==================== block 1
--- config.mk ---
export PLATFORM = sky130hd
export DESIGN_NAME = config_text_writer
export DESIGN_NICKNAME = d
export VERILOG_FILES = /design/src/rtl/config_text_writer.sv
export SDC_FILE = /design/constraint.sdc
export NUM_CORES = 1
export LEC_CHECK = 0
export CAP_MARGIN = 25
export CORE_MARGIN = 2
export CORE_UTILIZATION = 50
export CTS_CLUSTER_SIZE = 12
export DETAILED_ROUTE_END_ITERATION = 7
export GPL_TIMING_DRIVEN = 0
export PLACE_DENSITY = 0.76
export SLEW_MARGIN = 20
export SYNTH_ARGS = -nofsm -noshare
export SYNTH_HDL_FRONTEND = slang
export SYNTH_SLANG_ARGS = --single-unit
--- constraint.sdc ---
create_clock -name clk_in -period 3.02 [get_ports clk_in]
set_clock_uncertainty 0.1 [all_clocks]
set_input_delay 0.604 -clock clk_in [delete_from_list [all_inputs] [get_ports clk_in]]
set_output_delay 0.604 -clock clk_in [all_outputs]
set_load 0.01 [all_outputs]
--- src/rtl/config_text_writer.sv ---
`default_nettype none
// ============================================================================
// Module   : config_text_writer
// Purpose  : Command sequencer that clears, pokes or copies menu-ROM tiles
//            into the 40x23 configuration tile buffer.
// Revision : 1.0 - initial release
// ============================================================================
module config_text_writer #(
    parameter int COLS        = 40,
    parameter int ROWS        = 23,
    parameter int ROM_LATENCY = 2
) (
    input  logic        clk_in,
    input  logic        rst_in,
    input  logic        cmd_valid_in,
    output logic        cmd_ready_out,
    input  logic [1:0]  cmd_op_in,
    input  logic [4:0]  cmd_row_in,
    input  logic [5:0]  cmd_col_in,
    input  logic [7:0]  cmd_data_in,
    input  logic [11:0] cmd_src_in,
    input  logic [9:0]  cmd_len_in,
    output logic [11:0] menu_addr_out,
    input  logic [7:0]  menu_tile_in,
    output logic        buf_write_valid_out,
    output logic [9:0]  buf_write_addr_out,
    output logic [7:0]  buf_write_data_out,
    output logic        done_out,
    output logic        err_out
);

    localparam logic [2:0] c_S_IDLE       = 3'd0;
    localparam logic [2:0] c_S_CLEAR      = 3'd1;
    localparam logic [2:0] c_S_PUT        = 3'd2;
    localparam logic [2:0] c_S_COPY_ISSUE = 3'd3;
    localparam logic [2:0] c_S_COPY_DRAIN = 3'd4;
    localparam logic [2:0] c_S_DONE       = 3'd5;
    localparam logic [2:0] c_S_ERR        = 3'd6;

    localparam logic [1:0]  c_OP_CLEAR   = 2'd0;
    localparam logic [1:0]  c_OP_PUT     = 2'd1;
    localparam logic [1:0]  c_OP_COPY    = 2'd2;
    localparam logic [10:0] c_LAST       = 11'(COLS * ROWS - 1);
    localparam logic [9:0]  c_LAST10     = 10'(COLS * ROWS - 1);
    localparam logic [5:0]  c_ROWS       = 6'(ROWS);
    localparam logic [6:0]  c_COLS       = 7'(COLS);
    localparam logic [9:0]  c_COLS10     = 10'(COLS);
    localparam logic [1:0]  c_DRAIN_INIT = 2'(ROM_LATENCY - 1);

    logic [2:0]  r_state, w_state_nxt;
    logic        r_ready, r_done, r_err;
    logic [11:0] r_menu_addr, w_menu_addr;
    logic        r_wr_valid, w_wr_valid;
    logic [9:0]  r_wr_addr, w_wr_addr;
    logic [7:0]  r_wr_data, w_wr_data;
    logic [7:0]  r_fill, w_fill;
    logic [9:0]  r_rem, w_rem;
    logic [10:0] r_dst, w_dst, w_dst_inc;
    logic [1:0]  r_drain, w_drain;
    logic        w_pv0;
    logic [9:0]  w_pa0;
    logic [ROM_LATENCY-1:0]       r_pv;
    logic [ROM_LATENCY-1:0][9:0]  r_pa;

    logic        w_idle_like, w_bad;
    logic [9:0]  w_dest;

    assign w_idle_like = (r_state == c_S_IDLE) || (r_state == c_S_DONE) || (r_state == c_S_ERR);
    assign w_dest      = ({5'd0, cmd_row_in} * c_COLS10) + {4'd0, cmd_col_in};
    assign w_bad       = (cmd_op_in == 2'd3) ||
                         ((cmd_op_in != c_OP_CLEAR) &&
                          (({1'b0, cmd_row_in} >= c_ROWS) || ({1'b0, cmd_col_in} >= c_COLS)));
    // Saturates one past the last cell so long copies stay suppressed without wrapping.
    assign w_dst_inc   = (r_dst > c_LAST) ? r_dst : r_dst + 11'd1;

    always_ff @(posedge clk_in or posedge rst_in) begin
        if (rst_in) begin
            r_state     <= c_S_IDLE;
            r_ready     <= 1'b1;
            r_done      <= 1'b0;
            r_err       <= 1'b0;
            r_menu_addr <= '0;
            r_wr_valid  <= 1'b0;
            r_wr_addr   <= '0;
            r_wr_data   <= '0;
            r_fill      <= '0;
            r_rem       <= '0;
            r_dst       <= '0;
            r_drain     <= '0;
            r_pv        <= '0;
            r_pa        <= '0;
        end else begin
            r_state     <= w_state_nxt;
            r_ready     <= (w_state_nxt == c_S_IDLE) || (w_state_nxt == c_S_DONE) ||
                           (w_state_nxt == c_S_ERR);
            r_done      <= (w_state_nxt == c_S_DONE);
            r_err       <= (w_state_nxt == c_S_ERR);
            r_menu_addr <= w_menu_addr;
            r_wr_valid  <= w_wr_valid;
            r_wr_addr   <= w_wr_addr;
            r_wr_data   <= w_wr_data;
            r_fill      <= w_fill;
            r_rem       <= w_rem;
            r_dst       <= w_dst;
            r_drain     <= w_drain;
            r_pv[0]     <= w_pv0;
            r_pa[0]     <= w_pa0;
            for (int k = 1; k < ROM_LATENCY; k++) begin
                r_pv[k] <= r_pv[k-1];
                r_pa[k] <= r_pa[k-1];
            end
        end
    end

    // DONE and ERR behave as idle for acceptance so ready coincides with the pulse.
    always_comb begin
        w_state_nxt = r_state;
        case (r_state)
            c_S_IDLE, c_S_DONE, c_S_ERR: begin
                w_state_nxt = c_S_IDLE;
                if (cmd_valid_in) begin
                    if (w_bad)                         w_state_nxt = c_S_ERR;
                    else if (cmd_op_in == c_OP_CLEAR)  w_state_nxt = c_S_CLEAR;
                    else if (cmd_op_in == c_OP_PUT)    w_state_nxt = c_S_PUT;
                    else if (cmd_len_in == 10'd0)      w_state_nxt = c_S_PUT;
                    else                               w_state_nxt = c_S_COPY_ISSUE;
                end
            end
            c_S_CLEAR:      if (r_wr_addr == c_LAST10) w_state_nxt = c_S_DONE;
            c_S_PUT:        w_state_nxt = c_S_DONE;
            c_S_COPY_ISSUE: if (r_rem == 10'd0) w_state_nxt = c_S_COPY_DRAIN;
            c_S_COPY_DRAIN: if (r_drain == 2'd0) w_state_nxt = c_S_DONE;
            default:        w_state_nxt = c_S_IDLE;
        endcase
    end

    always_comb begin
        w_menu_addr = r_menu_addr;
        w_wr_valid  = 1'b0;
        w_wr_addr   = r_wr_addr;
        w_wr_data   = r_wr_data;
        w_fill      = r_fill;
        w_rem       = r_rem;
        w_dst       = r_dst;
        w_drain     = r_drain;
        w_pv0       = 1'b0;
        w_pa0       = r_pa[0];
        if (r_pv[ROM_LATENCY-1]) begin
            w_wr_valid = 1'b1;
            w_wr_addr  = r_pa[ROM_LATENCY-1];
            w_wr_data  = menu_tile_in;
        end
        case (r_state)
            c_S_IDLE, c_S_DONE, c_S_ERR: begin
                if (cmd_valid_in && !w_bad) begin
                    case (cmd_op_in)
                        c_OP_CLEAR: begin
                            w_wr_valid = 1'b1;
                            w_wr_addr  = 10'd0;
                            w_wr_data  = cmd_data_in;
                            w_fill     = cmd_data_in;
                        end
                        c_OP_PUT: begin
                            w_wr_valid = 1'b1;
                            w_wr_addr  = w_dest;
                            w_wr_data  = cmd_data_in;
                        end
                        c_OP_COPY: begin
                            if (cmd_len_in != 10'd0) begin
                                w_menu_addr = cmd_src_in;
                                w_pv0       = 1'b1;
                                w_pa0       = w_dest;
                                w_dst       = {1'b0, w_dest};
                                w_rem       = cmd_len_in - 10'd1;
                            end
                        end
                        default: ;
                    endcase
                end
            end
            c_S_CLEAR: begin
                if (r_wr_addr != c_LAST10) begin
                    w_wr_valid = 1'b1;
                    w_wr_addr  = r_wr_addr + 10'd1;
                    w_wr_data  = r_fill;
                end
            end
            c_S_COPY_ISSUE: begin
                if (r_rem == 10'd0) begin
                    w_drain = c_DRAIN_INIT;
                end else begin
                    w_menu_addr = r_menu_addr + 12'd1;
                    w_dst       = w_dst_inc;
                    w_pv0       = (w_dst_inc <= c_LAST);
                    w_pa0       = w_dst_inc[9:0];
                    w_rem       = r_rem - 10'd1;
                end
            end
            c_S_COPY_DRAIN: begin
                if (r_drain != 2'd0) w_drain = r_drain - 2'd1;
            end
            default: ;
        endcase
    end

    assign cmd_ready_out       = r_ready;
    assign done_out            = r_done;
    assign err_out             = r_err;
    assign menu_addr_out       = r_menu_addr;
    assign buf_write_valid_out = r_wr_valid;
    assign buf_write_addr_out  = r_wr_addr;
    assign buf_write_data_out  = r_wr_data;

endmodule
`default_nettype wire

==================== block 2
[src/rtl/debounce_pkg.sv]
// debounce_pkg
// Shared types and default constants for the multi-channel debouncer.
//   hold_state_t : per-channel hold/repeat FSM states
//   DB_*         : default filter, hold and repeat timings (100 Hz clock)
//   cnt_width()  : counter width for a modulus, never below one bit
package debounce_pkg;

    typedef enum logic [1:0] {
        IDLE,
        HELD,
        REPEAT
    } hold_state_t;

    localparam int unsigned DB_STABLE_CNT   = 3;
    localparam int unsigned DB_HOLD_TICKS   = 100;
    localparam int unsigned DB_REPEAT_TICKS = 20;

    function automatic int unsigned cnt_width(input int unsigned n);
        return (n > 1) ? $clog2(n) : 1;
    endfunction

endpackage

[src/rtl/debounce_chan.sv]
// debounce_chan
// One debounced channel: 2-flop synchroniser, stability filter, hold/repeat
// FSM and registered single-cycle event pulses.
//   clk_db     : debounce clock
//   rst        : synchronous active-high reset
//   din        : raw asynchronous input
//   level      : debounced level
//   press      : pulse on level 0->1
//   release_p  : pulse on level 1->0
//   long_press : pulse HOLD_TICKS cycles after press while still held
//   repeat_p   : pulse every REPEAT_TICKS after long_press (REPEAT_EN only)
module debounce_chan
    import debounce_pkg::*;
#(
    parameter int unsigned STABLE_CNT   = DB_STABLE_CNT,
    parameter int unsigned HOLD_TICKS   = DB_HOLD_TICKS,
    parameter int unsigned REPEAT_TICKS = DB_REPEAT_TICKS,
    parameter bit          REPEAT_EN    = 1'b0
) (
    input  logic clk_db,
    input  logic rst,
    input  logic din,
    output logic level,
    output logic press,
    output logic release_p,
    output logic long_press,
    output logic repeat_p
);

    localparam int unsigned SW = cnt_width(STABLE_CNT);
    // One extra count value (HOLD_TICKS) marks long_press as already issued
    // for non-repeating channels, so it cannot fire twice in one hold.
    localparam int unsigned HW = cnt_width(HOLD_TICKS + 1);
    localparam int unsigned RW = cnt_width(REPEAT_TICKS);

    localparam logic [SW-1:0] S_LAST = SW'(STABLE_CNT - 1);
    localparam logic [HW-1:0] H_LAST = HW'(HOLD_TICKS - 1);
    localparam logic [HW-1:0] H_SAT  = HW'(HOLD_TICKS);
    localparam logic [RW-1:0] R_LAST = RW'(REPEAT_TICKS - 1);

    logic          r_sync1;
    logic          r_sync2;
    logic          r_level;
    logic [SW-1:0] r_cnt;
    hold_state_t   r_state;
    logic [HW-1:0] r_hold;
    logic [RW-1:0] r_rpt;
    logic          r_press;
    logic          r_release;
    logic          r_long;
    logic          r_repeat;

    logic          w_level_nxt;
    logic [SW-1:0] w_cnt_nxt;
    logic          w_rise;
    logic          w_fall;
    hold_state_t   w_state_nxt;
    logic [HW-1:0] w_hold_nxt;
    logic [RW-1:0] w_rpt_nxt;
    logic          w_long_nxt;
    logic          w_repeat_nxt;

    // Stability filter: any sample matching the current level restarts the count.
    always_comb begin
        w_level_nxt = r_level;
        w_cnt_nxt   = r_cnt;
        w_rise      = 1'b0;
        w_fall      = 1'b0;
        if (r_sync2 == r_level) begin
            w_cnt_nxt = '0;
        end else if (r_cnt == S_LAST) begin
            w_level_nxt = r_sync2;
            w_cnt_nxt   = '0;
            w_rise      = r_sync2;
            w_fall      = ~r_sync2;
        end else begin
            w_cnt_nxt = r_cnt + SW'(1);
        end
    end

    // Hold/repeat FSM; a falling level pre-empts long_press and repeat_p.
    always_comb begin
        w_state_nxt  = r_state;
        w_hold_nxt   = r_hold;
        w_rpt_nxt    = r_rpt;
        w_long_nxt   = 1'b0;
        w_repeat_nxt = 1'b0;
        if (w_fall) begin
            w_state_nxt = IDLE;
            w_hold_nxt  = '0;
            w_rpt_nxt   = '0;
        end else begin
            case (r_state)
                IDLE: begin
                    if (w_rise) begin
                        w_state_nxt = HELD;
                        w_hold_nxt  = '0;
                    end
                end
                HELD: begin
                    if (r_hold == H_LAST) begin
                        w_long_nxt = 1'b1;
                        if (REPEAT_EN) begin
                            w_state_nxt = REPEAT;
                            w_rpt_nxt   = '0;
                        end else begin
                            w_hold_nxt = H_SAT;
                        end
                    end else if (r_hold != H_SAT) begin
                        w_hold_nxt = r_hold + HW'(1);
                    end
                end
                REPEAT: begin
                    if (r_rpt == R_LAST) begin
                        w_repeat_nxt = 1'b1;
                        w_rpt_nxt    = '0;
                    end else begin
                        w_rpt_nxt = r_rpt + RW'(1);
                    end
                end
                default: begin
                    w_state_nxt = IDLE;
                end
            endcase
        end
    end

    always_ff @(posedge clk_db) begin
        if (rst) begin
            r_sync1   <= 1'b0;
            r_sync2   <= 1'b0;
            r_level   <= 1'b0;
            r_cnt     <= '0;
            r_state   <= IDLE;
            r_hold    <= '0;
            r_rpt     <= '0;
            r_press   <= 1'b0;
            r_release <= 1'b0;
            r_long    <= 1'b0;
            r_repeat  <= 1'b0;
        end else begin
            r_sync1   <= din;
            r_sync2   <= r_sync1;
            r_level   <= w_level_nxt;
            r_cnt     <= w_cnt_nxt;
            r_state   <= w_state_nxt;
            r_hold    <= w_hold_nxt;
            r_rpt     <= w_rpt_nxt;
            r_press   <= w_rise;
            r_release <= w_fall;
            r_long    <= w_long_nxt;
            r_repeat  <= w_repeat_nxt;
        end
    end

    assign level      = r_level;
    assign press      = r_press;
    assign release_p  = r_release;
    assign long_press = r_long;
    assign repeat_p   = r_repeat;

endmodule

[src/rtl/debounce_multi.sv]
// debounce_multi
// N-channel button/switch debouncer between board I/O and the scoreboard
// control FSM. Each channel is an independent debounce_chan.
//   clk_db     : 100 Hz debounce clock
//   rst        : synchronous active-high reset
//   din        : raw asynchronous inputs
//   level      : debounced levels
//   press      : 1-cycle pulse per channel on level rise
//   release_p  : 1-cycle pulse per channel on level fall
//   long_press : 1-cycle pulse per channel after HOLD_TICKS of high level
//   repeat_p   : 1-cycle auto-repeat pulse on REPEAT_MASK channels
module debounce_multi
    import debounce_pkg::*;
#(
    parameter int unsigned        N_CH         = 6,
    parameter int unsigned        STABLE_CNT   = DB_STABLE_CNT,
    parameter int unsigned        HOLD_TICKS   = DB_HOLD_TICKS,
    parameter int unsigned        REPEAT_TICKS = DB_REPEAT_TICKS,
    parameter logic [N_CH-1:0]    REPEAT_MASK  = 6'b001110
) (
    input  logic            clk_db,
    input  logic            rst,
    input  logic [N_CH-1:0] din,
    output logic [N_CH-1:0] level,
    output logic [N_CH-1:0] press,
    output logic [N_CH-1:0] release_p,
    output logic [N_CH-1:0] long_press,
    output logic [N_CH-1:0] repeat_p
);

    for (genvar g = 0; g < N_CH; g++) begin : g_ch
        debounce_chan #(
            .STABLE_CNT  (STABLE_CNT),
            .HOLD_TICKS  (HOLD_TICKS),
            .REPEAT_TICKS(REPEAT_TICKS),
            .REPEAT_EN   (REPEAT_MASK[g])
        ) u_chan (
            .clk_db    (clk_db),
            .rst       (rst),
            .din       (din[g]),
            .level     (level[g]),
            .press     (press[g]),
            .release_p (release_p[g]),
            .long_press(long_press[g]),
            .repeat_p  (repeat_p[g])
        );
    end

endmodule
[config.mk]
export PLATFORM = sky130hd
export DESIGN_NAME = debounce_multi
export DESIGN_NICKNAME = d
export VERILOG_FILES = /design/src/rtl/debounce_pkg.sv /design/src/rtl/debounce_chan.sv /design/src/rtl/debounce_multi.sv
export SDC_FILE = /design/constraint.sdc
export NUM_CORES = 1
export LEC_CHECK = 0
export CORE_ASPECT_RATIO = 0.75
export CORE_MARGIN = 8
export CORE_UTILIZATION = 40
export DETAILED_ROUTE_END_ITERATION = 6
export PLACE_DENSITY = 0.63
export SKIP_LAST_GASP = 1
export SLEW_MARGIN = 5
export SYNTH_ARGS = -nofsm -noshare
export SYNTH_HDL_FRONTEND = slang
export SYNTH_SLANG_ARGS = --single-unit
[constraint.sdc]
create_clock -name clk_db -period 2.7 [get_ports clk_db]
set_input_delay 0.675 -clock clk_db [delete_from_list [all_inputs] [get_ports clk_db]]
set_output_delay 0.675 -clock clk_db [all_outputs]
set_load 0.005 [all_outputs]
### Placed standard cells, block 2

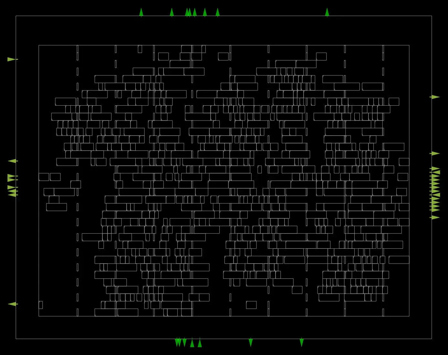
area of the placeable core: 13,110 um2
fillcell total: 1,194
tapcells inserted: 171

==> results_slide.txt, block 2 <==
Run Summary

Run status
  • Status: finished, final reports clean

Power and ir drop
  • Overall power of the completed layout: between 4 and 5 mW

Logic synthesis
  • Post-synthesis chip area from yosys: about 5400 um2
  • Yosys cell count: 617
  • Share of synthesized area occupied by flip-flops and latches: 0.4330
  • Number of flops mapped to enable cells by yosys: 0
  • Most instantiated flip-flop cell in the synthesis netlist: dfxtp_1
  • Largest area contributor in the netlist: dfxtp_1
  • Leading cell types by total area after synthesis: dfxtp_1 (43%), ha_1 (4.9%), buf_4 (4.2%)
  • Synth flops: between 100 and 150

Global routing
  • Global router's overall resource usage: 0.1326
  • Via count of the first global-routing pass: ~4,100

Finish
  • Nets: roughly 660
  • Number of clock-tree buffers in the layout: 20

Place
  • Placed insts: 783

Die
  • Horizontal die size: 150.3 um
  • Die Y-Extent: between 100 and 150 um

Route
  • Wire length per cell: approximately 14 um
  • Router iterations before antenna repair: 4
  • Met3 layer wire length in the routed design: approximately 650 um
  • Remaining DRCs: 0

Setup path
  • CP Buf/Inv Count: 1
  • Critical Path Stages: 1
  • Cell breakdown of the critical path: clkdlybuf4s50_1
  • Largest driver fanout on the critical path: 6

Clock tree
  • Buffers inserted by post-CTS timing repair: 0
block 2: cells by family (layout without fill, tap and decap cells):
logic type | count (synthesis) | after routing | share of synthesized area
simple gates | 251 | 251 | 0.2484
compound gates | 147 | 147 | 0.1774
flops | 117 | 117 | 0.4330
buf+inv | 69 | 94 | 0.07055
fa+ha+maj | 21 | 21 | 0.04858
mux | 10 | 10 | 0.01966
other cells | 1 | 3 | 0.0006933
xor+xnor | 1 | 1 | 0.001620
block 2: power breakdown:
group,switching (mW),internal (mW),leakage [nW]
sequential,0.00884,1.74,0.945
combinational,0.0575,0.0341,1.08
clock,0.790,1.42,0.276
total,0.856,3.20,2.30
### Cell classes on the final placement, block 1

Bar = 20 um.
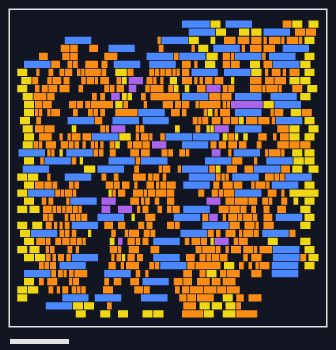
- blue: flops (cells 80; share of their area 31%)
- purple: clock drivers and dummy loads (cells 16; share of their area 3.1%)
- orange: all other logic (cells 453; share of their area 49%)
- yellow: other buffers and delay cells (cells 121; share of their area 17%)

### Placed standard cells, block 1

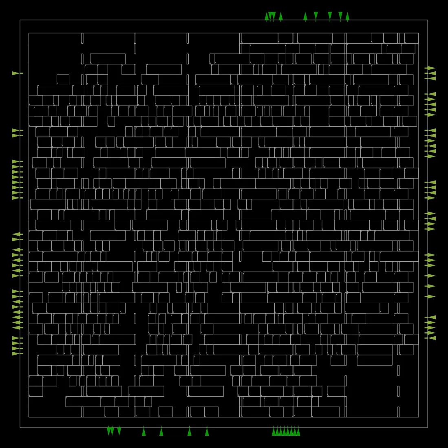
tapcells inserted: 136
final cell utilization of the core: 0.6400

==> results_slide.txt, block 1 <==
Run Summary

Run status
  • Status: finished, final reports clean

Setup path
  • Critical path capture point type: register
  • Source of the critical timing path: cmd_row_in[3]
  • Largest driver fanout on the critical path: 4
  • Highest-delay cell along the critical path: fa_1
  • Cell breakdown of the critical path: clkdlybuf4s50_1 -> ha_1 -> ha_1 -> fa_1 -> and3b_1 -> o2111ai_1 -> o21ai_0 -> a221o_1
  • Largest stage delay on the critical path: 0.58 ns
  • Register-to-Register Setup Slack: about 0.28 ns
  • Critical Path Start Type: primary input

Finish
  • Signed area change from the synthesized netlist to the final layout: 24.51%
  • Final sequential cell count: 80
  • Final cell count without fillers: between 800 and 900
  • Dominant kind of cell: combinational gates
  • Combinational share of cell area: 0.4615
  • Fillcell total: 897
  • Number of clock-tree buffers in the layout: 9

STA
  • Final Max Tran Viols: 0
  • Part of the cycle the worst path needs: 0.9670
  • RSZ-0062 raised after global routing: false

Route
  • Wire length per cell: 18.80 um
  • Top routing layer in use: met4
  • Count of nets left with antenna violations after detail routing: 0
  • Vias per cell: just over 6
  • WL met1: around 6.5 mm
  • Iteration-0 DRC count of the detailed router: about 450
  • Router iterations before antenna repair: 8

Die
  • Die Y-Extent: between 100 and 150 um
  • Ports: roughly 88

Clock tree
  • Clock Latency Late Sink: approximately 0.36 ns
  • Max clock buf depth: 2
  • Post-CTS Hold Fix Bufs: 0

Logic synthesis
  • Share of the synthesized area in the top cell type: 0.3742
  • Share of flip-flops with an asynchronous set or reset after synthesis: 1.000
  • Distinct cells, synth: around 73
  • Post-Synthesis Mean Instance Area: approximately 9.3 um2
  • Synth flops: approximately 80
  • Most repeated cell in the gate-level netlist after synthesis: dfrtp_1
  • Synth top cells by count: dfrtp_1 (79), a21oi_1 (41), nand2_1 (41)
  • Most instantiated flip-flop cell in the synthesis netlist: dfrtp_1

Min path
  • Cell depth of the worst min-delay path: 0
  • Type of the most critical hold path: reg2reg

Global routing
  • Global-route wire length before repair: around 25 mm
  • Pin count of the biggest net entering global routing: around 47
  • GR Util met1: 0.3545
  • Most congested layer reported by global routing: met2

Power and ir drop
  • Power per unit of standard cell area: 913.5 nW/um2
  • Maximum resistive drop on vdd: ~0.44 mV
-- block 1: logic make-up after synthesis --
logic type               count (synthesis)  share of synthesized area
AND-OR/OR-AND                          173                     0.2264
XOR/XNOR                                17                    0.03103
adder cells (fa/ha/maj)                 16                    0.04074
buffers and inverters                   54                    0.04761
flip-flops                              80                     0.3792
multiplexers                            40                    0.07935
AND/OR/NAND/NOR                        185                     0.1956
-- block 1: report_power, final --
part | internal, mW | leakage (nW) | switching (mW)
registers | 1.57 | 0.964 | 0.503
clock network | 0.391 | 0.101 | 0.447
logic | 1.42 | 1.61 | 1.68
total | 3.38 | 2.68 | 2.63

==> screenshots <==
Logic cells by family.
image #1
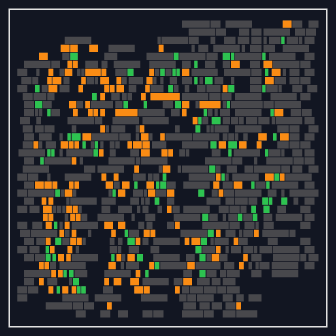
image #2
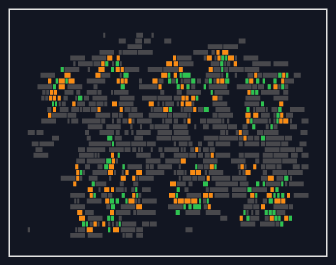
- block 1 = image #1
- block 2 = image #2


==================== block 3
### M2 wires, block 3

Cells faint in the background.
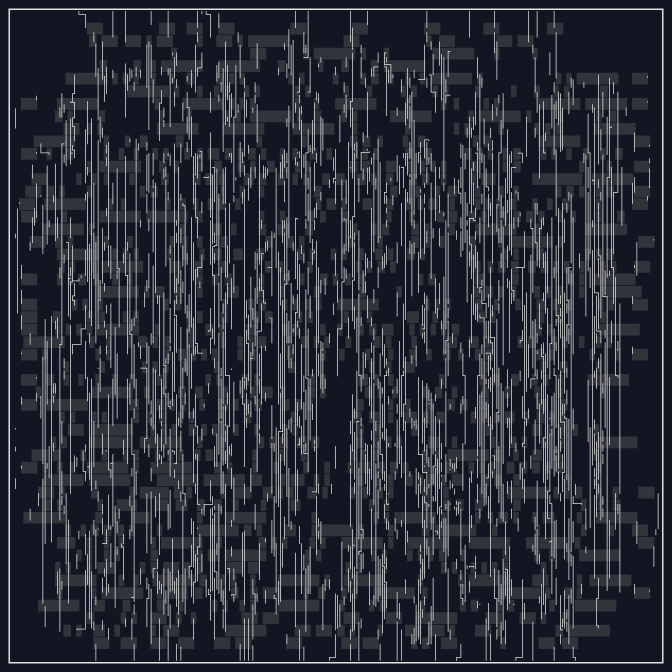

--- src/rtl/shift_sequencer_pkg.sv ---
// Shared opcodes, state encoding and helpers for the multi-cycle shift sequencer.
package shift_pkg;

  localparam logic [2:0] OP_SLL = 3'b011;
  localparam logic [2:0] OP_SRL = 3'b100;
  localparam logic [2:0] OP_SRA = 3'b101;

  typedef enum logic [1:0] {
    ST_IDLE = 2'd0,
    ST_RUN  = 2'd1,
    ST_DONE = 2'd2
  } state_t;

  // Distance to shift this cycle: whatever is left, capped at the step size.
  function automatic logic [4:0] min_step(input logic [4:0] rem, input logic [4:0] step_max);
    return (rem < step_max) ? rem : step_max;
  endfunction

  function automatic logic is_legal_op(input logic [2:0] op);
    return (op == OP_SLL) || (op == OP_SRL) || (op == OP_SRA);
  endfunction

endpackage

--- src/rtl/shift_sequencer_if.sv ---
// Request/response bundle between execute-stage control and the shift sequencer.
interface shift_sequencer_if #(
  parameter int WIDTH = 32
);
  logic             start;
  logic [2:0]       op;
  logic [WIDTH-1:0] a;
  logic [4:0]       sh_amt;
  logic             busy;
  logic             done;
  logic [WIDTH-1:0] result;
  logic             illegal;

  modport master (
    output start, op, a, sh_amt,
    input  busy, done, result, illegal
  );

  modport slave (
    input  start, op, a, sh_amt,
    output busy, done, result, illegal
  );
endinterface

--- src/rtl/shift_sequencer_step.sv ---
// Narrow one-cycle shifter: moves acc by at most STEP bits in the direction given by op.
module shift_step
  import shift_pkg::*;
#(
  parameter int WIDTH = 32,
  parameter int SW    = 3
) (
  input  logic [WIDTH-1:0] acc,
  input  logic [2:0]       op,
  input  logic [SW-1:0]    s,
  output logic [WIDTH-1:0] acc_next
);

  always_comb begin
    acc_next = acc;
    case (op)
      OP_SLL:  acc_next = acc << s;
      OP_SRL:  acc_next = acc >> s;
      OP_SRA:  acc_next = $signed(acc) >>> s;
      default: acc_next = acc;
    endcase
  end

endmodule

--- src/rtl/shift_sequencer.sv ---
// Multi-cycle shift controller: iterates a STEP-bit shifter until the requested distance is consumed.
module shift_sequencer
  import shift_pkg::*;
#(
  parameter int WIDTH = 32,
  parameter int STEP  = 4
) (
  input  logic              clk,
  input  logic              rst,
  shift_sequencer_if.slave  bus
);

  localparam int         SW       = $clog2(STEP) + 1;
  localparam logic [4:0] STEP_MAX = 5'(STEP);

  state_t           state_reg;
  logic [WIDTH-1:0] acc_reg;
  logic [4:0]       rem_reg;
  logic [2:0]       op_reg;
  logic [WIDTH-1:0] result_reg;
  logic             busy_reg;
  logic             done_reg;
  logic             illegal_reg;

  logic [4:0]       s_full;
  logic [SW-1:0]    s_step;
  logic [WIDTH-1:0] acc_next;

  assign s_full = min_step(rem_reg, STEP_MAX);
  assign s_step = s_full[SW-1:0];

  shift_step #(
    .WIDTH (WIDTH),
    .SW    (SW)
  ) u_step (
    .acc      (acc_reg),
    .op       (op_reg),
    .s        (s_step),
    .acc_next (acc_next)
  );

  always_ff @(posedge clk or posedge rst) begin
    if (rst) begin
      state_reg   <= ST_IDLE;
      acc_reg     <= '0;
      rem_reg     <= '0;
      op_reg      <= '0;
      result_reg  <= '0;
      busy_reg    <= 1'b0;
      done_reg    <= 1'b0;
      illegal_reg <= 1'b0;
    end else begin
      done_reg    <= 1'b0;
      illegal_reg <= 1'b0;
      case (state_reg)
        ST_IDLE: begin
          if (bus.start) begin
            if (is_legal_op(bus.op)) begin
              op_reg   <= bus.op;
              acc_reg  <= bus.a;
              rem_reg  <= bus.sh_amt;
              busy_reg <= 1'b1;
              // A zero-distance shift skips RUN; the operand is already the answer.
              if (bus.sh_amt == 5'd0) begin
                state_reg  <= ST_DONE;
                done_reg   <= 1'b1;
                result_reg <= bus.a;
              end else begin
                state_reg <= ST_RUN;
              end
            end else begin
              illegal_reg <= 1'b1;
            end
          end
        end
        ST_RUN: begin
          acc_reg <= acc_next;
          rem_reg <= rem_reg - s_full;
          if (rem_reg == s_full) begin
            state_reg  <= ST_DONE;
            done_reg   <= 1'b1;
            result_reg <= acc_next;
          end
        end
        ST_DONE: begin
          state_reg <= ST_IDLE;
          busy_reg  <= 1'b0;
        end
        default: begin
          state_reg <= ST_IDLE;
          busy_reg  <= 1'b0;
        end
      endcase
    end
  end

  assign bus.busy    = busy_reg;
  assign bus.done    = done_reg;
  assign bus.result  = result_reg;
  assign bus.illegal = illegal_reg;

endmodule

--- src/flat_wrapper.sv ---
// flat-port wrapper written by rule: the top's interface ports become plain ports
module shift_sequencer_flat import shift_pkg::*;
#(
  parameter int WIDTH = 32,
  parameter int STEP  = 4
)
  (clk, rst, bus_start, bus_op, bus_a, bus_sh_amt, bus_busy, bus_done, bus_result, bus_illegal);
  shift_sequencer_if #(.WIDTH(WIDTH)) bus_i ();
  input  logic clk;
  input  logic rst;
  input wire logic [$bits(bus_i.start)-1:0] bus_start;
  input wire logic [$bits(bus_i.op)-1:0] bus_op;
  input wire logic [$bits(bus_i.a)-1:0] bus_a;
  input wire logic [$bits(bus_i.sh_amt)-1:0] bus_sh_amt;
  output wire logic [$bits(bus_i.busy)-1:0] bus_busy;
  output wire logic [$bits(bus_i.done)-1:0] bus_done;
  output wire logic [$bits(bus_i.result)-1:0] bus_result;
  output wire logic [$bits(bus_i.illegal)-1:0] bus_illegal;
  assign bus_i.start = bus_start;
  assign bus_i.op = bus_op;
  assign bus_i.a = bus_a;
  assign bus_i.sh_amt = bus_sh_amt;
  assign bus_busy = bus_i.busy;
  assign bus_done = bus_i.done;
  assign bus_result = bus_i.result;
  assign bus_illegal = bus_i.illegal;
  shift_sequencer #(.WIDTH(WIDTH), .STEP(STEP)) u_core (.clk(clk), .rst(rst), .bus(bus_i));
endmodule
--- config.mk ---
export PLATFORM = sky130hd
export DESIGN_NAME = shift_sequencer_flat
export DESIGN_NICKNAME = d
export VERILOG_FILES = /design/src/rtl/shift_sequencer_pkg.sv /design/src/rtl/shift_sequencer_if.sv /design/src/rtl/shift_sequencer_step.sv /design/src/rtl/shift_sequencer.sv /design/src/flat_wrapper.sv
export SDC_FILE = /design/constraint.sdc
export NUM_CORES = 1
export LEC_CHECK = 0
export ABC_AREA = 1
export CAP_MARGIN = 20
export CELL_PAD_IN_SITES_DETAIL_PLACEMENT = 1
export CELL_PAD_IN_SITES_GLOBAL_PLACEMENT = 2
export CORE_UTILIZATION = 32
export CTS_CLUSTER_SIZE = 25
export DETAILED_ROUTE_END_ITERATION = 12
export PLACE_DENSITY_LB_ADDON = 0.25
export SYNTH_ARGS = -nofsm -noshare
export SYNTH_HDL_FRONTEND = slang
export SYNTH_HIERARCHICAL = 1
export SYNTH_SLANG_ARGS = --single-unit
--- constraint.sdc ---
create_clock -name clk -period 5.6 [get_ports clk]
set_clock_uncertainty 0.2 [all_clocks]
set_input_delay 1.12 -clock clk [delete_from_list [all_inputs] [get_ports clk]]
set_output_delay 1.12 -clock clk [all_outputs]
set_load 0.1 [all_outputs]
==================== block 4
### src/rtl/alu_result_wb.sv
// Consumer end of the ALU result interface: commits MUL/DIV results to HI/LO,
// captures status flags and drives the register-file write port with back-pressure.
module alu_result_wb #(
    parameter int          DW      = 32,
    parameter logic [5:0]  FS_MUL  = 6'h1E,
    parameter logic [5:0]  FS_DIV  = 6'h1F,
    parameter logic [5:0]  FS_MFHI = 6'h3C,
    parameter logic [5:0]  FS_MFLO = 6'h3D
) (
    input  logic          clk,
    input  logic          reset,
    input  logic          alu_valid,
    output logic          alu_ready,
    input  logic [5:0]    FS,
    input  logic [4:0]    D_addr,
    input  logic [DW-1:0] Y_hi,
    input  logic [DW-1:0] Y_lo,
    input  logic          C,
    input  logic          V,
    input  logic          N,
    input  logic          Z,
    output logic          wr_en,
    output logic [4:0]    wr_addr,
    output logic [DW-1:0] wr_data,
    input  logic          wr_ready,
    output logic [DW-1:0] HI,
    output logic [DW-1:0] LO,
    output logic          C_q,
    output logic          V_q,
    output logic          N_q,
    output logic          Z_q,
    output logic          busy,
    output logic          state_dbg
);

    // Handshake: an op is taken on a rising edge where alu_valid && alu_ready;
    // a write is taken by the register file on a rising edge where wr_en && wr_ready.
    typedef enum logic {
        S_IDLE  = 1'b0,
        S_WRITE = 1'b1
    } state_t;

    state_t state_q;
    state_t state_d;

    logic accept;
    logic is_muldiv;
    logic is_mfhi;
    logic is_mflo;
    logic is_move;
    logic do_write;
    logic [DW-1:0] write_value;

    assign is_muldiv = (FS == FS_MUL) || (FS == FS_DIV);
    assign is_mfhi   = (FS == FS_MFHI);
    assign is_mflo   = (FS == FS_MFLO);
    assign is_move   = is_mfhi || is_mflo;
    assign accept    = alu_valid && alu_ready;
    // Register $0 is hard-wired, so writes aimed at it are dropped entirely.
    assign do_write  = accept && !is_muldiv && (D_addr != 5'd0);

    always_comb begin
        write_value = Y_lo;
        if (is_mfhi) begin
            write_value = HI;
        end else if (is_mflo) begin
            write_value = LO;
        end
    end

    always_ff @(posedge clk or negedge reset) begin
        if (!reset) begin
            state_q <= S_IDLE;
        end else begin
            state_q <= state_d;
        end
    end

    always_comb begin
        state_d = state_q;
        case (state_q)
            S_IDLE: begin
                if (do_write) begin
                    state_d = S_WRITE;
                end
            end
            S_WRITE: begin
                if (wr_ready) begin
                    state_d = S_IDLE;
                end
            end
            default: state_d = S_IDLE;
        endcase
    end

    // Outputs depend on state only, so reset drops wr_en without waiting for a clock.
    always_comb begin
        alu_ready = 1'b0;
        wr_en     = 1'b0;
        busy      = 1'b0;
        state_dbg = state_q;
        case (state_q)
            S_IDLE:  alu_ready = 1'b1;
            S_WRITE: begin
                wr_en = 1'b1;
                busy  = 1'b1;
            end
            default: alu_ready = 1'b0;
        endcase
    end

    always_ff @(posedge clk or negedge reset) begin
        if (!reset) begin
            HI  <= '0;
            LO  <= '0;
            C_q <= 1'b0;
            V_q <= 1'b0;
            N_q <= 1'b0;
            Z_q <= 1'b0;
        end else if (accept) begin
            if (is_muldiv) begin
                HI  <= Y_hi;
                LO  <= Y_lo;
                C_q <= 1'b0;
                V_q <= 1'b0;
                N_q <= N;
                Z_q <= Z;
            end else if (!is_move) begin
                C_q <= C;
                V_q <= V;
                N_q <= N;
                Z_q <= Z;
            end
        end
    end

    // Address/data are only loaded on accept, so they stay stable throughout a stall.
    always_ff @(posedge clk or negedge reset) begin
        if (!reset) begin
            wr_addr <= '0;
            wr_data <= '0;
        end else if (do_write) begin
            wr_addr <= D_addr;
            wr_data <= write_value;
        end
    end

endmodule

### config.mk
export PLATFORM = sky130hd
export DESIGN_NAME = alu_result_wb
export DESIGN_NICKNAME = d
export VERILOG_FILES = /design/src/rtl/alu_result_wb.sv
export SDC_FILE = /design/constraint.sdc
export NUM_CORES = 1
export LEC_CHECK = 0
export CORE_AREA = 4 4 83 163
export DETAILED_ROUTE_END_ITERATION = 12
export DIE_AREA = 0 0 87 167
export GPL_TIMING_DRIVEN = 0
export PLACE_DENSITY_LB_ADDON = 0.2
export SLEW_MARGIN = 0
export SYNTH_ARGS = -nofsm -noshare
export SYNTH_HDL_FRONTEND = slang
export SYNTH_SLANG_ARGS = --single-unit
### constraint.sdc
create_clock -name clk -period 1.73 [get_ports clk]
set_input_delay 0.346 -clock clk [delete_from_list [all_inputs] [get_ports clk]]
set_output_delay 0.346 -clock clk [all_outputs]
set_load 0.02 [all_outputs]
### Clock network drawn from the DEF, block 4

Bar = 20 um.
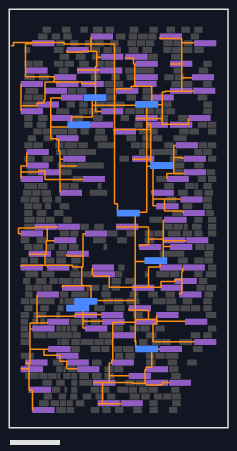
- blue: cells driving clock nets (count 9)
- purple: flip-flops (count 106)
- orange: clock wires (length 1,350 um)
- flops lie: widely spread

==> results_slide.txt, block 4 <==
Run Summary

Run status
  • Status: finished, final reports clean

Global routing
  • Met3 routing resource usage after global routing: 0.03955
  • Via count of the first global-routing pass: between 3,000 and 4,000
  • Most congested layer reported by global routing: met2
  • Global Route met2 Usage: 0.3664
  • Global-route wire length before repair: 21.13 mm
  • Pin count of the biggest net entering global routing: slightly above 60

Route
  • Met3 layer wire length in the routed design: between 700 and 800 um
  • Wire length per cell: a little over 20 um
  • Total number of vias: approximately 3,400

Logic synthesis
  • Cell area after synthesis: between 4000 and 5000 um2
  • Yosys warnings: 0
  • Leading cell types by total area after synthesis: dfrtp_1 (55%), mux2_2 (31%), mux2_4 (5.9%)
  • Most instantiated flip-flop cell in the synthesis netlist: dfrtp_1
  • Post-synthesis chip area from yosys: 4846 um2
  • Mux contribution to synthesized area: 0.4028
  • AO/OA Area Share: 0.005680
  • Adder-cell area share of the yosys netlist: 0
  • Share of synthesized area occupied by flip-flops and latches: 0.5474
  • Yosys cell count: ~310
  • Share of the synthesized area in the top cell type: 0.5474

Setup path
  • Register-to-Register Setup Slack: approximately 0.050 ns
  • Source of the critical timing path: HI[11]
  • Cell breakdown of the critical path: clkdlybuf4s50_1
  • Capturing element of the worst setup path: HI[11]
  • Largest driver fanout on the critical path: 3
  • Critical Path Start Type: register
  • Reg2reg end: wr_data[4]
  • Critical path capture point type: output port

Place
  • Place WS: -0.7589 ns

Finish
  • Signed area change from the synthesized netlist to the final layout: 57.71%
  • Final cell utilization of the core: 0.6267
  • Registers with the most flip-flops: HI x32, LO x32, wr_data x32
  • Final cell count without fillers: 678
  • Fillcell total: roughly 960

Clock tree
  • Number of buffers created by CTS: 9
  • Post-CTS Hold Fix Bufs: 0
  • Clock-pin slew on the worst setup and hold paths: 0.07 ns

STA
  • Final clock skew: between 0.009 and 0.01 ns
  • RSZ-0062 raised after global routing: true
  • Slew at the pin closest to its max-slew limit: roughly 0.80 ns
  • Part of the cycle the worst path needs: 0.9886

Die
  • Core Density at Floorplan: 0.3974
  • Horizontal die size: 87 um

Flow run
  • Number of OpenROAD warnings: 27
## block 4: final cells by class
| cell class | count | area share |
|---|---|---|
| Antenna cell | 1 | 0.0003274 |
| Buffer | 20 | 0.02898 |
| Clock buffer | 10 | 0.02996 |
| Clock inverter | 3 | 0.008841 |
| Inverter | 1 | 0.0004912 |
| Multi-Input combinational cell | 184 | 0.2759 |
| Sequential cell | 106 | 0.3471 |
| Tap cell | 147 | 0.02407 |
| Timing Repair Buffer | 206 | 0.2844 |
## block 4: repair_timing
item,4_1_cts,5_1_grt
gates cloned,4,0
endpoints found under the setup margin,111,36
pin swaps,6,3
buffers inserted,7,4
gates resized,47,24
### Placed standard cells, block 3

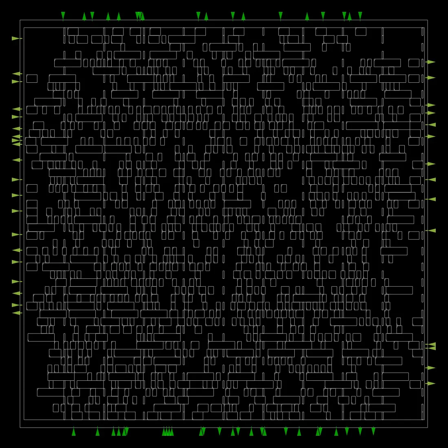
final cell utilization of the core: 0.3868
area of the placeable core: 18,890 um2

## Picture notes: 'M2 wires' of block 3
- main direction: vertical
- nets with wire on the layer: 916

==> results_slide.txt, block 3 <==
Run Summary

STA
  • Number of setup violations in the final report: 0
  • Final total negative setup slack: 0 ns
  • Final min period: approximately 3.8 ns
  • Hold Vio Cnt, Final: 0
  • RSZ-0062 raised after global routing: false

Finish
  • Combinational share of cell area: 0.5167
  • Number of signal-net buffers in the layout: 85
  • Non-clock inverters: around 41
  • Multi-input gate count: around 870
  • Final cell count without fillers: around 1,300
  • Signed area change from the synthesized netlist to the final layout: 17.55%
  • Share of final layout cell area taken by non-clock buffers: 0.1137
  • Area of all sequential standard cells: between 1500 and 2000 um2
  • Sequential cell area share: 0.2637

Min path
  • Start point of the worst min-delay path: u_core/bus.busy

Clock tree
  • Clock-pin slew on the worst setup and hold paths: approximately 0.06 ns
  • Max clock buf depth: 2
  • Number of buffers created by CTS: 9
  • TritonCTS clock tree: yes

Logic synthesis
  • Share of flip-flops with an asynchronous set or reset after synthesis: 1.000
  • Yosys warnings: 6
  • Number of flops mapped to enable cells by yosys: 0
  • Cell area after synthesis: roughly 6200 um2
  • Most repeated cell in the gate-level netlist after synthesis: nand2_1

Setup path
  • Worst path most repeated cell: nand2_1
  • Source of the critical timing path: u_core/rem_reg[3]
  • CP Buf/Inv Count: 1
  • Critical Path Stages: 15

Global routing
  • Via count of the first global-routing pass: 7,032
  • Pin count of the biggest net entering global routing: around 60
  • Most congested layer reported by global routing: met2

Flow run
  • Tally of max-capacitance violations: 0

Die
  • FP Rows: roughly 50
  • Horizontal die size: 141.4 um

Run status
  • Status: finished, final reports clean

Route
  • Remaining DRCs: 0
## block 3: kinds of logic (layout without fill, tap and decap cells)
group / Yosys count / in the layout
AND/OR/NAND/NOR: 808 / 808
buffers and inverters: 98 / 141
flip-flops: 77 / 77
AND-OR/OR-AND: 57 / 57
adder cells (fa/ha/maj): 1 / 1
other: 1 / 1
multiplexers: 1 / 1

## Gallery

Logic cells by family.
picture 1
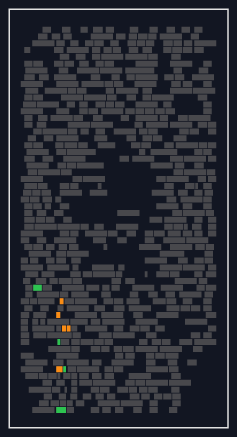
picture 2
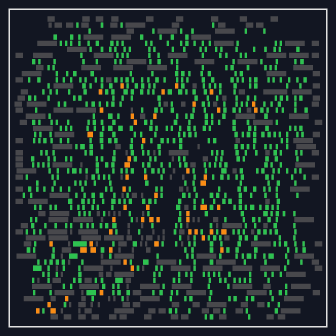
- block 4 = picture 1
- block 3 = picture 2
Of these, most cells: picture 2

Key to picture 2:
- green: NAND gates (cells 770; most used nand2_1; where widely spread)
- orange: inverting AOI/OAI gates (cells 54; most used o21ai_1)


==================== block 5
### Cell classes on the final placement, block 5

Bar = 50 um.
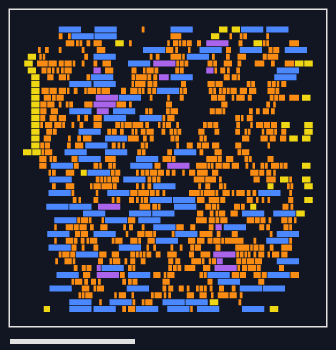

<file path="src/rtl/module_lcd_controller.sv">
// module_lcd_controller: display-request receiver driving an HD44780 16x2 LCD
// in 8-bit write-only mode. Runs the LCD power-up init itself, then renders a
// two-line frame (mnemonic/register on line 1, result on line 2) per request.
// Optional feature: define LCD_HEX_VALUE_EN to show line 2 as raw hex and
// skip the binary-to-BCD conversion state.
module module_lcd_controller #(
  parameter int unsigned POWERUP_CYC = 1_000_000,
  parameter int unsigned E_CYC       = 12,
  parameter int unsigned CMD_CYC     = 2_000,
  parameter int unsigned CLR_CYC     = 100_000
) (
  input  logic        clk,
  input  logic        rst_n,
  input  logic        req,
  input  logic [2:0]  opcode,
  input  logic [3:0]  addr,
  input  logic [15:0] value,
  output logic        ack,
  output logic        busy,
  output logic        done,
  output logic        lcd_rs,
  output logic        lcd_rw,
  output logic        lcd_e,
  output logic [7:0]  lcd_data
);

  typedef enum logic [2:0] {S_PWRUP, S_INIT, S_IDLE, S_CONV, S_WRITE} state_t;
  typedef enum logic [1:0] {PH_SETUP, PH_E, PH_HOLD} phase_t;

  localparam logic [5:0] INIT_LAST  = 6'd3;
  localparam logic [5:0] FRAME_LAST = 6'd33;

  state_t      state, state_nxt;
  phase_t      phase, phase_nxt;
  logic [5:0]  idx, idx_nxt;
  logic [31:0] cnt, cnt_nxt;
  logic [31:0] hold_len;
  logic        last_byte;
  logic        done_q;

  logic [2:0]  op_q;
  logic [3:0]  addr_q;
`ifdef LCD_HEX_VALUE_EN
  logic [15:0] value_q;
`else
  logic        sign_q;
  logic [15:0] bin_q;
  logic [19:0] bcd_q;
  logic [19:0] bcd_adj;
`endif

  logic [3:0]  l1_pos, l2_pos;
  logic [7:0]  line2_byte;
  logic [7:0]  cur_byte;
  logic        cur_rs;

  function automatic logic [39:0] mnemonic(input logic [2:0] op);
    case (op)
      3'd0:    return "LOAD ";
      3'd1:    return "ADD  ";
      3'd2:    return "ADDI ";
      3'd3:    return "SUB  ";
      3'd4:    return "SUBI ";
      3'd5:    return "MUL  ";
      3'd6:    return "CLEAR";
      default: return "DISP ";
    endcase
  endfunction

  function automatic logic [7:0] dec_char(input logic [3:0] d);
    return 8'h30 + {4'h0, d};
  endfunction

`ifdef LCD_HEX_VALUE_EN
  function automatic logic [7:0] hex_char(input logic [3:0] d);
    return (d < 4'd10) ? 8'h30 + {4'h0, d} : 8'h37 + {4'h0, d};
  endfunction
`else
  // Double-dabble correction: every BCD digit >= 5 gets +3 before the shift.
  function automatic logic [19:0] dd_adjust(input logic [19:0] b);
    logic [19:0] r;
    for (int k = 0; k < 5; k++)
      r[4*k +: 4] = (b[4*k +: 4] >= 4'd5) ? b[4*k +: 4] + 4'd3 : b[4*k +: 4];
    return r;
  endfunction

  assign bcd_adj = dd_adjust(bcd_q);
`endif

  function automatic logic [7:0] line1_char(input logic [3:0] p, input logic [2:0] op,
                                            input logic [3:0] a);
    logic [39:0] mn;
    mn = mnemonic(op);
    case (p)
      4'd0:    return mn[39:32];
      4'd1:    return mn[31:24];
      4'd2:    return mn[23:16];
      4'd3:    return mn[15:8];
      4'd4:    return mn[7:0];
      4'd6:    return "R";
      4'd7:    return (a >= 4'd10) ? "1" : "0";
      4'd8:    return dec_char((a >= 4'd10) ? a - 4'd10 : a);
      default: return " ";
    endcase
  endfunction

  assign l1_pos = 4'(idx - 6'd1);
  assign l2_pos = 4'(idx - 6'd18);

  // Line-2 character for the current position (decimal or hex rendering).
  always_comb begin
    // NOTE: every combinational output gets a default first so no path leaves it unassigned (no latch).
    line2_byte = " ";
    case (l2_pos)
      4'd0: line2_byte = "=";
`ifdef LCD_HEX_VALUE_EN
      4'd1: line2_byte = "0";
      4'd2: line2_byte = "x";
      4'd3: line2_byte = hex_char(value_q[15:12]);
      4'd4: line2_byte = hex_char(value_q[11:8]);
      4'd5: line2_byte = hex_char(value_q[7:4]);
      4'd6: line2_byte = hex_char(value_q[3:0]);
`else
      4'd1: line2_byte = sign_q ? "-" : "+";
      4'd2: line2_byte = dec_char(bcd_q[19:16]);
      4'd3: line2_byte = dec_char(bcd_q[15:12]);
      4'd4: line2_byte = dec_char(bcd_q[11:8]);
      4'd5: line2_byte = dec_char(bcd_q[7:4]);
      4'd6: line2_byte = dec_char(bcd_q[3:0]);
`endif
      default: line2_byte = " ";
    endcase
  end

  // Byte currently on the bus: init command sequence or frame byte.
  always_comb begin
    cur_byte = 8'h00;
    cur_rs   = 1'b0;
    if (state == S_INIT) begin
      case (idx[1:0])
        2'd0:    cur_byte = 8'h38;
        2'd1:    cur_byte = 8'h0C;
        2'd2:    cur_byte = 8'h01;
        default: cur_byte = 8'h06;
      endcase
    end else if (state == S_WRITE) begin
      if (idx == 6'd0) begin
        cur_byte = 8'h80;
      end else if (idx <= 6'd16) begin
        cur_rs   = 1'b1;
        cur_byte = line1_char(l1_pos, op_q, addr_q);
      end else if (idx == 6'd17) begin
        cur_byte = 8'hC0;
      end else begin
        cur_rs   = 1'b1;
        cur_byte = line2_byte;
      end
    end
  end

  // Next-state logic: power-up wait, byte strobe sequencing, request accept, conversion.
  always_comb begin
    state_nxt = state;
    phase_nxt = phase;
    idx_nxt   = idx;
    cnt_nxt   = cnt + 32'd1;
    // Clear-display needs the long post-byte hold; everything else the short one.
    hold_len  = (cur_byte == 8'h01 && !cur_rs) ? CLR_CYC : CMD_CYC;
    last_byte = (state == S_INIT) ? (idx == INIT_LAST) : (idx == FRAME_LAST);
    case (state)
      S_PWRUP: begin
        if (cnt == POWERUP_CYC - 1) begin
          state_nxt = S_INIT;
          phase_nxt = PH_SETUP;
          idx_nxt   = '0;
          cnt_nxt   = '0;
        end
      end
      S_INIT, S_WRITE: begin
        case (phase)
          PH_SETUP: begin
            phase_nxt = PH_E;
            cnt_nxt   = '0;
          end
          PH_E: begin
            if (cnt == E_CYC - 1) begin
              phase_nxt = PH_HOLD;
              cnt_nxt   = '0;
            end
          end
          default: begin
            if (cnt == hold_len - 1) begin
              phase_nxt = PH_SETUP;
              cnt_nxt   = '0;
              if (last_byte) begin
                state_nxt = S_IDLE;
                idx_nxt   = '0;
              end else begin
                idx_nxt   = idx + 6'd1;
              end
            end
          end
        endcase
      end
      S_IDLE: begin
        cnt_nxt = '0;
        if (req) begin
`ifdef LCD_HEX_VALUE_EN
          state_nxt = S_WRITE;
`else
          state_nxt = S_CONV;
`endif
          phase_nxt = PH_SETUP;
          idx_nxt   = '0;
        end
      end
      S_CONV: begin
        if (cnt == 32'd15) begin
          state_nxt = S_WRITE;
          phase_nxt = PH_SETUP;
          idx_nxt   = '0;
          cnt_nxt   = '0;
        end
      end
      default: state_nxt = S_PWRUP;
    endcase
  end

  // FSM state register and per-phase counters.
  always_ff @(posedge clk or negedge rst_n) begin
    if (!rst_n) begin
      state <= S_PWRUP;
      phase <= PH_SETUP;
      idx   <= '0;
      cnt   <= '0;
    end else begin
      // NOTE: sequential state uses non-blocking assignments so all registers update from pre-edge values.
      state <= state_nxt;
      phase <= phase_nxt;
      idx   <= idx_nxt;
      cnt   <= cnt_nxt;
    end
  end

  // Request latch, binary-to-BCD shifter and end-of-frame pulse.
  always_ff @(posedge clk or negedge rst_n) begin
    if (!rst_n) begin
      done_q  <= 1'b0;
      op_q    <= '0;
      addr_q  <= '0;
`ifdef LCD_HEX_VALUE_EN
      value_q <= '0;
`else
      sign_q  <= 1'b0;
      bin_q   <= '0;
      bcd_q   <= '0;
`endif
    end else begin
      done_q <= (state == S_WRITE) && (state_nxt == S_IDLE);
      if (ack) begin
        op_q    <= opcode;
        addr_q  <= addr;
`ifdef LCD_HEX_VALUE_EN
        value_q <= value;
`else
        sign_q  <= value[15];
        // 16'h8000 negates to itself, which read unsigned is the required 32768.
        bin_q   <= value[15] ? (~value + 16'd1) : value;
        bcd_q   <= '0;
      end else if (state == S_CONV) begin
        bcd_q   <= (bcd_adj << 1) | {19'd0, bin_q[15]};
        bin_q   <= bin_q << 1;
`endif
      end
    end
  end

  assign ack      = (state == S_IDLE) && req;
  assign busy     = (state != S_IDLE);
  assign done     = done_q;
  assign lcd_rw   = 1'b0;
  assign lcd_e    = (phase == PH_E) && (state == S_INIT || state == S_WRITE);
  assign lcd_rs   = cur_rs;
  assign lcd_data = cur_byte;

endmodule
</file>
<file path="config.mk">
export PLATFORM = sky130hd
export DESIGN_NAME = module_lcd_controller
export DESIGN_NICKNAME = d
export VERILOG_FILES = /design/src/rtl/module_lcd_controller.sv
export SDC_FILE = /design/constraint.sdc
export NUM_CORES = 1
export LEC_CHECK = 0
export CELL_PAD_IN_SITES_DETAIL_PLACEMENT = 0
export CELL_PAD_IN_SITES_GLOBAL_PLACEMENT = 1
export CORE_MARGIN = 5
export CORE_UTILIZATION = 45
export DETAILED_ROUTE_END_ITERATION = 7
export HOLD_SLACK_MARGIN = 0.08
export PLACE_DENSITY = 0.84
export SYNTH_ARGS = -nofsm -noshare
export SYNTH_HDL_FRONTEND = slang
export SYNTH_SLANG_ARGS = --single-unit
</file>
<file path="constraint.sdc">
create_clock -name clk -period 6.45 [get_ports clk]
set_input_delay 0.9675 -clock clk [delete_from_list [all_inputs] [get_ports clk]]
set_output_delay 0.9675 -clock clk [all_outputs]
set_load 0.01 [all_outputs]
</file>
==================== block 6
===== src/rtl/bcd_conv_scheduler.sv =====
// Round-robin scheduler that time-shares one external binary-to-BCD converter among
// NREQ requesters and returns each sampled result with the requester ID.
module bcd_conv_scheduler #(
    parameter int NREQ   = 4,
    parameter int SETTLE = 1
) (
    input  logic              clk,
    input  logic              reset,
    input  logic [NREQ-1:0]   req_valid,
    input  logic [5*NREQ-1:0] req_code,
    output logic [NREQ-1:0]   req_ready,
    output logic              rsp_valid,
    input  logic              rsp_ready,
    output logic [2:0]        rsp_id,
    output logic [5:0]        rsp_bcd,
    output logic [4:0]        cv_bin,
    output logic              cv_eo,
    input  logic [5:0]        cv_bcd,
    output logic              busy,
    output logic              err
);

    typedef enum logic [1:0] {
        IDLE,
        DRIVE,
        RESP
    } state_t;

    state_t     state;
    state_t     state_nxt;
    logic [2:0] ptr;
    logic [2:0] winner;
    logic       found;
    logic [3:0] cnt;

    // Search starts just past the last winner so every requester gets a turn.
    // NOTE: every signal assigned in always_comb gets a default first; a path
    // that leaves one unassigned would infer a latch.
    always_comb begin
        found  = 1'b0;
        winner = '0;
        for (int k = 1; k <= NREQ; k++) begin
            if (!found && req_valid[(int'(ptr) + k) % NREQ]) begin
                found  = 1'b1;
                winner = 3'((int'(ptr) + k) % NREQ);
            end
        end
    end

    // NOTE: sequential state uses non-blocking assignments so every register
    // samples pre-edge values regardless of process ordering.
    always_ff @(posedge clk or posedge reset) begin
        if (reset) begin
            state <= IDLE;
        end else begin
            state <= state_nxt;
        end
    end

    always_comb begin
        state_nxt = state;
        unique case (state)
            IDLE:    if (found) state_nxt = DRIVE;
            DRIVE:   if (cnt == 4'd0) state_nxt = RESP;
            RESP:    if (rsp_ready) state_nxt = IDLE;
            default: state_nxt = IDLE;
        endcase
    end

    // The converter is enabled only during DRIVE; cv_eo follows the async reset.
    always_comb begin
        req_ready = '0;
        cv_eo     = 1'b1;
        rsp_valid = 1'b0;
        busy      = (state != IDLE);
        if (state == IDLE && found) req_ready = NREQ'(1) << winner;
        if (state == DRIVE) cv_eo = 1'b0;
        if (state == RESP) rsp_valid = 1'b1;
    end

    always_ff @(posedge clk or posedge reset) begin
        if (reset) begin
            ptr     <= 3'(NREQ - 1);
            cnt     <= '0;
            cv_bin  <= '0;
            rsp_id  <= '0;
            rsp_bcd <= '0;
            err     <= 1'b0;
        end else begin
            case (state)
                IDLE: begin
                    if (found) begin
                        cv_bin <= req_code[int'(winner)*5 +: 5];
                        rsp_id <= winner;
                        ptr    <= winner;
                        cnt    <= 4'(SETTLE - 1);
                    end
                end
                DRIVE: begin
                    if (cnt == 4'd0) begin
                        rsp_bcd <= cv_bcd;
                        // All-ones is never a legal BCD result, so it marks a converter fault.
                        if (&cv_bcd) err <= 1'b1;
                    end else begin
                        cnt <= cnt - 4'd1;
                    end
                end
                default: ;
            endcase
        end
    end

endmodule


===== config.mk =====
export PLATFORM = sky130hd
export DESIGN_NAME = bcd_conv_scheduler
export DESIGN_NICKNAME = d
export VERILOG_FILES = /design/src/rtl/bcd_conv_scheduler.sv
export SDC_FILE = /design/constraint.sdc
export NUM_CORES = 1
export LEC_CHECK = 0
export ABC_AREA = 1
export CAP_MARGIN = 20
export CORE_MARGIN = 4
export CORE_UTILIZATION = 47
export DETAILED_ROUTE_END_ITERATION = 10
export PLACE_DENSITY = 0.94
export REMOVE_ABC_BUFFERS = 1
export SYNTH_ARGS = -nofsm -noshare
export SYNTH_HDL_FRONTEND = slang
export SYNTH_SLANG_ARGS = --single-unit

===== constraint.sdc =====
create_clock -name clk -period 4.2 [get_ports clk]
set_clock_uncertainty 0.15 [all_clocks]
set_input_delay 0.84 -clock clk [delete_from_list [all_inputs] [get_ports clk]]
set_output_delay 0.84 -clock clk [all_outputs]
set_load 0.05 [all_outputs]

==================== block 7
$ cat config.mk
export PLATFORM = sky130hd
export DESIGN_NAME = iic_req_arbiter
export DESIGN_NICKNAME = d
export VERILOG_FILES = /design/src/rtl/iic_req_arbiter.sv
export SDC_FILE = /design/constraint.sdc
export NUM_CORES = 1
export LEC_CHECK = 0
export CAP_MARGIN = 20
export CELL_PAD_IN_SITES_DETAIL_PLACEMENT = 0
export CELL_PAD_IN_SITES_GLOBAL_PLACEMENT = 2
export CORE_UTILIZATION = 29
export CTS_CLUSTER_SIZE = 8
export DETAILED_ROUTE_END_ITERATION = 10
export PLACE_DENSITY_LB_ADDON = 0.15
export SETUP_SLACK_MARGIN = 0.3
export SYNTH_ARGS = -nofsm -noshare
export SYNTH_HDL_FRONTEND = slang
export SYNTH_SLANG_ARGS = --single-unit
$ cat constraint.sdc
create_clock -name sys_clk -period 2.6 [get_ports sys_clk]
set_clock_uncertainty 0.15 [all_clocks]
set_input_delay 0.52 -clock sys_clk [delete_from_list [all_inputs] [get_ports sys_clk]]
set_output_delay 0.52 -clock sys_clk [all_outputs]
set_load 0.03 [all_outputs]
$ cat src/rtl/iic_req_arbiter.sv
// Round-robin arbiter sharing one IIC byte driver between two clients.
// Optional feature macro IIC_RETRY_EN: re-launch a NACKed command up to MAX_RETRY times.
module iic_req_arbiter #(
    parameter int EXEC_HOLD = 64,
    parameter int GAP_CYC   = 200,
    parameter int TIMEOUT   = 1_000_000,
    parameter int MAX_RETRY = 3
) (
    input  logic        sys_clk,
    input  logic        sys_rst_n,
    input  logic        req0,
    input  logic        req1,
    input  logic        rh_wl0,
    input  logic        rh_wl1,
    input  logic        bit_ctrl0,
    input  logic        bit_ctrl1,
    input  logic [15:0] addr0,
    input  logic [15:0] addr1,
    input  logic [7:0]  wdata0,
    input  logic [7:0]  wdata1,
    output logic        done0,
    output logic        done1,
    output logic [7:0]  rdata0,
    output logic [7:0]  rdata1,
    output logic        err0,
    output logic        err1,
    output logic        busy,
    output logic        iic_exec,
    output logic        iic_rh_wl,
    output logic        iic_bit_ctrl,
    output logic [15:0] iic_addr,
    output logic [7:0]  iic_data_w,
    input  logic [7:0]  iic_data_r,
    input  logic        iic_done,
    input  logic        iic_ack
);

    localparam int CNT_W = $clog2(TIMEOUT);
    localparam int GAP_W = $clog2(GAP_CYC);
    localparam logic [CNT_W-1:0] EXEC_LAST = CNT_W'(EXEC_HOLD - 1);
    localparam logic [CNT_W-1:0] TMO_LAST  = CNT_W'(TIMEOUT - 1);
    localparam logic [GAP_W-1:0] GAP_LAST  = GAP_W'(GAP_CYC - 1);

    typedef enum logic [2:0] {
        ST_IDLE,
        ST_GRANT,
        ST_LAUNCH,
        ST_WAIT,
        ST_RESP,
        ST_GAP
    } state_t;

    state_t state_reg, state_next;

    logic [CNT_W-1:0] cyc_cnt_reg;
    logic [GAP_W-1:0] gap_cnt_reg;
    logic             last_reg;
    logic             gnt_reg;
    logic             sel_client;
    logic             sel_valid;
    logic             done_s1_reg, done_s2_reg, done_s3_reg;
    logic             cmp_edge;
    logic             resp_fire;
    logic             resp_err;
    logic             retry_take;
    logic             retry_pend;
    logic             busy_reg;
    logic             iic_exec_reg;
    logic             iic_rh_wl_reg;
    logic             iic_bit_ctrl_reg;
    logic [15:0]      iic_addr_reg;
    logic [7:0]       iic_data_w_reg;

    // iic_done comes from the driver's divided clock domain.
    always_ff @(posedge sys_clk or negedge sys_rst_n) begin
        if (!sys_rst_n) begin
            done_s1_reg <= 1'b0;
            done_s2_reg <= 1'b0;
            done_s3_reg <= 1'b0;
        end else begin
            done_s1_reg <= iic_done;
            done_s2_reg <= done_s1_reg;
            done_s3_reg <= done_s2_reg;
        end
    end

    assign cmp_edge = done_s2_reg & ~done_s3_reg;

    always_comb begin
        sel_valid  = req0 | req1;
        sel_client = 1'b0;
        if (req0 && req1) begin
            sel_client = ~last_reg;
        end else if (req1) begin
            sel_client = 1'b1;
        end
    end

    always_ff @(posedge sys_clk or negedge sys_rst_n) begin
        if (!sys_rst_n) begin
            state_reg <= ST_IDLE;
        end else begin
            state_reg <= state_next;
        end
    end

    // The completion edge is only honoured in WAIT, so a late iic_done after
    // a timeout is ignored.
    always_comb begin
        state_next = state_reg;
        case (state_reg)
            ST_IDLE: begin
                if (sel_valid) begin
                    state_next = ST_GRANT;
                end
            end
            ST_GRANT: begin
                state_next = sel_valid ? ST_LAUNCH : ST_IDLE;
            end
            ST_LAUNCH: begin
                if (cyc_cnt_reg == EXEC_LAST) begin
                    state_next = ST_WAIT;
                end
            end
            ST_WAIT: begin
                if (cmp_edge) begin
                    state_next = retry_take ? ST_GAP : ST_RESP;
                end else if (cyc_cnt_reg == TMO_LAST) begin
                    state_next = ST_RESP;
                end
            end
            ST_RESP: begin
                state_next = ST_GAP;
            end
            ST_GAP: begin
                if (gap_cnt_reg == GAP_LAST) begin
                    state_next = retry_pend ? ST_LAUNCH : ST_IDLE;
                end
            end
            default: begin
                state_next = ST_IDLE;
            end
        endcase
    end

    assign resp_fire = (state_reg == ST_WAIT) && (state_next == ST_RESP);
    assign resp_err  = cmp_edge ? iic_ack : 1'b1;

`ifdef IIC_RETRY_EN
    localparam int RW = $clog2(MAX_RETRY + 1);

    logic [RW-1:0] retry_cnt_reg;
    logic          retry_pend_reg;

    always_ff @(posedge sys_clk or negedge sys_rst_n) begin
        if (!sys_rst_n) begin
            retry_cnt_reg  <= '0;
            retry_pend_reg <= 1'b0;
        end else if (state_reg == ST_GRANT) begin
            retry_cnt_reg  <= '0;
            retry_pend_reg <= 1'b0;
        end else if ((state_reg == ST_WAIT) && cmp_edge && retry_take) begin
            retry_cnt_reg  <= retry_cnt_reg + 1'b1;
            retry_pend_reg <= 1'b1;
        end else if ((state_reg == ST_GAP) && (state_next == ST_LAUNCH)) begin
            retry_pend_reg <= 1'b0;
        end
    end

    assign retry_take = iic_ack && (retry_cnt_reg < RW'(MAX_RETRY));
    assign retry_pend = retry_pend_reg;
`else
    assign retry_take = 1'b0;
    assign retry_pend = 1'b0;
`endif

    // Cycle counter runs from LAUNCH entry through WAIT; it leaves before TIMEOUT.
    always_ff @(posedge sys_clk or negedge sys_rst_n) begin
        if (!sys_rst_n) begin
            busy_reg         <= 1'b0;
            iic_exec_reg     <= 1'b0;
            last_reg         <= 1'b1;
            gnt_reg          <= 1'b0;
            iic_rh_wl_reg    <= 1'b0;
            iic_bit_ctrl_reg <= 1'b0;
            iic_addr_reg     <= '0;
            iic_data_w_reg   <= '0;
            cyc_cnt_reg      <= '0;
            gap_cnt_reg      <= '0;
        end else begin
            busy_reg     <= (state_next != ST_IDLE);
            iic_exec_reg <= (state_next == ST_LAUNCH);

            if ((state_reg == ST_GRANT) && sel_valid) begin
                gnt_reg          <= sel_client;
                last_reg         <= sel_client;
                iic_rh_wl_reg    <= sel_client ? rh_wl1    : rh_wl0;
                iic_bit_ctrl_reg <= sel_client ? bit_ctrl1 : bit_ctrl0;
                iic_addr_reg     <= sel_client ? addr1     : addr0;
                iic_data_w_reg   <= sel_client ? wdata1    : wdata0;
            end

            if ((state_next == ST_LAUNCH) && (state_reg != ST_LAUNCH)) begin
                cyc_cnt_reg <= '0;
            end else if ((state_next == ST_LAUNCH) || (state_next == ST_WAIT)) begin
                cyc_cnt_reg <= cyc_cnt_reg + 1'b1;
            end

            if ((state_next == ST_GAP) && (state_reg != ST_GAP)) begin
                gap_cnt_reg <= '0;
            end else if (state_next == ST_GAP) begin
                gap_cnt_reg <= gap_cnt_reg + 1'b1;
            end
        end
    end

    genvar gi;
    generate
        for (gi = 0; gi < 2; gi++) begin : g_client
            localparam logic CID = 1'(gi);

            logic       done_reg;
            logic       err_reg;
            logic [7:0] rdata_reg;

            always_ff @(posedge sys_clk or negedge sys_rst_n) begin
                if (!sys_rst_n) begin
                    done_reg  <= 1'b0;
                    err_reg   <= 1'b0;
                    rdata_reg <= '0;
                end else begin
                    done_reg <= resp_fire && (gnt_reg == CID);
                    if (resp_fire && (gnt_reg == CID)) begin
                        err_reg <= resp_err;
                        if (iic_rh_wl_reg) begin
                            rdata_reg <= iic_data_r;
                        end
                    end
                end
            end
        end
    endgenerate

    assign done0        = g_client[0].done_reg;
    assign done1        = g_client[1].done_reg;
    assign err0         = g_client[0].err_reg;
    assign err1         = g_client[1].err_reg;
    assign rdata0       = g_client[0].rdata_reg;
    assign rdata1       = g_client[1].rdata_reg;
    assign busy         = busy_reg;
    assign iic_exec     = iic_exec_reg;
    assign iic_rh_wl    = iic_rh_wl_reg;
    assign iic_bit_ctrl = iic_bit_ctrl_reg;
    assign iic_addr     = iic_addr_reg;
    assign iic_data_w   = iic_data_w_reg;

endmodule


==> layout pictures side by side <==
Placed standard cells.
panel A
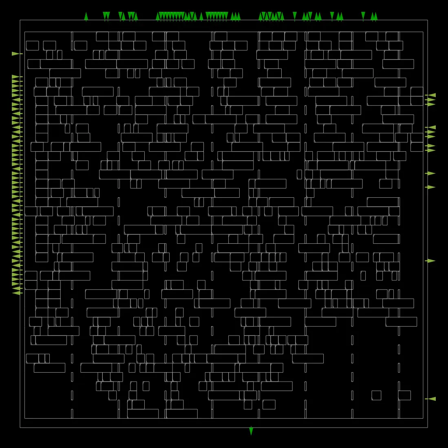
panel B
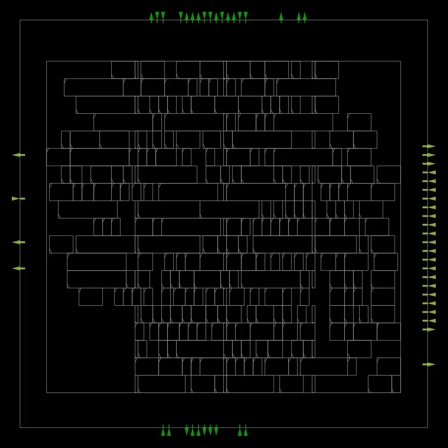
panel C
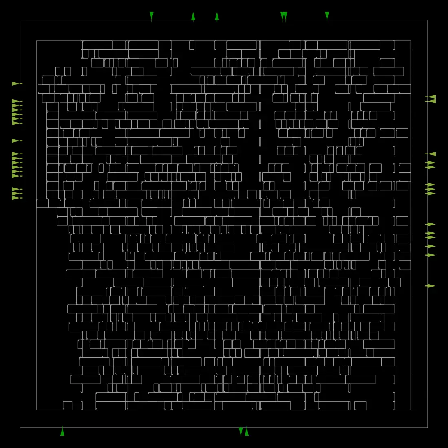
- block 7 = panel A
- block 5 = panel C
- block 6 = panel B

### Clock network drawn from the DEF, block 5

Bar = 50 um.
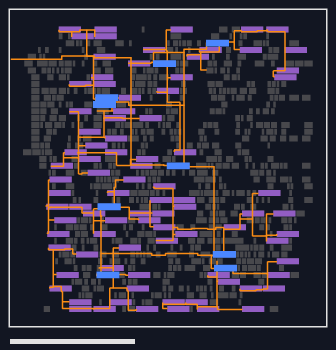
- purple: flip-flops (count 88)
- orange: clock wires (length 1,230 um)
- blue: cells driving clock nets (count 9)
- routed clock nets: 10
- flops lie: widely spread

### M2 wires, block 5

Cells faint in the background.
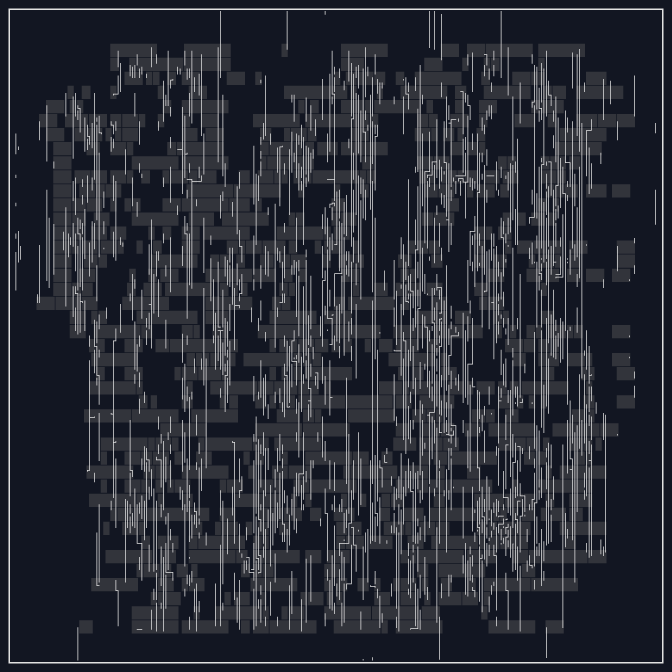
- longest straight run: 49.3 um
- share of all routed wire: 46%
- nets with wire on the layer: 621
- main direction: vertical

## Picture notes: 'Cell classes on the final placement' of block 5
- purple: clock drivers and dummy loads (cells 16; share of their area 4.4%)
- yellow: other buffers and delay cells (cells 41; share of their area 6.1%)
- blue: flops (cells 88; share of their area 33%)
- orange: all other logic (cells 596; share of their area 56%)

==> results_slide.txt, block 5 <==
Run Summary

STA
  • Final total negative setup slack: 0 ns

Logic synthesis
  • Most instantiated flip-flop cell in the synthesis netlist: dfrtp_1
  • Yosys cell count: 725
  • Most repeated cell in the gate-level netlist after synthesis: dfrtp_1
  • Leading cell types by total area after synthesis: dfrtp_1 (36%), nand2_1 (5.3%), xor2_1 (4.9%)
  • Cell area after synthesis: ~6000 um2

Die
  • Area of the placeable core: approximately 13,000 um2
  • FP Rows: roughly 42

Run status
  • Status: finished, final reports clean

Clock tree
  • TritonCTS clock tree: yes
  • Clock Latency Late Sink: around 0.35 ns
  • Clock tree root driver cell: clkbuf_16
  • Number of H-tree branching levels: 3

Global routing
  • GR Util met1: 0.2808
  • Global Route met2 Usage: 0.3099

Setup path
  • Worst path required time: approximately 5.5 ns
  • Capturing element of the worst setup path: lcd_data[3]

Flow run
  • Number of OpenROAD warnings: 38
==> block 5: sequential cells by signal, indices dropped and copies added, names as in the netlist <==
register	count
op_q	3
bin_q	16
state	3
bcd_q	20
cnt	32
addr_q	4
idx	6
done	1
sign_q	1
phase	2
==> block 5: area by class of cell <==
| cell class | count | area, um2 |
|---|---|---|
| inverters | 24 | 90.09 |
| multi-input cells | 572 | 3607 |
| repair buffers | 41 | 400.4 |
| well taps | 176 | 220.2 |
| fillers | 1319 | 6435 |
| clock inverters | 6 | 48.80 |
| flip-flops and latches | 88 | 2202 |
| clock buffers | 10 | 239.0 |
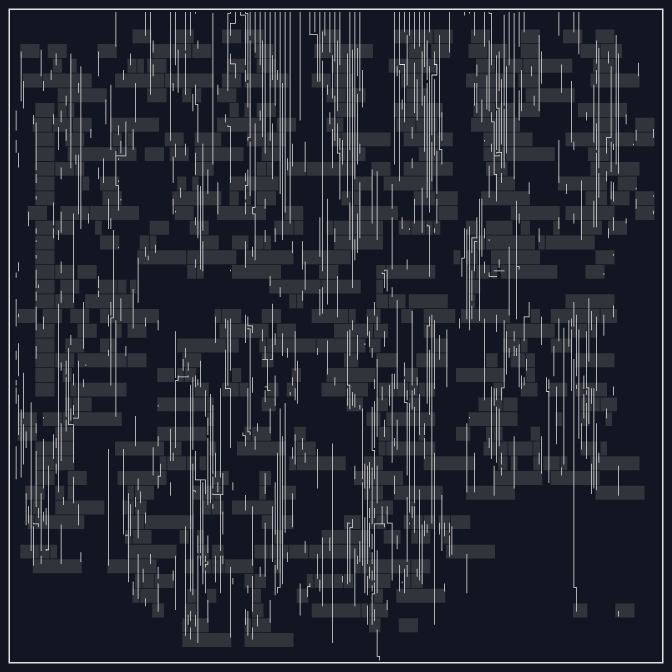
*M2 wires, block 7*
Cells faint in the background.
- main direction: vertical
- nets with wire on the layer: 469
- longest straight run: 43.9 um
- share of all routed wire: 48%
- wire length on this layer: 4,750 um

### Logic cells by family, block 7

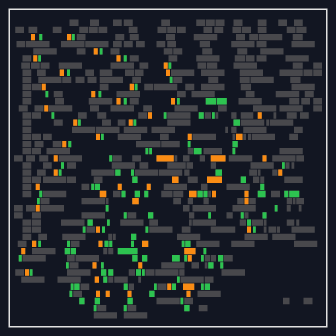
- orange: inverting AOI/OAI gates (cells 58; most used o21ai_0; where widely spread)
- green: NAND gates (cells 112; most used nand2_1)

==> results_slide.txt, block 7 <==
Run Summary

Run status
  • Status: finished, final reports clean

Logic synthesis
  • Number of flops mapped to enable cells by yosys: 0
  • Leading cell types by total area after synthesis: dfrtp_1 (51%), mux2i_1 (11%), nand2_1 (5.9%)
  • Fraction of the mapped netlist area in simple logic gates: 0.1943
  • Synth top cells by count: dfrtp_1 (83), nand2_1 (64), mux2i_1 (44)
  • Mux contribution to synthesized area: 0.1552
  • Syn Nets: 462
  • Distinct cells, synth: ~43
  • Cell area after synthesis: around 4000 um2

Clock tree
  • Clock Latency Late Sink: ~0.34 ns
  • Max clock buf depth: 2
  • Number of H-tree branching levels: 3

Setup path
  • Largest driver fanout on the critical path: 8
  • FF-to-FF Start: cyc_cnt_reg[1]
  • CP arrival: around 2.2 ns
  • Critical Path Start Type: register
  • Number of cells on the worst reg-to-reg path: 6
  • Register-to-Register Setup Slack: roughly 0.45 ns
  • Reg2reg end: rdata0[7]

STA
  • Worst max-slew margin expressed relative to the limit: 0.5864
  • Setup ws final: 0.4455 ns
  • Final total negative setup slack: 0 ns
  • Number of setup violations in the final report: 0
  • Final Max Tran Viols: 0
  • Final min period: ~2.2 ns

Die
  • Ports: approximately 110
  • Area of the placeable core: about 13,000 um2
  • FP Rows: between 40 and 50
  • Die Y-Extent: between 100 and 150 um

Finish
  • Final cell utilization of the core: 0.4313
  • Share of post-route cells with drive strength above 1: 0.1107
  • Number of signal-net buffers in the layout: about 120
  • Most frequent standard cell in the layout excluding fill and tap cells: clkdlybuf4s50_1
  • Fillcell total: approximately 1,400
  • Final sequential cell count: ~84
  • Number of clock-tree buffers in the layout: 11
  • Design area: a little under 6000 um2

Flow run
  • Number of OpenROAD warnings: 26
  • Tally of max-capacitance violations: 0

Route
  • Met3 layer wire length in the routed design: approximately 630 um

Place
  • Half-perimeter wire length after placement: 7.050 mm

Global routing
  • Initial antenna violation count: 0
  • Via count of the first global-routing pass: ~3,300
  • Global-route wire length before repair: 16.37 mm

Min path
  • Start point of the worst min-delay path: done_s1_reg
==> block 7: critical path: stages, from the launching register on <==
cell,delay (ns)
dfrtp_1,0.41
ha_1,0.23
and4_1,0.31
nand4_4,0.19
o21ai_4,0.27
nand2_4,0.15
mux2_1,0.33
==> block 7: cells by family after synthesis <==
| logic type | count (synthesis) |
|---|---|
| AND/OR/NAND/NOR | 154 |
| adder cells (fa/ha/maj) | 2 |
| buffers and inverters | 27 |
| AND-OR/OR-AND | 62 |
| flip-flops | 84 |
| multiplexers | 61 |
| XOR/XNOR | 4 |
### Logic cells by family, block 6

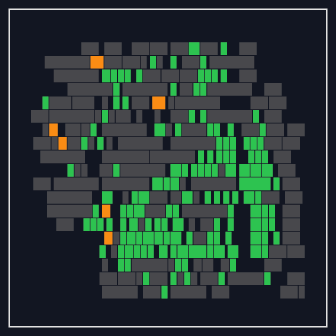
- green: NAND gates (cells 140; most used nand2_1)
- orange: inverting AOI/OAI gates (cells 6; most used o21ai_1)

### Cell classes on the final placement, block 6

Bar = 20 um.
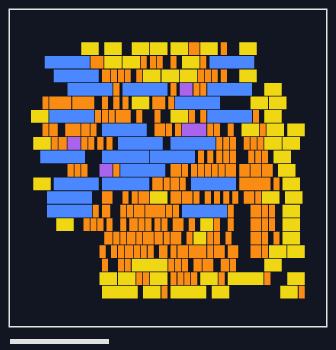
- blue: flops (cells 22; share of their area 27%)
- purple: clock drivers and dummy loads (cells 4; share of their area 1.8%)
- orange: all other logic (cells 185; share of their area 42%)
- yellow: other buffers and delay cells (cells 55; share of their area 29%)

==> results_slide.txt, block 6 <==
Run Summary

Finish
  • Ant diodes: 0
  • Final cell utilization of the core: 0.7189
  • Most frequent standard cell in the layout excluding fill and tap cells: nand2_1
  • Area of the multi-input gates: 759.5 um2
  • Sequential cell area share: 0.2697
  • Dominant kind of cell: combinational gates

Clock tree
  • TritonCTS clock tree: yes
  • Number of H-tree branching levels: 1
  • Post-CTS Hold Fix Bufs: 0
  • Clock Latency Late Sink: around 0.31 ns

Place
  • Place WS: around 0.45 ns

Global routing
  • Via count of the first global-routing pass: 1,470
  • Global Route met2 Usage: 0.3220
  • GRT overflow: 0

Setup path
  • Category of the most critical setup path: in2out
  • Number of cells on the worst reg-to-reg path: 15

Logic synthesis
  • Mux contribution to synthesized area: 0
  • Share of the synthesized area in the top cell type: 0.3451
  • Share of synthesized area occupied by flip-flops and latches: 0.3814
  • AO/OA Area Share: 0.02416
  • Yosys cell count: 215
  • Area fraction in xor and xnor cells: 0.01208
  • Distinct cells, synth: 25
  • Cell area after synthesis: roughly 1500 um2
  • Post-Synthesis Mean Instance Area: 6.745 um2

Die
  • Area of the placeable core: 2853 um2
  • Tapcells inserted: 31
  • Die Y-Extent: between 60 and 70 um
  • Core Density at Floorplan: 0.5083

Route
  • Wire length per cell: 12.71 um
  • Drt total wl: 3.774 mm
  • Iteration-0 DRC count of the detailed router: 95

Run status
  • Status: finished, final reports clean

STA
  • Final Max Tran Viols: 0
  • Number of setup violations in the final report: 0
  • Final total negative setup slack: 0 ns

Min path
  • Cell depth of the worst min-delay path: 2
## block 6: path summary, 6_finish.rpt
check | from | to | slack, ns
max in group asynchronous | reset | cnt[1] | 2.61
min in group asynchronous | reset | cnt[3] | 0.80
worst min register to register | rsp_bcd[1] | rsp_bcd[1] | 0.33
worst max register to register | ptr[0] | cv_bin[3] | 1.94
worst min-delay path | rsp_bcd[1] | rsp_bcd[1] | 0.33
worst max-delay path | req_valid[3] | req_ready[0] | 0.42
## block 6: flip-flops by register name, indices dropped and copies added (netlist names)
signal,flops
rsp_bcd,6
rsp_id,2
err,1
ptr,2
cv_bin,5
cnt,4
state,2

==================== block 8
### Logic cells by family, block 8

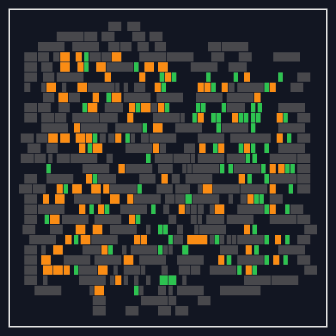

<file path="config.mk">
export PLATFORM = sky130hd
export DESIGN_NAME = seq_addsub_nbit
export DESIGN_NICKNAME = d
export VERILOG_FILES = /design/src/rtl/seq_addsub_nbit.sv
export SDC_FILE = /design/constraint.sdc
export NUM_CORES = 1
export LEC_CHECK = 0
export ABC_AREA = 0
export CORE_MARGIN = 2
export CORE_UTILIZATION = 43
export CTS_BUF_LIST = sky130_fd_sc_hd__clkbuf_4 sky130_fd_sc_hd__clkbuf_8
export DETAILED_ROUTE_END_ITERATION = 8
export GPL_TIMING_DRIVEN = 0
export HOLD_SLACK_MARGIN = 0.08
export PLACE_DENSITY = 0.69
export SKIP_CTS_REPAIR_TIMING = 1
export SLEW_MARGIN = 20
export SYNTH_ARGS = -nofsm -noshare
export SYNTH_HDL_FRONTEND = slang
export SYNTH_SLANG_ARGS = --single-unit
</file>
<file path="constraint.sdc">
create_clock -name clk -period 2.7 [get_ports clk]
set_input_delay 0.405 -clock clk [delete_from_list [all_inputs] [get_ports clk]]
set_output_delay 0.405 -clock clk [all_outputs]
set_load 0.005 [all_outputs]
</file>
<file path="src/rtl/seq_addsub_nbit.sv">
// seq_addsub_nbit: multi-cycle adder/subtractor.
//   Computes a+b or a-b over WIDTH bits, CHUNK bits per clock, with the ripple
//   carry held in a register between chunks. NCYC = WIDTH/CHUNK cycles per op.
// Ports:
//   clk   - rising-edge clock
//   rst   - synchronous, active-high reset
//   start - request an operation (sampled when not busy, i.e. IDLE or DONE)
//   sub   - 0: a+b, 1: a-b (sampled with start)
//   a, b  - WIDTH-bit operands (sampled with start)
//   busy  - high while chunks are being processed
//   done  - one-cycle pulse; sum/cout/ovf are updated for that cycle
//   sum   - registered result, held until the next done
//   cout  - carry out of the MSB (subtract: 1 = no borrow)
//   ovf   - two's-complement signed overflow
// Optional feature: define SEQ_ADDSUB_SATURATE_EN to clamp sum on overflow.
module seq_addsub_nbit #(
  parameter int WIDTH = 16,
  parameter int CHUNK = 4
) (
  input  logic             clk,
  input  logic             rst,
  input  logic             start,
  input  logic             sub,
  input  logic [WIDTH-1:0] a,
  input  logic [WIDTH-1:0] b,
  output logic             busy,
  output logic             done,
  output logic [WIDTH-1:0] sum,
  output logic             cout,
  output logic             ovf
);

  localparam int NCYC = WIDTH / CHUNK;
  localparam int CW   = (NCYC > 1) ? $clog2(NCYC) : 1;

  typedef enum logic [1:0] {
    S_IDLE,
    S_RUN,
    S_DONE
  } state_t;

  state_t           state_q, state_d;
  logic [WIDTH-1:0] a_q, a_d;
  logic [WIDTH-1:0] b_q, b_d;
  logic [WIDTH-1:0] res_q, res_d;
  logic [WIDTH-1:0] sum_q, sum_d;
  logic [CW-1:0]    cnt_q, cnt_d;
  logic             carry_q, carry_d;
  logic             asign_q, asign_d;
  logic             bsign_q, bsign_d;
  logic             cout_q, cout_d;
  logic             ovf_q, ovf_d;

  logic [CHUNK:0]   chunk_sum;
  logic [WIDTH-1:0] res_shift;
  logic             ovf_calc;
  logic [WIDTH-1:0] sum_final;

  // Per-chunk datapath: low CHUNK bits of the operand shift registers plus carry.
  assign chunk_sum = {1'b0, a_q[CHUNK-1:0]} + {1'b0, b_q[CHUNK-1:0]}
                   + {{CHUNK{1'b0}}, carry_q};

  // New chunk enters at the MSB end; after NCYC shifts the first chunk sits at bit 0.
  assign res_shift = (res_q >> CHUNK) | (WIDTH'(chunk_sum[CHUNK-1:0]) << (WIDTH - CHUNK));

  // bsign_q already holds the inverted B sign for subtract.
  assign ovf_calc = (asign_q == bsign_q) && (res_shift[WIDTH-1] != asign_q);

`ifdef SEQ_ADDSUB_SATURATE_EN
  assign sum_final = !ovf_calc ? res_shift
                   : (asign_q ? {1'b1, {(WIDTH-1){1'b0}}} : {1'b0, {(WIDTH-1){1'b1}}});
`else
  assign sum_final = res_shift;
`endif

  always_comb begin
    state_d = state_q;
    a_d     = a_q;
    b_d     = b_q;
    res_d   = res_q;
    sum_d   = sum_q;
    cnt_d   = cnt_q;
    carry_d = carry_q;
    asign_d = asign_q;
    bsign_d = bsign_q;
    cout_d  = cout_q;
    ovf_d   = ovf_q;

    case (state_q)
      S_IDLE, S_DONE: begin
        state_d = S_IDLE;
        if (start) begin
          a_d     = a;
          b_d     = sub ? ~b : b;
          carry_d = sub;
          asign_d = a[WIDTH-1];
          bsign_d = sub ? ~b[WIDTH-1] : b[WIDTH-1];
          cnt_d   = '0;
          state_d = S_RUN;
        end
      end
      S_RUN: begin
        a_d     = a_q >> CHUNK;
        b_d     = b_q >> CHUNK;
        carry_d = chunk_sum[CHUNK];
        res_d   = res_shift;
        cnt_d   = cnt_q + 1'b1;
        // Outputs are loaded on the edge that enters DONE, so they are valid
        // exactly while done is high and never show partial results.
        if (cnt_q == CW'(NCYC - 1)) begin
          state_d = S_DONE;
          sum_d   = sum_final;
          cout_d  = chunk_sum[CHUNK];
          ovf_d   = ovf_calc;
        end
      end
      default: state_d = S_IDLE;
    endcase
  end

  always_ff @(posedge clk) begin
    if (rst) begin
      state_q <= S_IDLE;
      a_q     <= '0;
      b_q     <= '0;
      res_q   <= '0;
      sum_q   <= '0;
      cnt_q   <= '0;
      carry_q <= 1'b0;
      asign_q <= 1'b0;
      bsign_q <= 1'b0;
      cout_q  <= 1'b0;
      ovf_q   <= 1'b0;
    end else begin
      state_q <= state_d;
      a_q     <= a_d;
      b_q     <= b_d;
      res_q   <= res_d;
      sum_q   <= sum_d;
      cnt_q   <= cnt_d;
      carry_q <= carry_d;
      asign_q <= asign_d;
      bsign_q <= bsign_d;
      cout_q  <= cout_d;
      ovf_q   <= ovf_d;
    end
  end

  assign busy = (state_q == S_RUN);
  assign done = (state_q == S_DONE);
  assign sum  = sum_q;
  assign cout = cout_q;
  assign ovf  = ovf_q;

endmodule

</file>
==================== block 9
--- src/rtl/pipe_ctrl_pkg.sv ---
// pipe_ctrl_pkg: shared state encoding and CSR field constants for the pipeline trap controller
package pipe_ctrl_pkg;
   localparam int PCTL_XLEN = 32;
   localparam int MCAUSE_IRQ_BIT = PCTL_XLEN - 1;
   localparam logic [1:0] MTVEC_MODE_VECTORED = 2'b01;
   typedef enum logic [1:0] {RUN, MEM_WAIT, TRAP, MRET} pctl_state_e;
endpackage

--- src/rtl/pipe_trap_ctrl_if.sv ---
// pipe_trap_ctrl_if: pipeline/CSR <-> sequencing controller bundle
//   master: pipeline/CSR side (drives PCs, hazards, CSR values; receives stall/flush/redirect/trap pulses)
//   slave : controller side
interface pipe_trap_ctrl_if #(
   parameter int XLEN = 32,
   parameter int CAUSE_W = 4
);
   logic [XLEN-1:0] pc_if;
   logic [XLEN-1:0] pc_ex;
   logic valid_ex;
   logic br_taken_ex;
   logic [XLEN-1:0] br_target_ex;
   logic rd_en_mw;
   logic mem_ready;
   logic is_mret_mw;
   logic irq_pending;
   logic [CAUSE_W-1:0] irq_cause;
   logic [XLEN-1:0] mtvec;
   logic [XLEN-1:0] mepc;
   logic stall_if;
   logic stall_mw;
   logic flush_ex;
   logic flush_mw;
   logic redirect;
   logic [XLEN-1:0] pc_target;
   logic trap_take;
   logic [XLEN-1:0] trap_epc;
   logic [XLEN-1:0] trap_cause;
   logic mret_take;
   modport master (
      output pc_if, pc_ex, valid_ex, br_taken_ex, br_target_ex, rd_en_mw, mem_ready,
             is_mret_mw, irq_pending, irq_cause, mtvec, mepc,
      input  stall_if, stall_mw, flush_ex, flush_mw, redirect, pc_target,
             trap_take, trap_epc, trap_cause, mret_take
   );
   modport slave (
      input  pc_if, pc_ex, valid_ex, br_taken_ex, br_target_ex, rd_en_mw, mem_ready,
             is_mret_mw, irq_pending, irq_cause, mtvec, mepc,
      output stall_if, stall_mw, flush_ex, flush_mw, redirect, pc_target,
             trap_take, trap_epc, trap_cause, mret_take
   );
endinterface

--- src/rtl/trap_vec_gen.sv ---
// trap_vec_gen: mtvec/cause -> trap handler address (direct or vectored, wraps mod 2^XLEN)
//   mtvec in, cause in, target out
module trap_vec_gen
   import pipe_ctrl_pkg::*;
#(
   parameter int XLEN = 32,
   parameter int CAUSE_W = 4
) (
   input  logic [XLEN-1:0] mtvec,
   input  logic [CAUSE_W-1:0] cause,
   output logic [XLEN-1:0] target
);
   logic [XLEN-1:0] base;
   always_comb begin
      base = {mtvec[XLEN-1:2], 2'b00};
      target = (mtvec[1:0] == MTVEC_MODE_VECTORED) ? base + (XLEN'(cause) << 2) : base;
   end
endmodule

--- src/rtl/pipe_trap_ctrl.sv ---
// pipe_trap_ctrl: stall/flush/redirect sequencing with interrupt entry and mret return
//   clk, reset (sync, active-high), bus: pipe_trap_ctrl_if.slave
//   all bus outputs are Mealy decodes of state and inputs, forced to 0 while reset is high
module pipe_trap_ctrl
   import pipe_ctrl_pkg::*;
#(
   parameter int XLEN = MCAUSE_IRQ_BIT + 1,
   parameter int CAUSE_W = 4
) (
   input  logic clk,
   input  logic reset,
   pipe_trap_ctrl_if.slave bus
);
   localparam int PAD = XLEN - 1 - CAUSE_W;
   pctl_state_e state;
   logic [CAUSE_W-1:0] cause_q;
   logic [XLEN-1:0] vec_target;
   logic run, ld, mr, tr, br, wait_stall, in_trap, in_mret;
   trap_vec_gen #(.XLEN(XLEN), .CAUSE_W(CAUSE_W)) u_vec (
      .mtvec(bus.mtvec),
      .cause(cause_q),
      .target(vec_target)
   );
   // priority in RUN: load stall > mret > interrupt > branch
   always_comb begin
      run = !reset && state == RUN;
      ld = run && bus.rd_en_mw && !bus.mem_ready;
      mr = run && !ld && bus.is_mret_mw;
      tr = run && !ld && !bus.is_mret_mw && bus.irq_pending;
      br = run && !ld && !bus.is_mret_mw && !bus.irq_pending && bus.br_taken_ex;
      wait_stall = !reset && state == MEM_WAIT && !bus.mem_ready;
      in_trap = !reset && state == TRAP;
      in_mret = !reset && state == MRET;
      bus.stall_if = ld || wait_stall;
      bus.stall_mw = ld || wait_stall;
      bus.flush_mw = mr || tr;
      bus.flush_ex = mr || tr || br || in_trap || in_mret;
      bus.redirect = br || in_trap || in_mret;
      bus.pc_target = in_mret ? bus.mepc : in_trap ? vec_target : br ? bus.br_target_ex : '0;
      bus.trap_take = tr;
      bus.trap_epc = !tr ? '0 : bus.valid_ex ? bus.pc_ex : bus.pc_if;
      bus.trap_cause = tr ? {1'b1, {PAD{1'b0}}, bus.irq_cause} : '0;
      bus.mret_take = mr;
   end
   always_ff @(posedge clk) begin
      state <= reset ? RUN : ld ? MEM_WAIT : mr ? MRET : tr ? TRAP : wait_stall ? MEM_WAIT : RUN;
      cause_q <= reset ? '0 : tr ? bus.irq_cause : cause_q;
   end
endmodule

--- src/flat_wrapper.sv ---
// flat-port wrapper written by rule: the top's interface ports become plain ports
module pipe_trap_ctrl_flat import pipe_ctrl_pkg::*;
#(
   parameter int XLEN = MCAUSE_IRQ_BIT + 1,
   parameter int CAUSE_W = 4
)
  (clk, reset, bus_pc_if, bus_pc_ex, bus_valid_ex, bus_br_taken_ex, bus_br_target_ex, bus_rd_en_mw, bus_mem_ready, bus_is_mret_mw, bus_irq_pending, bus_irq_cause, bus_mtvec, bus_mepc, bus_stall_if, bus_stall_mw, bus_flush_ex, bus_flush_mw, bus_redirect, bus_pc_target, bus_trap_take, bus_trap_epc, bus_trap_cause, bus_mret_take);
  pipe_trap_ctrl_if #(.XLEN(XLEN), .CAUSE_W(CAUSE_W)) bus_i ();
  input  logic clk;
  input  logic reset;
  input wire logic [$bits(bus_i.pc_if)-1:0] bus_pc_if;
  input wire logic [$bits(bus_i.pc_ex)-1:0] bus_pc_ex;
  input wire logic [$bits(bus_i.valid_ex)-1:0] bus_valid_ex;
  input wire logic [$bits(bus_i.br_taken_ex)-1:0] bus_br_taken_ex;
  input wire logic [$bits(bus_i.br_target_ex)-1:0] bus_br_target_ex;
  input wire logic [$bits(bus_i.rd_en_mw)-1:0] bus_rd_en_mw;
  input wire logic [$bits(bus_i.mem_ready)-1:0] bus_mem_ready;
  input wire logic [$bits(bus_i.is_mret_mw)-1:0] bus_is_mret_mw;
  input wire logic [$bits(bus_i.irq_pending)-1:0] bus_irq_pending;
  input wire logic [$bits(bus_i.irq_cause)-1:0] bus_irq_cause;
  input wire logic [$bits(bus_i.mtvec)-1:0] bus_mtvec;
  input wire logic [$bits(bus_i.mepc)-1:0] bus_mepc;
  output wire logic [$bits(bus_i.stall_if)-1:0] bus_stall_if;
  output wire logic [$bits(bus_i.stall_mw)-1:0] bus_stall_mw;
  output wire logic [$bits(bus_i.flush_ex)-1:0] bus_flush_ex;
  output wire logic [$bits(bus_i.flush_mw)-1:0] bus_flush_mw;
  output wire logic [$bits(bus_i.redirect)-1:0] bus_redirect;
  output wire logic [$bits(bus_i.pc_target)-1:0] bus_pc_target;
  output wire logic [$bits(bus_i.trap_take)-1:0] bus_trap_take;
  output wire logic [$bits(bus_i.trap_epc)-1:0] bus_trap_epc;
  output wire logic [$bits(bus_i.trap_cause)-1:0] bus_trap_cause;
  output wire logic [$bits(bus_i.mret_take)-1:0] bus_mret_take;
  assign bus_i.pc_if = bus_pc_if;
  assign bus_i.pc_ex = bus_pc_ex;
  assign bus_i.valid_ex = bus_valid_ex;
  assign bus_i.br_taken_ex = bus_br_taken_ex;
  assign bus_i.br_target_ex = bus_br_target_ex;
  assign bus_i.rd_en_mw = bus_rd_en_mw;
  assign bus_i.mem_ready = bus_mem_ready;
  assign bus_i.is_mret_mw = bus_is_mret_mw;
  assign bus_i.irq_pending = bus_irq_pending;
  assign bus_i.irq_cause = bus_irq_cause;
  assign bus_i.mtvec = bus_mtvec;
  assign bus_i.mepc = bus_mepc;
  assign bus_stall_if = bus_i.stall_if;
  assign bus_stall_mw = bus_i.stall_mw;
  assign bus_flush_ex = bus_i.flush_ex;
  assign bus_flush_mw = bus_i.flush_mw;
  assign bus_redirect = bus_i.redirect;
  assign bus_pc_target = bus_i.pc_target;
  assign bus_trap_take = bus_i.trap_take;
  assign bus_trap_epc = bus_i.trap_epc;
  assign bus_trap_cause = bus_i.trap_cause;
  assign bus_mret_take = bus_i.mret_take;
  pipe_trap_ctrl #(.XLEN(XLEN), .CAUSE_W(CAUSE_W)) u_core (.clk(clk), .reset(reset), .bus(bus_i));
endmodule
--- config.mk ---
export PLATFORM = sky130hd
export DESIGN_NAME = pipe_trap_ctrl_flat
export DESIGN_NICKNAME = d
export VERILOG_FILES = /design/src/rtl/pipe_ctrl_pkg.sv /design/src/rtl/pipe_trap_ctrl_if.sv /design/src/rtl/trap_vec_gen.sv /design/src/rtl/pipe_trap_ctrl.sv /design/src/flat_wrapper.sv
export SDC_FILE = /design/constraint.sdc
export NUM_CORES = 1
export LEC_CHECK = 0
export CORE_AREA = 2 2 108 110
export DETAILED_ROUTE_END_ITERATION = 16
export DIE_AREA = 0 0 110 112
export PLACE_DENSITY_LB_ADDON = 0.12
export SYNTH_ARGS = -nofsm -noshare
export SYNTH_HDL_FRONTEND = slang
export SYNTH_SLANG_ARGS = --single-unit
--- constraint.sdc ---
create_clock -name clk -period 2.93 [get_ports clk]
set_clock_uncertainty 0.2 [all_clocks]
set_input_delay 0.4395 -clock clk [delete_from_list [all_inputs] [get_ports clk]]
set_output_delay 0.4395 -clock clk [all_outputs]
set_load 0.01 [all_outputs]
==================== block 10
**config.mk**
```make
export PLATFORM = sky130hd
export DESIGN_NAME = instr_fetch
export DESIGN_NICKNAME = d
export VERILOG_FILES = /design/src/rtl/cpu_pkg.sv /design/src/rtl/instr_fetch.sv
export SDC_FILE = /design/constraint.sdc
export NUM_CORES = 1
export LEC_CHECK = 0
export CAP_MARGIN = 20
export CORE_ASPECT_RATIO = 2
export CORE_MARGIN = 10
export CORE_UTILIZATION = 54
export CTS_CLUSTER_SIZE = 28
export DETAILED_ROUTE_END_ITERATION = 7
export GPL_TIMING_DRIVEN = 0
export PLACE_DENSITY_LB_ADDON = 0.2
export SYNTH_ARGS = -nofsm -noshare
export SYNTH_HDL_FRONTEND = slang
export SYNTH_SLANG_ARGS = --single-unit
```
**constraint.sdc**
```tcl
create_clock -name clk -period 3.8 [get_ports clk]
set_input_delay 0.76 -clock clk [delete_from_list [all_inputs] [get_ports clk]]
set_output_delay 0.76 -clock clk [all_outputs]
set_load 0.02 [all_outputs]
```
**src/rtl/cpu_pkg.sv**
```systemverilog
// Shared CPU definitions: fetch FSM states and instruction field layout.
// Used by the fetch unit, the IO loader and the core decoder.
package cpu_pkg;

    typedef enum logic [2:0] {
        IDLE  = 3'd0,
        F0    = 3'd1,
        F1    = 3'd2,
        F2    = 3'd3,
        VALID = 3'd4
    } fetch_state_t;

    localparam int OPCODE_W     = 8;
    localparam int OPERAND8_W   = 8;
    localparam int OPERAND16_W  = 16;
    localparam int OPCODE_LSB   = 24;
    localparam int OPERAND8_LSB = 16;

endpackage

```
**src/rtl/instr_fetch.sv**
```systemverilog
// Sequential instruction fetcher: reads two RAM words per instruction and
// hands the assembled 32-bit instruction to the core via valid/ready.
import cpu_pkg::*;

module instr_fetch #(
    parameter int                 ADDR_W   = 16,
    parameter int                 DATA_W   = 16,
    parameter logic [ADDR_W-1:0]  RESET_PC = {ADDR_W{1'b0}}
) (
    input  logic                  clk,
    input  logic                  reset,
    input  logic                  enable,
    output logic [ADDR_W-1:0]     address,
    output logic                  wren,
    input  logic [DATA_W-1:0]     q,
    input  logic                  pc_load,
    input  logic [ADDR_W-1:0]     pc_load_value,
    output logic [2*DATA_W-1:0]   instr,
    output logic [ADDR_W-1:0]     instr_pc,
    output logic                  instr_valid,
    input  logic                  instr_ready
);

    localparam logic [ADDR_W-1:0] PC_ONE = {{(ADDR_W-1){1'b0}}, 1'b1};
    localparam logic [ADDR_W-1:0] PC_TWO = {{(ADDR_W-2){1'b0}}, 2'b10};

    fetch_state_t       r_state;
    logic [ADDR_W-1:0]  r_pc;

    assign wren = 1'b0;

    // Fetch FSM, PC register and registered instruction outputs
    always_ff @(posedge clk) begin
        if (!reset) begin
            r_state     <= IDLE;
            r_pc        <= RESET_PC;
            address     <= RESET_PC;
            instr       <= {(2*DATA_W){1'b0}};
            instr_pc    <= RESET_PC;
            instr_valid <= 1'b0;
        end else if (!enable) begin
            // pc is kept so re-enabling refetches an unconsumed instruction
            r_state     <= IDLE;
            instr_valid <= 1'b0;
        end else if (pc_load) begin
            r_pc        <= pc_load_value;
            address     <= pc_load_value;
            instr_valid <= 1'b0;
            r_state     <= F0;
        end else begin
            case (r_state)
                IDLE: begin
                    address <= r_pc;
                    r_state <= F0;
                end
                F0: begin
                    address <= r_pc + PC_ONE;
                    r_state <= F1;
                end
                F1: begin
                    instr[2*DATA_W-1:DATA_W] <= q;
                    r_state                  <= F2;
                end
                F2: begin
                    instr[DATA_W-1:0] <= q;
                    instr_pc          <= r_pc;
                    instr_valid       <= 1'b1;
                    r_state           <= VALID;
                end
                VALID: begin
                    if (instr_ready) begin
                        r_pc        <= r_pc + PC_TWO;
                        address     <= r_pc + PC_TWO;
                        instr_valid <= 1'b0;
                        r_state     <= F0;
                    end else begin
                        r_state <= VALID;
                    end
                end
                default: begin
                    instr_valid <= 1'b0;
                    r_state     <= IDLE;
                end
            endcase
        end
    end

endmodule

```
==================== block 11
## config.mk

```make
export PLATFORM = sky130hd
export DESIGN_NAME = wb_port_arbiter
export DESIGN_NICKNAME = d
export VERILOG_FILES = /design/src/rtl/wb_port_arbiter.sv
export SDC_FILE = /design/constraint.sdc
export NUM_CORES = 1
export LEC_CHECK = 0
export ABC_CLOCK_PERIOD_IN_PS = 2740
export CAP_MARGIN = 10
export CORE_UTILIZATION = 38
export CTS_CLUSTER_DIAMETER = 200
export DETAILED_ROUTE_END_ITERATION = 12
export GPL_TIMING_DRIVEN = 0
export PLACE_DENSITY = 0.76
export SYNTH_ARGS = -nofsm -noshare
export SYNTH_HDL_FRONTEND = slang
export SYNTH_SLANG_ARGS = --single-unit
```

## constraint.sdc

```tcl
create_clock -name clk -period 2.74 [get_ports clk]
set_input_delay 0.548 -clock clk [delete_from_list [all_inputs] [get_ports clk]]
set_output_delay 0.548 -clock clk [all_outputs]
set_load 0.01 [all_outputs]
```

## src/rtl/wb_port_arbiter.sv

```systemverilog
// wb_port_arbiter: round-robin arbitration of execute/load results onto the register-file write port,
// with a pending-write scoreboard for decode hazard detection.
module wb_port_arbiter #(
  parameter int XLEN = 64,
  parameter int NREG = 32,
  parameter int AW   = 5
) (
  input  logic            clk,
  input  logic            rst_n,
  input  logic            iss_valid,
  input  logic [AW-1:0]   iss_rd,
  input  logic            ex_valid,
  input  logic [AW-1:0]   ex_rd,
  input  logic [XLEN-1:0] ex_data,
  output logic            ex_ready,
  input  logic            ld_valid,
  input  logic [AW-1:0]   ld_rd,
  input  logic [XLEN-1:0] ld_data,
  output logic            ld_ready,
  output logic            rf_we,
  output logic [AW-1:0]   rf_rd,
  output logic [XLEN-1:0] rf_wdata,
  input  logic [AW-1:0]   rs1_idx,
  input  logic [AW-1:0]   rs2_idx,
  output logic            rs1_busy,
  output logic            rs2_busy,
  output logic            wb_err
);
  logic            last_ld;
  logic [NREG-1:0] sb, sb_set, sb_clr;
  logic            grant;
  logic [AW-1:0]   g_rd;
  logic [XLEN-1:0] g_data;
  // the requester that lost the last grant wins a contention
  assign ex_ready = rst_n && ex_valid && (!ld_valid || last_ld);
  assign ld_ready = rst_n && ld_valid && (!ex_valid || !last_ld);
  assign grant    = ex_ready || ld_ready;
  assign g_rd     = ex_ready ? ex_rd : ld_rd;
  assign g_data   = ex_ready ? ex_data : ld_data;
  assign sb_set   = (iss_valid && iss_rd != '0) ? (NREG'(1) << iss_rd) : '0;
  assign sb_clr   = rf_we ? (NREG'(1) << rf_rd) : '0;
  assign rs1_busy = sb[rs1_idx];
  assign rs2_busy = sb[rs2_idx];
  always_ff @(posedge clk) begin
    if (!rst_n) begin
      last_ld  <= 1'b1;
      rf_we    <= 1'b0;
      rf_rd    <= '0;
      rf_wdata <= '0;
      sb       <= '0;
      wb_err   <= 1'b0;
    end else begin
      last_ld  <= grant ? ld_ready : last_ld;
      rf_we    <= grant && g_rd != '0;
      if (grant) begin
        rf_rd    <= g_rd;
        rf_wdata <= g_data;
      end
      sb       <= ((sb & ~sb_clr) | sb_set) & ~NREG'(1);
      wb_err   <= wb_err | (rf_we && rf_rd != '0 && !sb[rf_rd]);
    end
  end
endmodule

```

### Placed standard cells, block 8

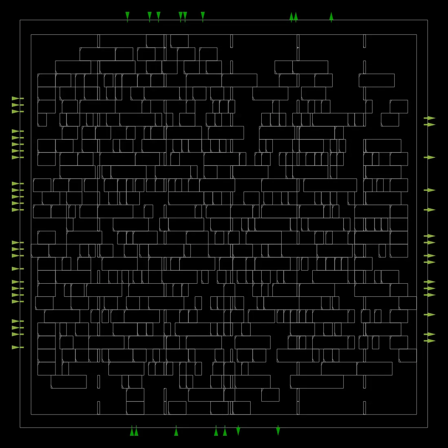
FP Rows: 29
sequential cell area share: 0.3783
final cell utilization of the core: 0.5783
final cell count without fillers: 476
final sequential cell count: 69

About 'Logic cells by family' of block 8:
- green: NAND gates (cells 85; most used nand2_1)
- orange: inverting AOI/OAI gates (cells 92; most used a21oi_1)

==> results_slide.txt, block 8 <==
Run Summary

Setup path
  • Critical Path Start Type: register
  • Largest driver fanout on the critical path: 10

Route
  • Vias per cell: ~5.1

Place
  • Area after detailed placement: about 3400 um2
  • Place WS: between 0.6 and 0.7 ns

Power and ir drop
  • Power attributed to combinational cells: ~0.27 mW
  • Reported sequential group power: around 1.1 mW
  • Logic pwr share: 0.116

Logic synthesis
  • Yosys cell count: 330
  • AO/OA Area Share: 0.2099

Finish
  • Share of post-route cells with drive strength above 1: 0.08020
  • Area of the multi-input gates: between 1000 and 1500 um2

Run status
  • Status: finished, final reports clean

Global routing
  • GRT overflow: 0

STA
  • Final Max Tran Viols: 0

Min path
  • Cell depth of the worst min-delay path: 2
==> block 8: area by class of cell <==
type	count	area share
plain buffers	25	0.02947
clock buffers	12	0.04352
clock inverters	4	0.01919
inverters	4	0.004112
multi-input cells	232	0.3537
flip-flops and latches	69	0.3783
well taps	77	0.02639
repair buffers	53	0.1453
==> block 8: routing by layer <==
layer | vias up | GRT usage | part of all wire
met4 | 0 | 0.07071 | 0.015
met5 | - | 0 | 0
li1 | 1243 | - | -
met1 | 1129 | 0.2346 | 0.47
met3 | 9 | 0.03638 | 0.044
met2 | 56 | 0.2928 | 0.47
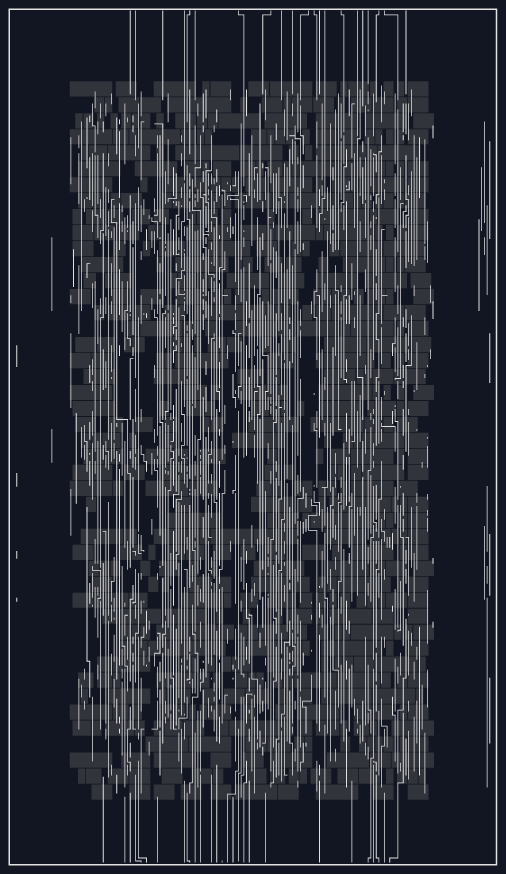
*M2 wires, block 10*
Cells faint in the background.
- wire length on this layer: 8,380 um
- longest straight run: 46.6 um
- share of all routed wire: 52%
- main direction: vertical

### Cell classes on the final placement, block 10

Bar = 20 um.
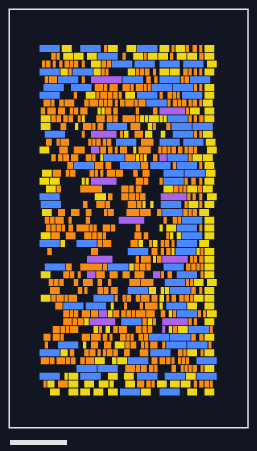
- orange: all other logic (cells 417; share of their area 42%)
- yellow: other buffers and delay cells (cells 153; share of their area 23%)
- purple: clock drivers and dummy loads (cells 16; share of their area 5.4%)
- blue: flops (cells 84; share of their area 30%)

==> results_slide.txt, block 10 <==
Run Summary

Run status
  • Status: finished, final reports clean

Min path
  • Start point of the worst min-delay path: instr_pc[8]

Finish
  • Sequential cell area share: 0.2971
  • Design area: between 5000 and 6000 um2

Power and ir drop
  • Overall power of the completed layout: roughly 2.1 mW
  • Internal power of the cells: 1.518 mW
  • Cell leakage power: slightly below 2 nW

Global routing
  • Global router's overall resource usage: 0.2647

STA
  • Slew at the pin closest to its max-slew limit: between 0.9 and 1 ns

Flow run
  • Number of OpenROAD warnings: 27
  • Tally of max-capacitance violations: 0

Logic synthesis
  • Post-Synthesis Mean Instance Area: 7.656 um2
  • AO/OA Area Share: 0.2425

Clock tree
  • Sinks on Clock Net: between 80 and 90
  • Buffers inserted by post-CTS timing repair: 0

Route
  • Remaining DRCs: 0

Setup path
  • Register-to-Register Setup Slack: 1.55 ns
block 10: state kept, by name, indices dropped and copies added, names as in the netlist:
name	count
instr	32
r_state	3
instr_valid	1
r_pc	16
address	16
instr_pc	16
block 10: critical path, cell delays in order:
cell and delay (ns):
clkdlybuf4s50_1 0.57, nand2b_1 0.09, a21oi_1 0.21, o21a_1 0.32, clkbuf_1 0.54, o211ai_1 0.23
a21oi_1 0.17
block 10: routing by layer:
layer,vias up,track usage,share of wire
li1,2173,-,-
met1,2158,0.2533,0.32
met2,279,0.4656,0.52
met3,89,0.05933,0.084
met4,0,0.1801,0.078
met5,-,0,0
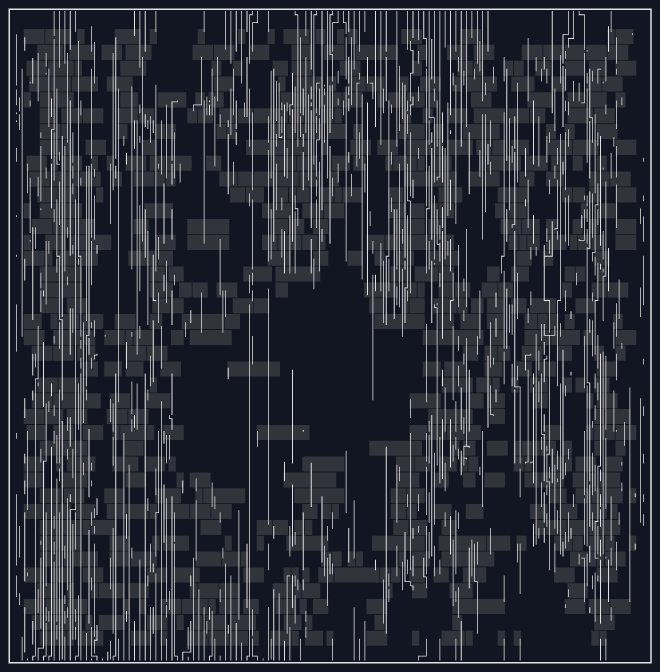
*M2 wires, block 9*
Cells faint in the background.
- wire length on this layer: 6,740 um
- longest straight run: 60.3 um
- nets with wire on the layer: 717

==> results_slide.txt, block 9 <==
Run Summary

Run status
  • Status: finished, final reports clean

Setup path
  • Critical Path Start Type: register
  • Cell breakdown of the critical path: ha_4 -> fa_2 -> a21o_1 -> a21oi_2 -> buf_4 -> buf_6 -> nor2_4 -> xnor2_2 -> a211oi_2 -> buf_2
  • Cell family contributing the most delay on the critical path: AND-OR/OR-AND gates
  • Reg2reg end: u_core.cause_q[0]

Die
  • Die Footprint: approximately 12,000 um2

Finish
  • Multi-input gate count: between 300 and 400
  • Final cell utilization of the core: 0.5182
  • Clock tree cell share of total cell area: 0.01296

Logic synthesis
  • Leading cell types by total area after synthesis: mux2i_1 (15%), buf_4 (9.4%), nor2_1 (8.1%)
  • Adder-cell area share of the yosys netlist: 0.02918

Flow run
  • Tally of max-capacitance violations: 0

Route
  • Remaining DRCs: 0
  • Total number of vias: approximately 3,700
  • Router iterations before antenna repair: 4
  • Drt total wl: about 13 mm
  • Vias per cell: 4.513

Clock tree
  • Total of cells resized after clock tree synthesis: approximately 180

Power and ir drop
  • Clk power: roughly 0.22 mW
  • Net switching power: roughly 0.29 mW
[block 9: worst min-delay path, cell delays in order, from the launching register on]
cell and delay [ns]:
dfxtp_1 0.33, nand2_1 0.06, a21oi_1 0.05
[block 9: synthesized netlist by cell type (7+ instances only)]
| cell | n |
|---|---|
| o21ai_0 | 18 |
| nor3b_1 | 8 |
| inv_1 | 7 |
| mux2i_1 | 35 |
| a22oi_1 | 9 |
| a21oi_1 | 33 |
| nor3_1 | 7 |
| clkbuf_1 | 22 |
| nand2_1 | 24 |
| xnor2_1 | 21 |
| and2_1 | 8 |
| nor2_1 | 52 |
| buf_4 | 30 |
### M2 wires, block 11

Cells faint in the background.
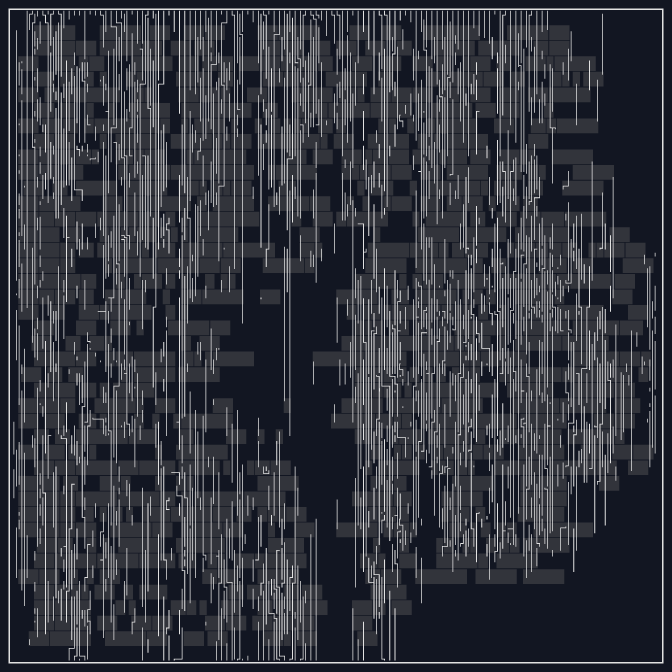
- longest straight run: 51.9 um
- share of all routed wire: 53%
- wire length on this layer: 9,300 um
- nets with wire on the layer: 801

### Clock network drawn from the DEF, block 11

Bar = 20 um.
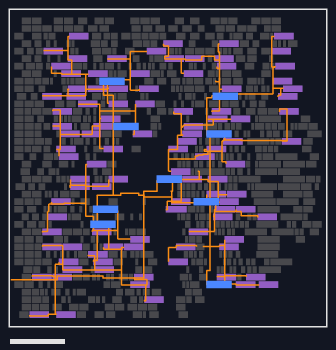
- blue: cells driving clock nets (count 9)
- purple: flip-flops (count 103)
- orange: clock wires (length 1,140 um)
- routed clock nets: 10

==> results_slide.txt, block 11 <==
Run Summary

Route
  • Remaining DRCs: 0
  • Iteration-0 DRC count of the detailed router: 340

Setup path
  • Cell breakdown of the critical path: buf_8 -> mux4_2 -> mux4_2 -> mux2_2 -> clkdlybuf4s15_1
  • Reg2reg end: wb_err
  • Critical path capture point type: output port

Logic synthesis
  • Share of synthesized area occupied by flip-flops and latches: 0.4316
  • Number of instances in the synthesized netlist: 542

STA
  • Part of the cycle the worst path needs: 0.9810
  • Final Max Tran Viols: 0

Die
  • Ports: approximately 230

Run status
  • Status: finished, final reports clean

Global routing
  • Global Route met2 Usage: 0.4913
  • GR Util met1: 0.3004

Power and ir drop
  • Logic pwr share: 0.204
  • Maximum resistive drop on vdd: approximately 0.3 mV

Place
  • Half-perimeter wire length after placement: 13.89 mm

Finish
  • Ant diodes: 0
==> block 11: repair_timing <==
action | CTS | global route
pin swaps | 0 | 1
hold buffers | 0 | 0
setup endpoints to repair | 4 | 3
setup buffers | 0 | 2
resized | 17 | 6
==> block 11: kinds of logic (layout without fill, tap and decap cells) <==
group	Yosys count	in the layout	share of synthesized area
and+or+nand+nor	141	141	0.1286
AOI/OAI and AO/OA	213	213	0.2627
muxes	35	35	0.1370
buffers and inverters	50	294	0.04007
DFF	103	103	0.4316

==> notes/layouts.md <==
Pictures saved along the way, in no particular order.

Logic cells by family.
shot_01.png
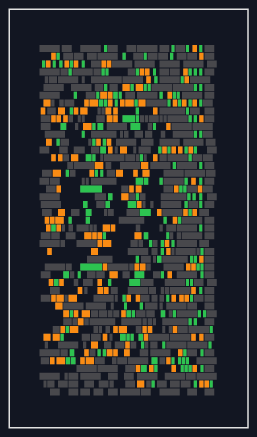
shot_02.png
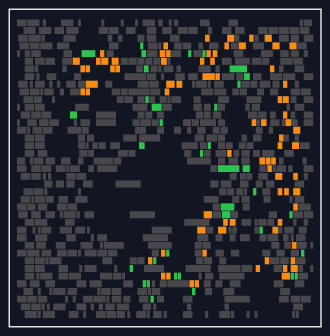
shot_03.png
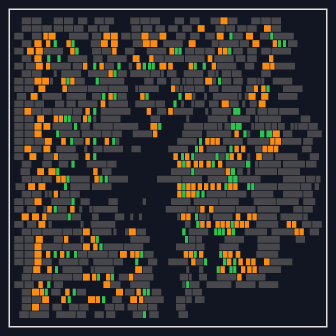
- shot_01.png = block 10
- shot_03.png = block 11
- shot_02.png = block 9
The one with the most cells is shot_03.png.

Key to shot_03.png:
- orange: inverting AOI/OAI gates (cells 212; most used a21oi_1; where widely spread)
- green: NAND gates (cells 112; most used nand2_1)



==> screenshots <==
M2 wires.
Cells faint in the background.
(a)
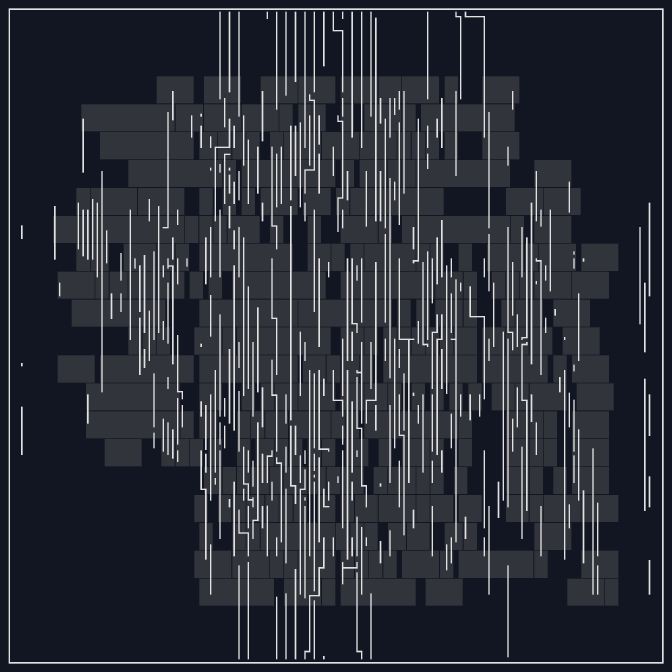
(b)
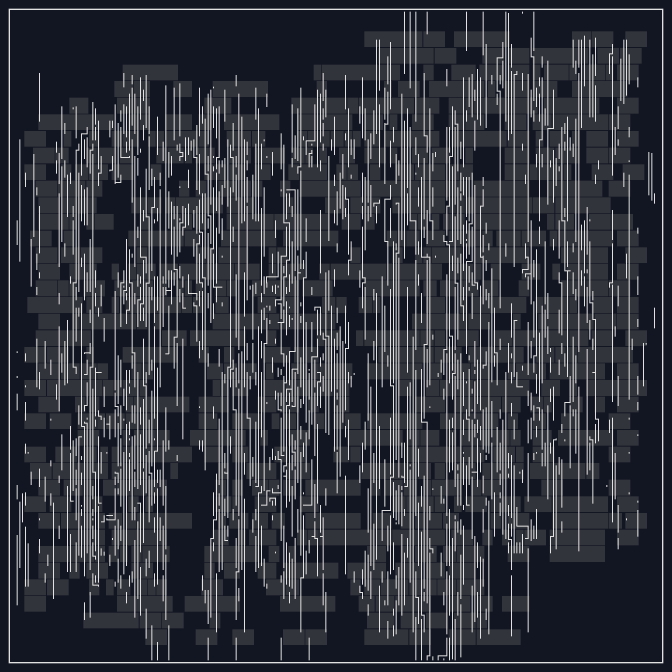
(c)
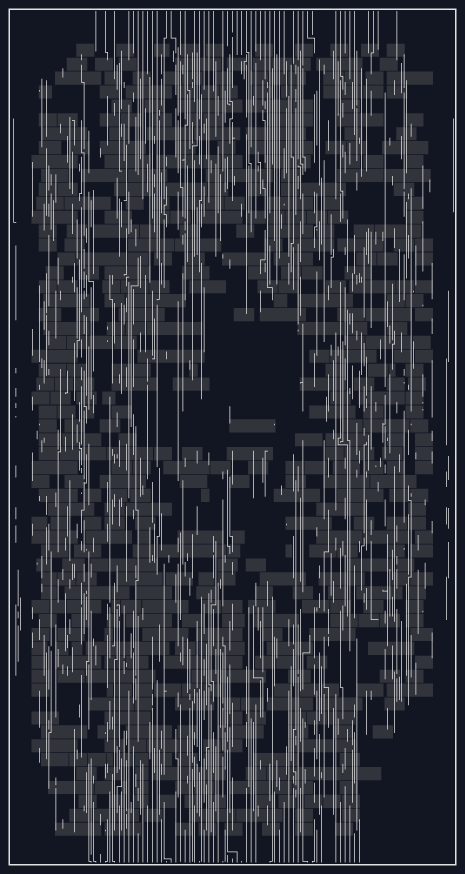
(d)
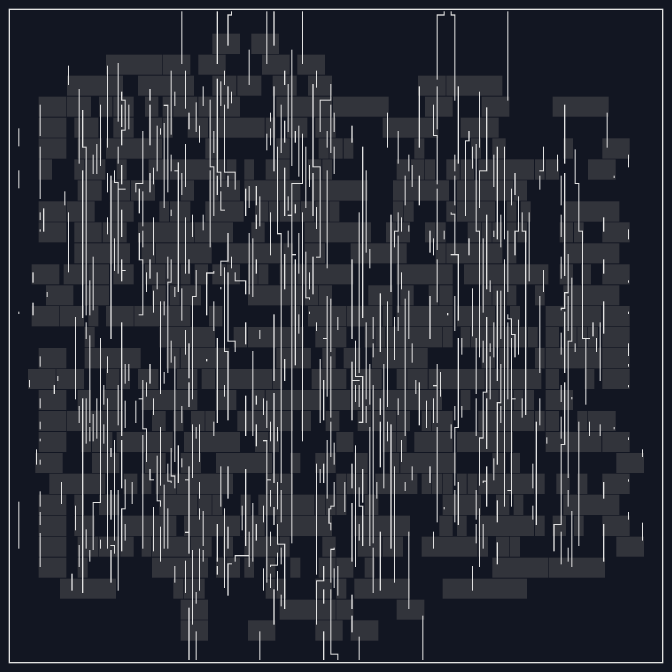
(e)
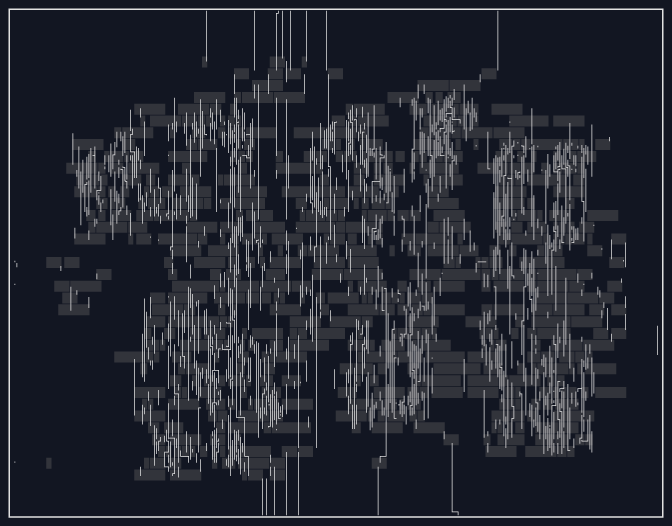
(e) -> block 2
(b) -> block 1
(d) -> block 8
(c) -> block 4
(a) -> block 6


==> screenshots <==
Cell classes on the final placement.
Plate I
Bar = 20 um.
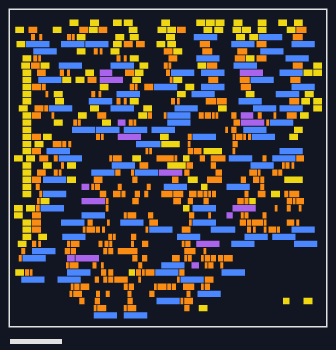
Plate II
Bar = 20 um.
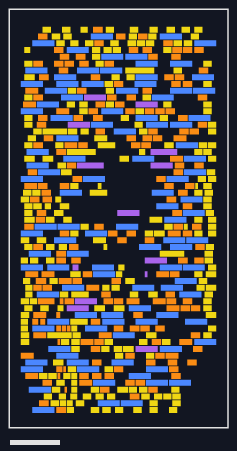
Plate III
Bar = 20 um.
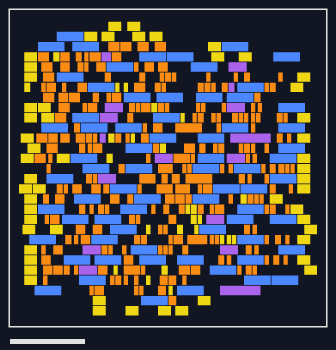
Plate IV
Bar = 20 um.
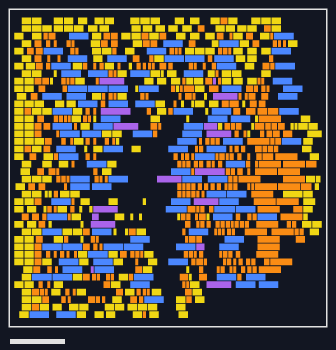
Plate V
Bar = 50 um.
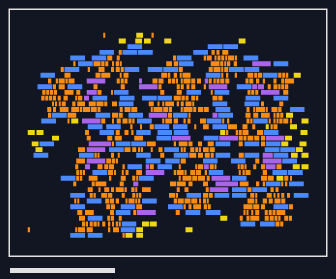
Plate VI
Bar = 20 um.
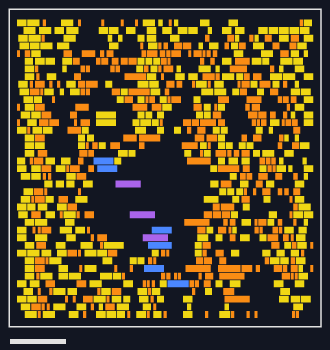
block 2 -> Plate V
block 11 -> Plate IV
block 7 -> Plate I
block 9 -> Plate VI
block 8 -> Plate III
block 4 -> Plate II
Of these, most cells: Plate IV

No activity file was given, so power comes from the tool's default toggle rates.
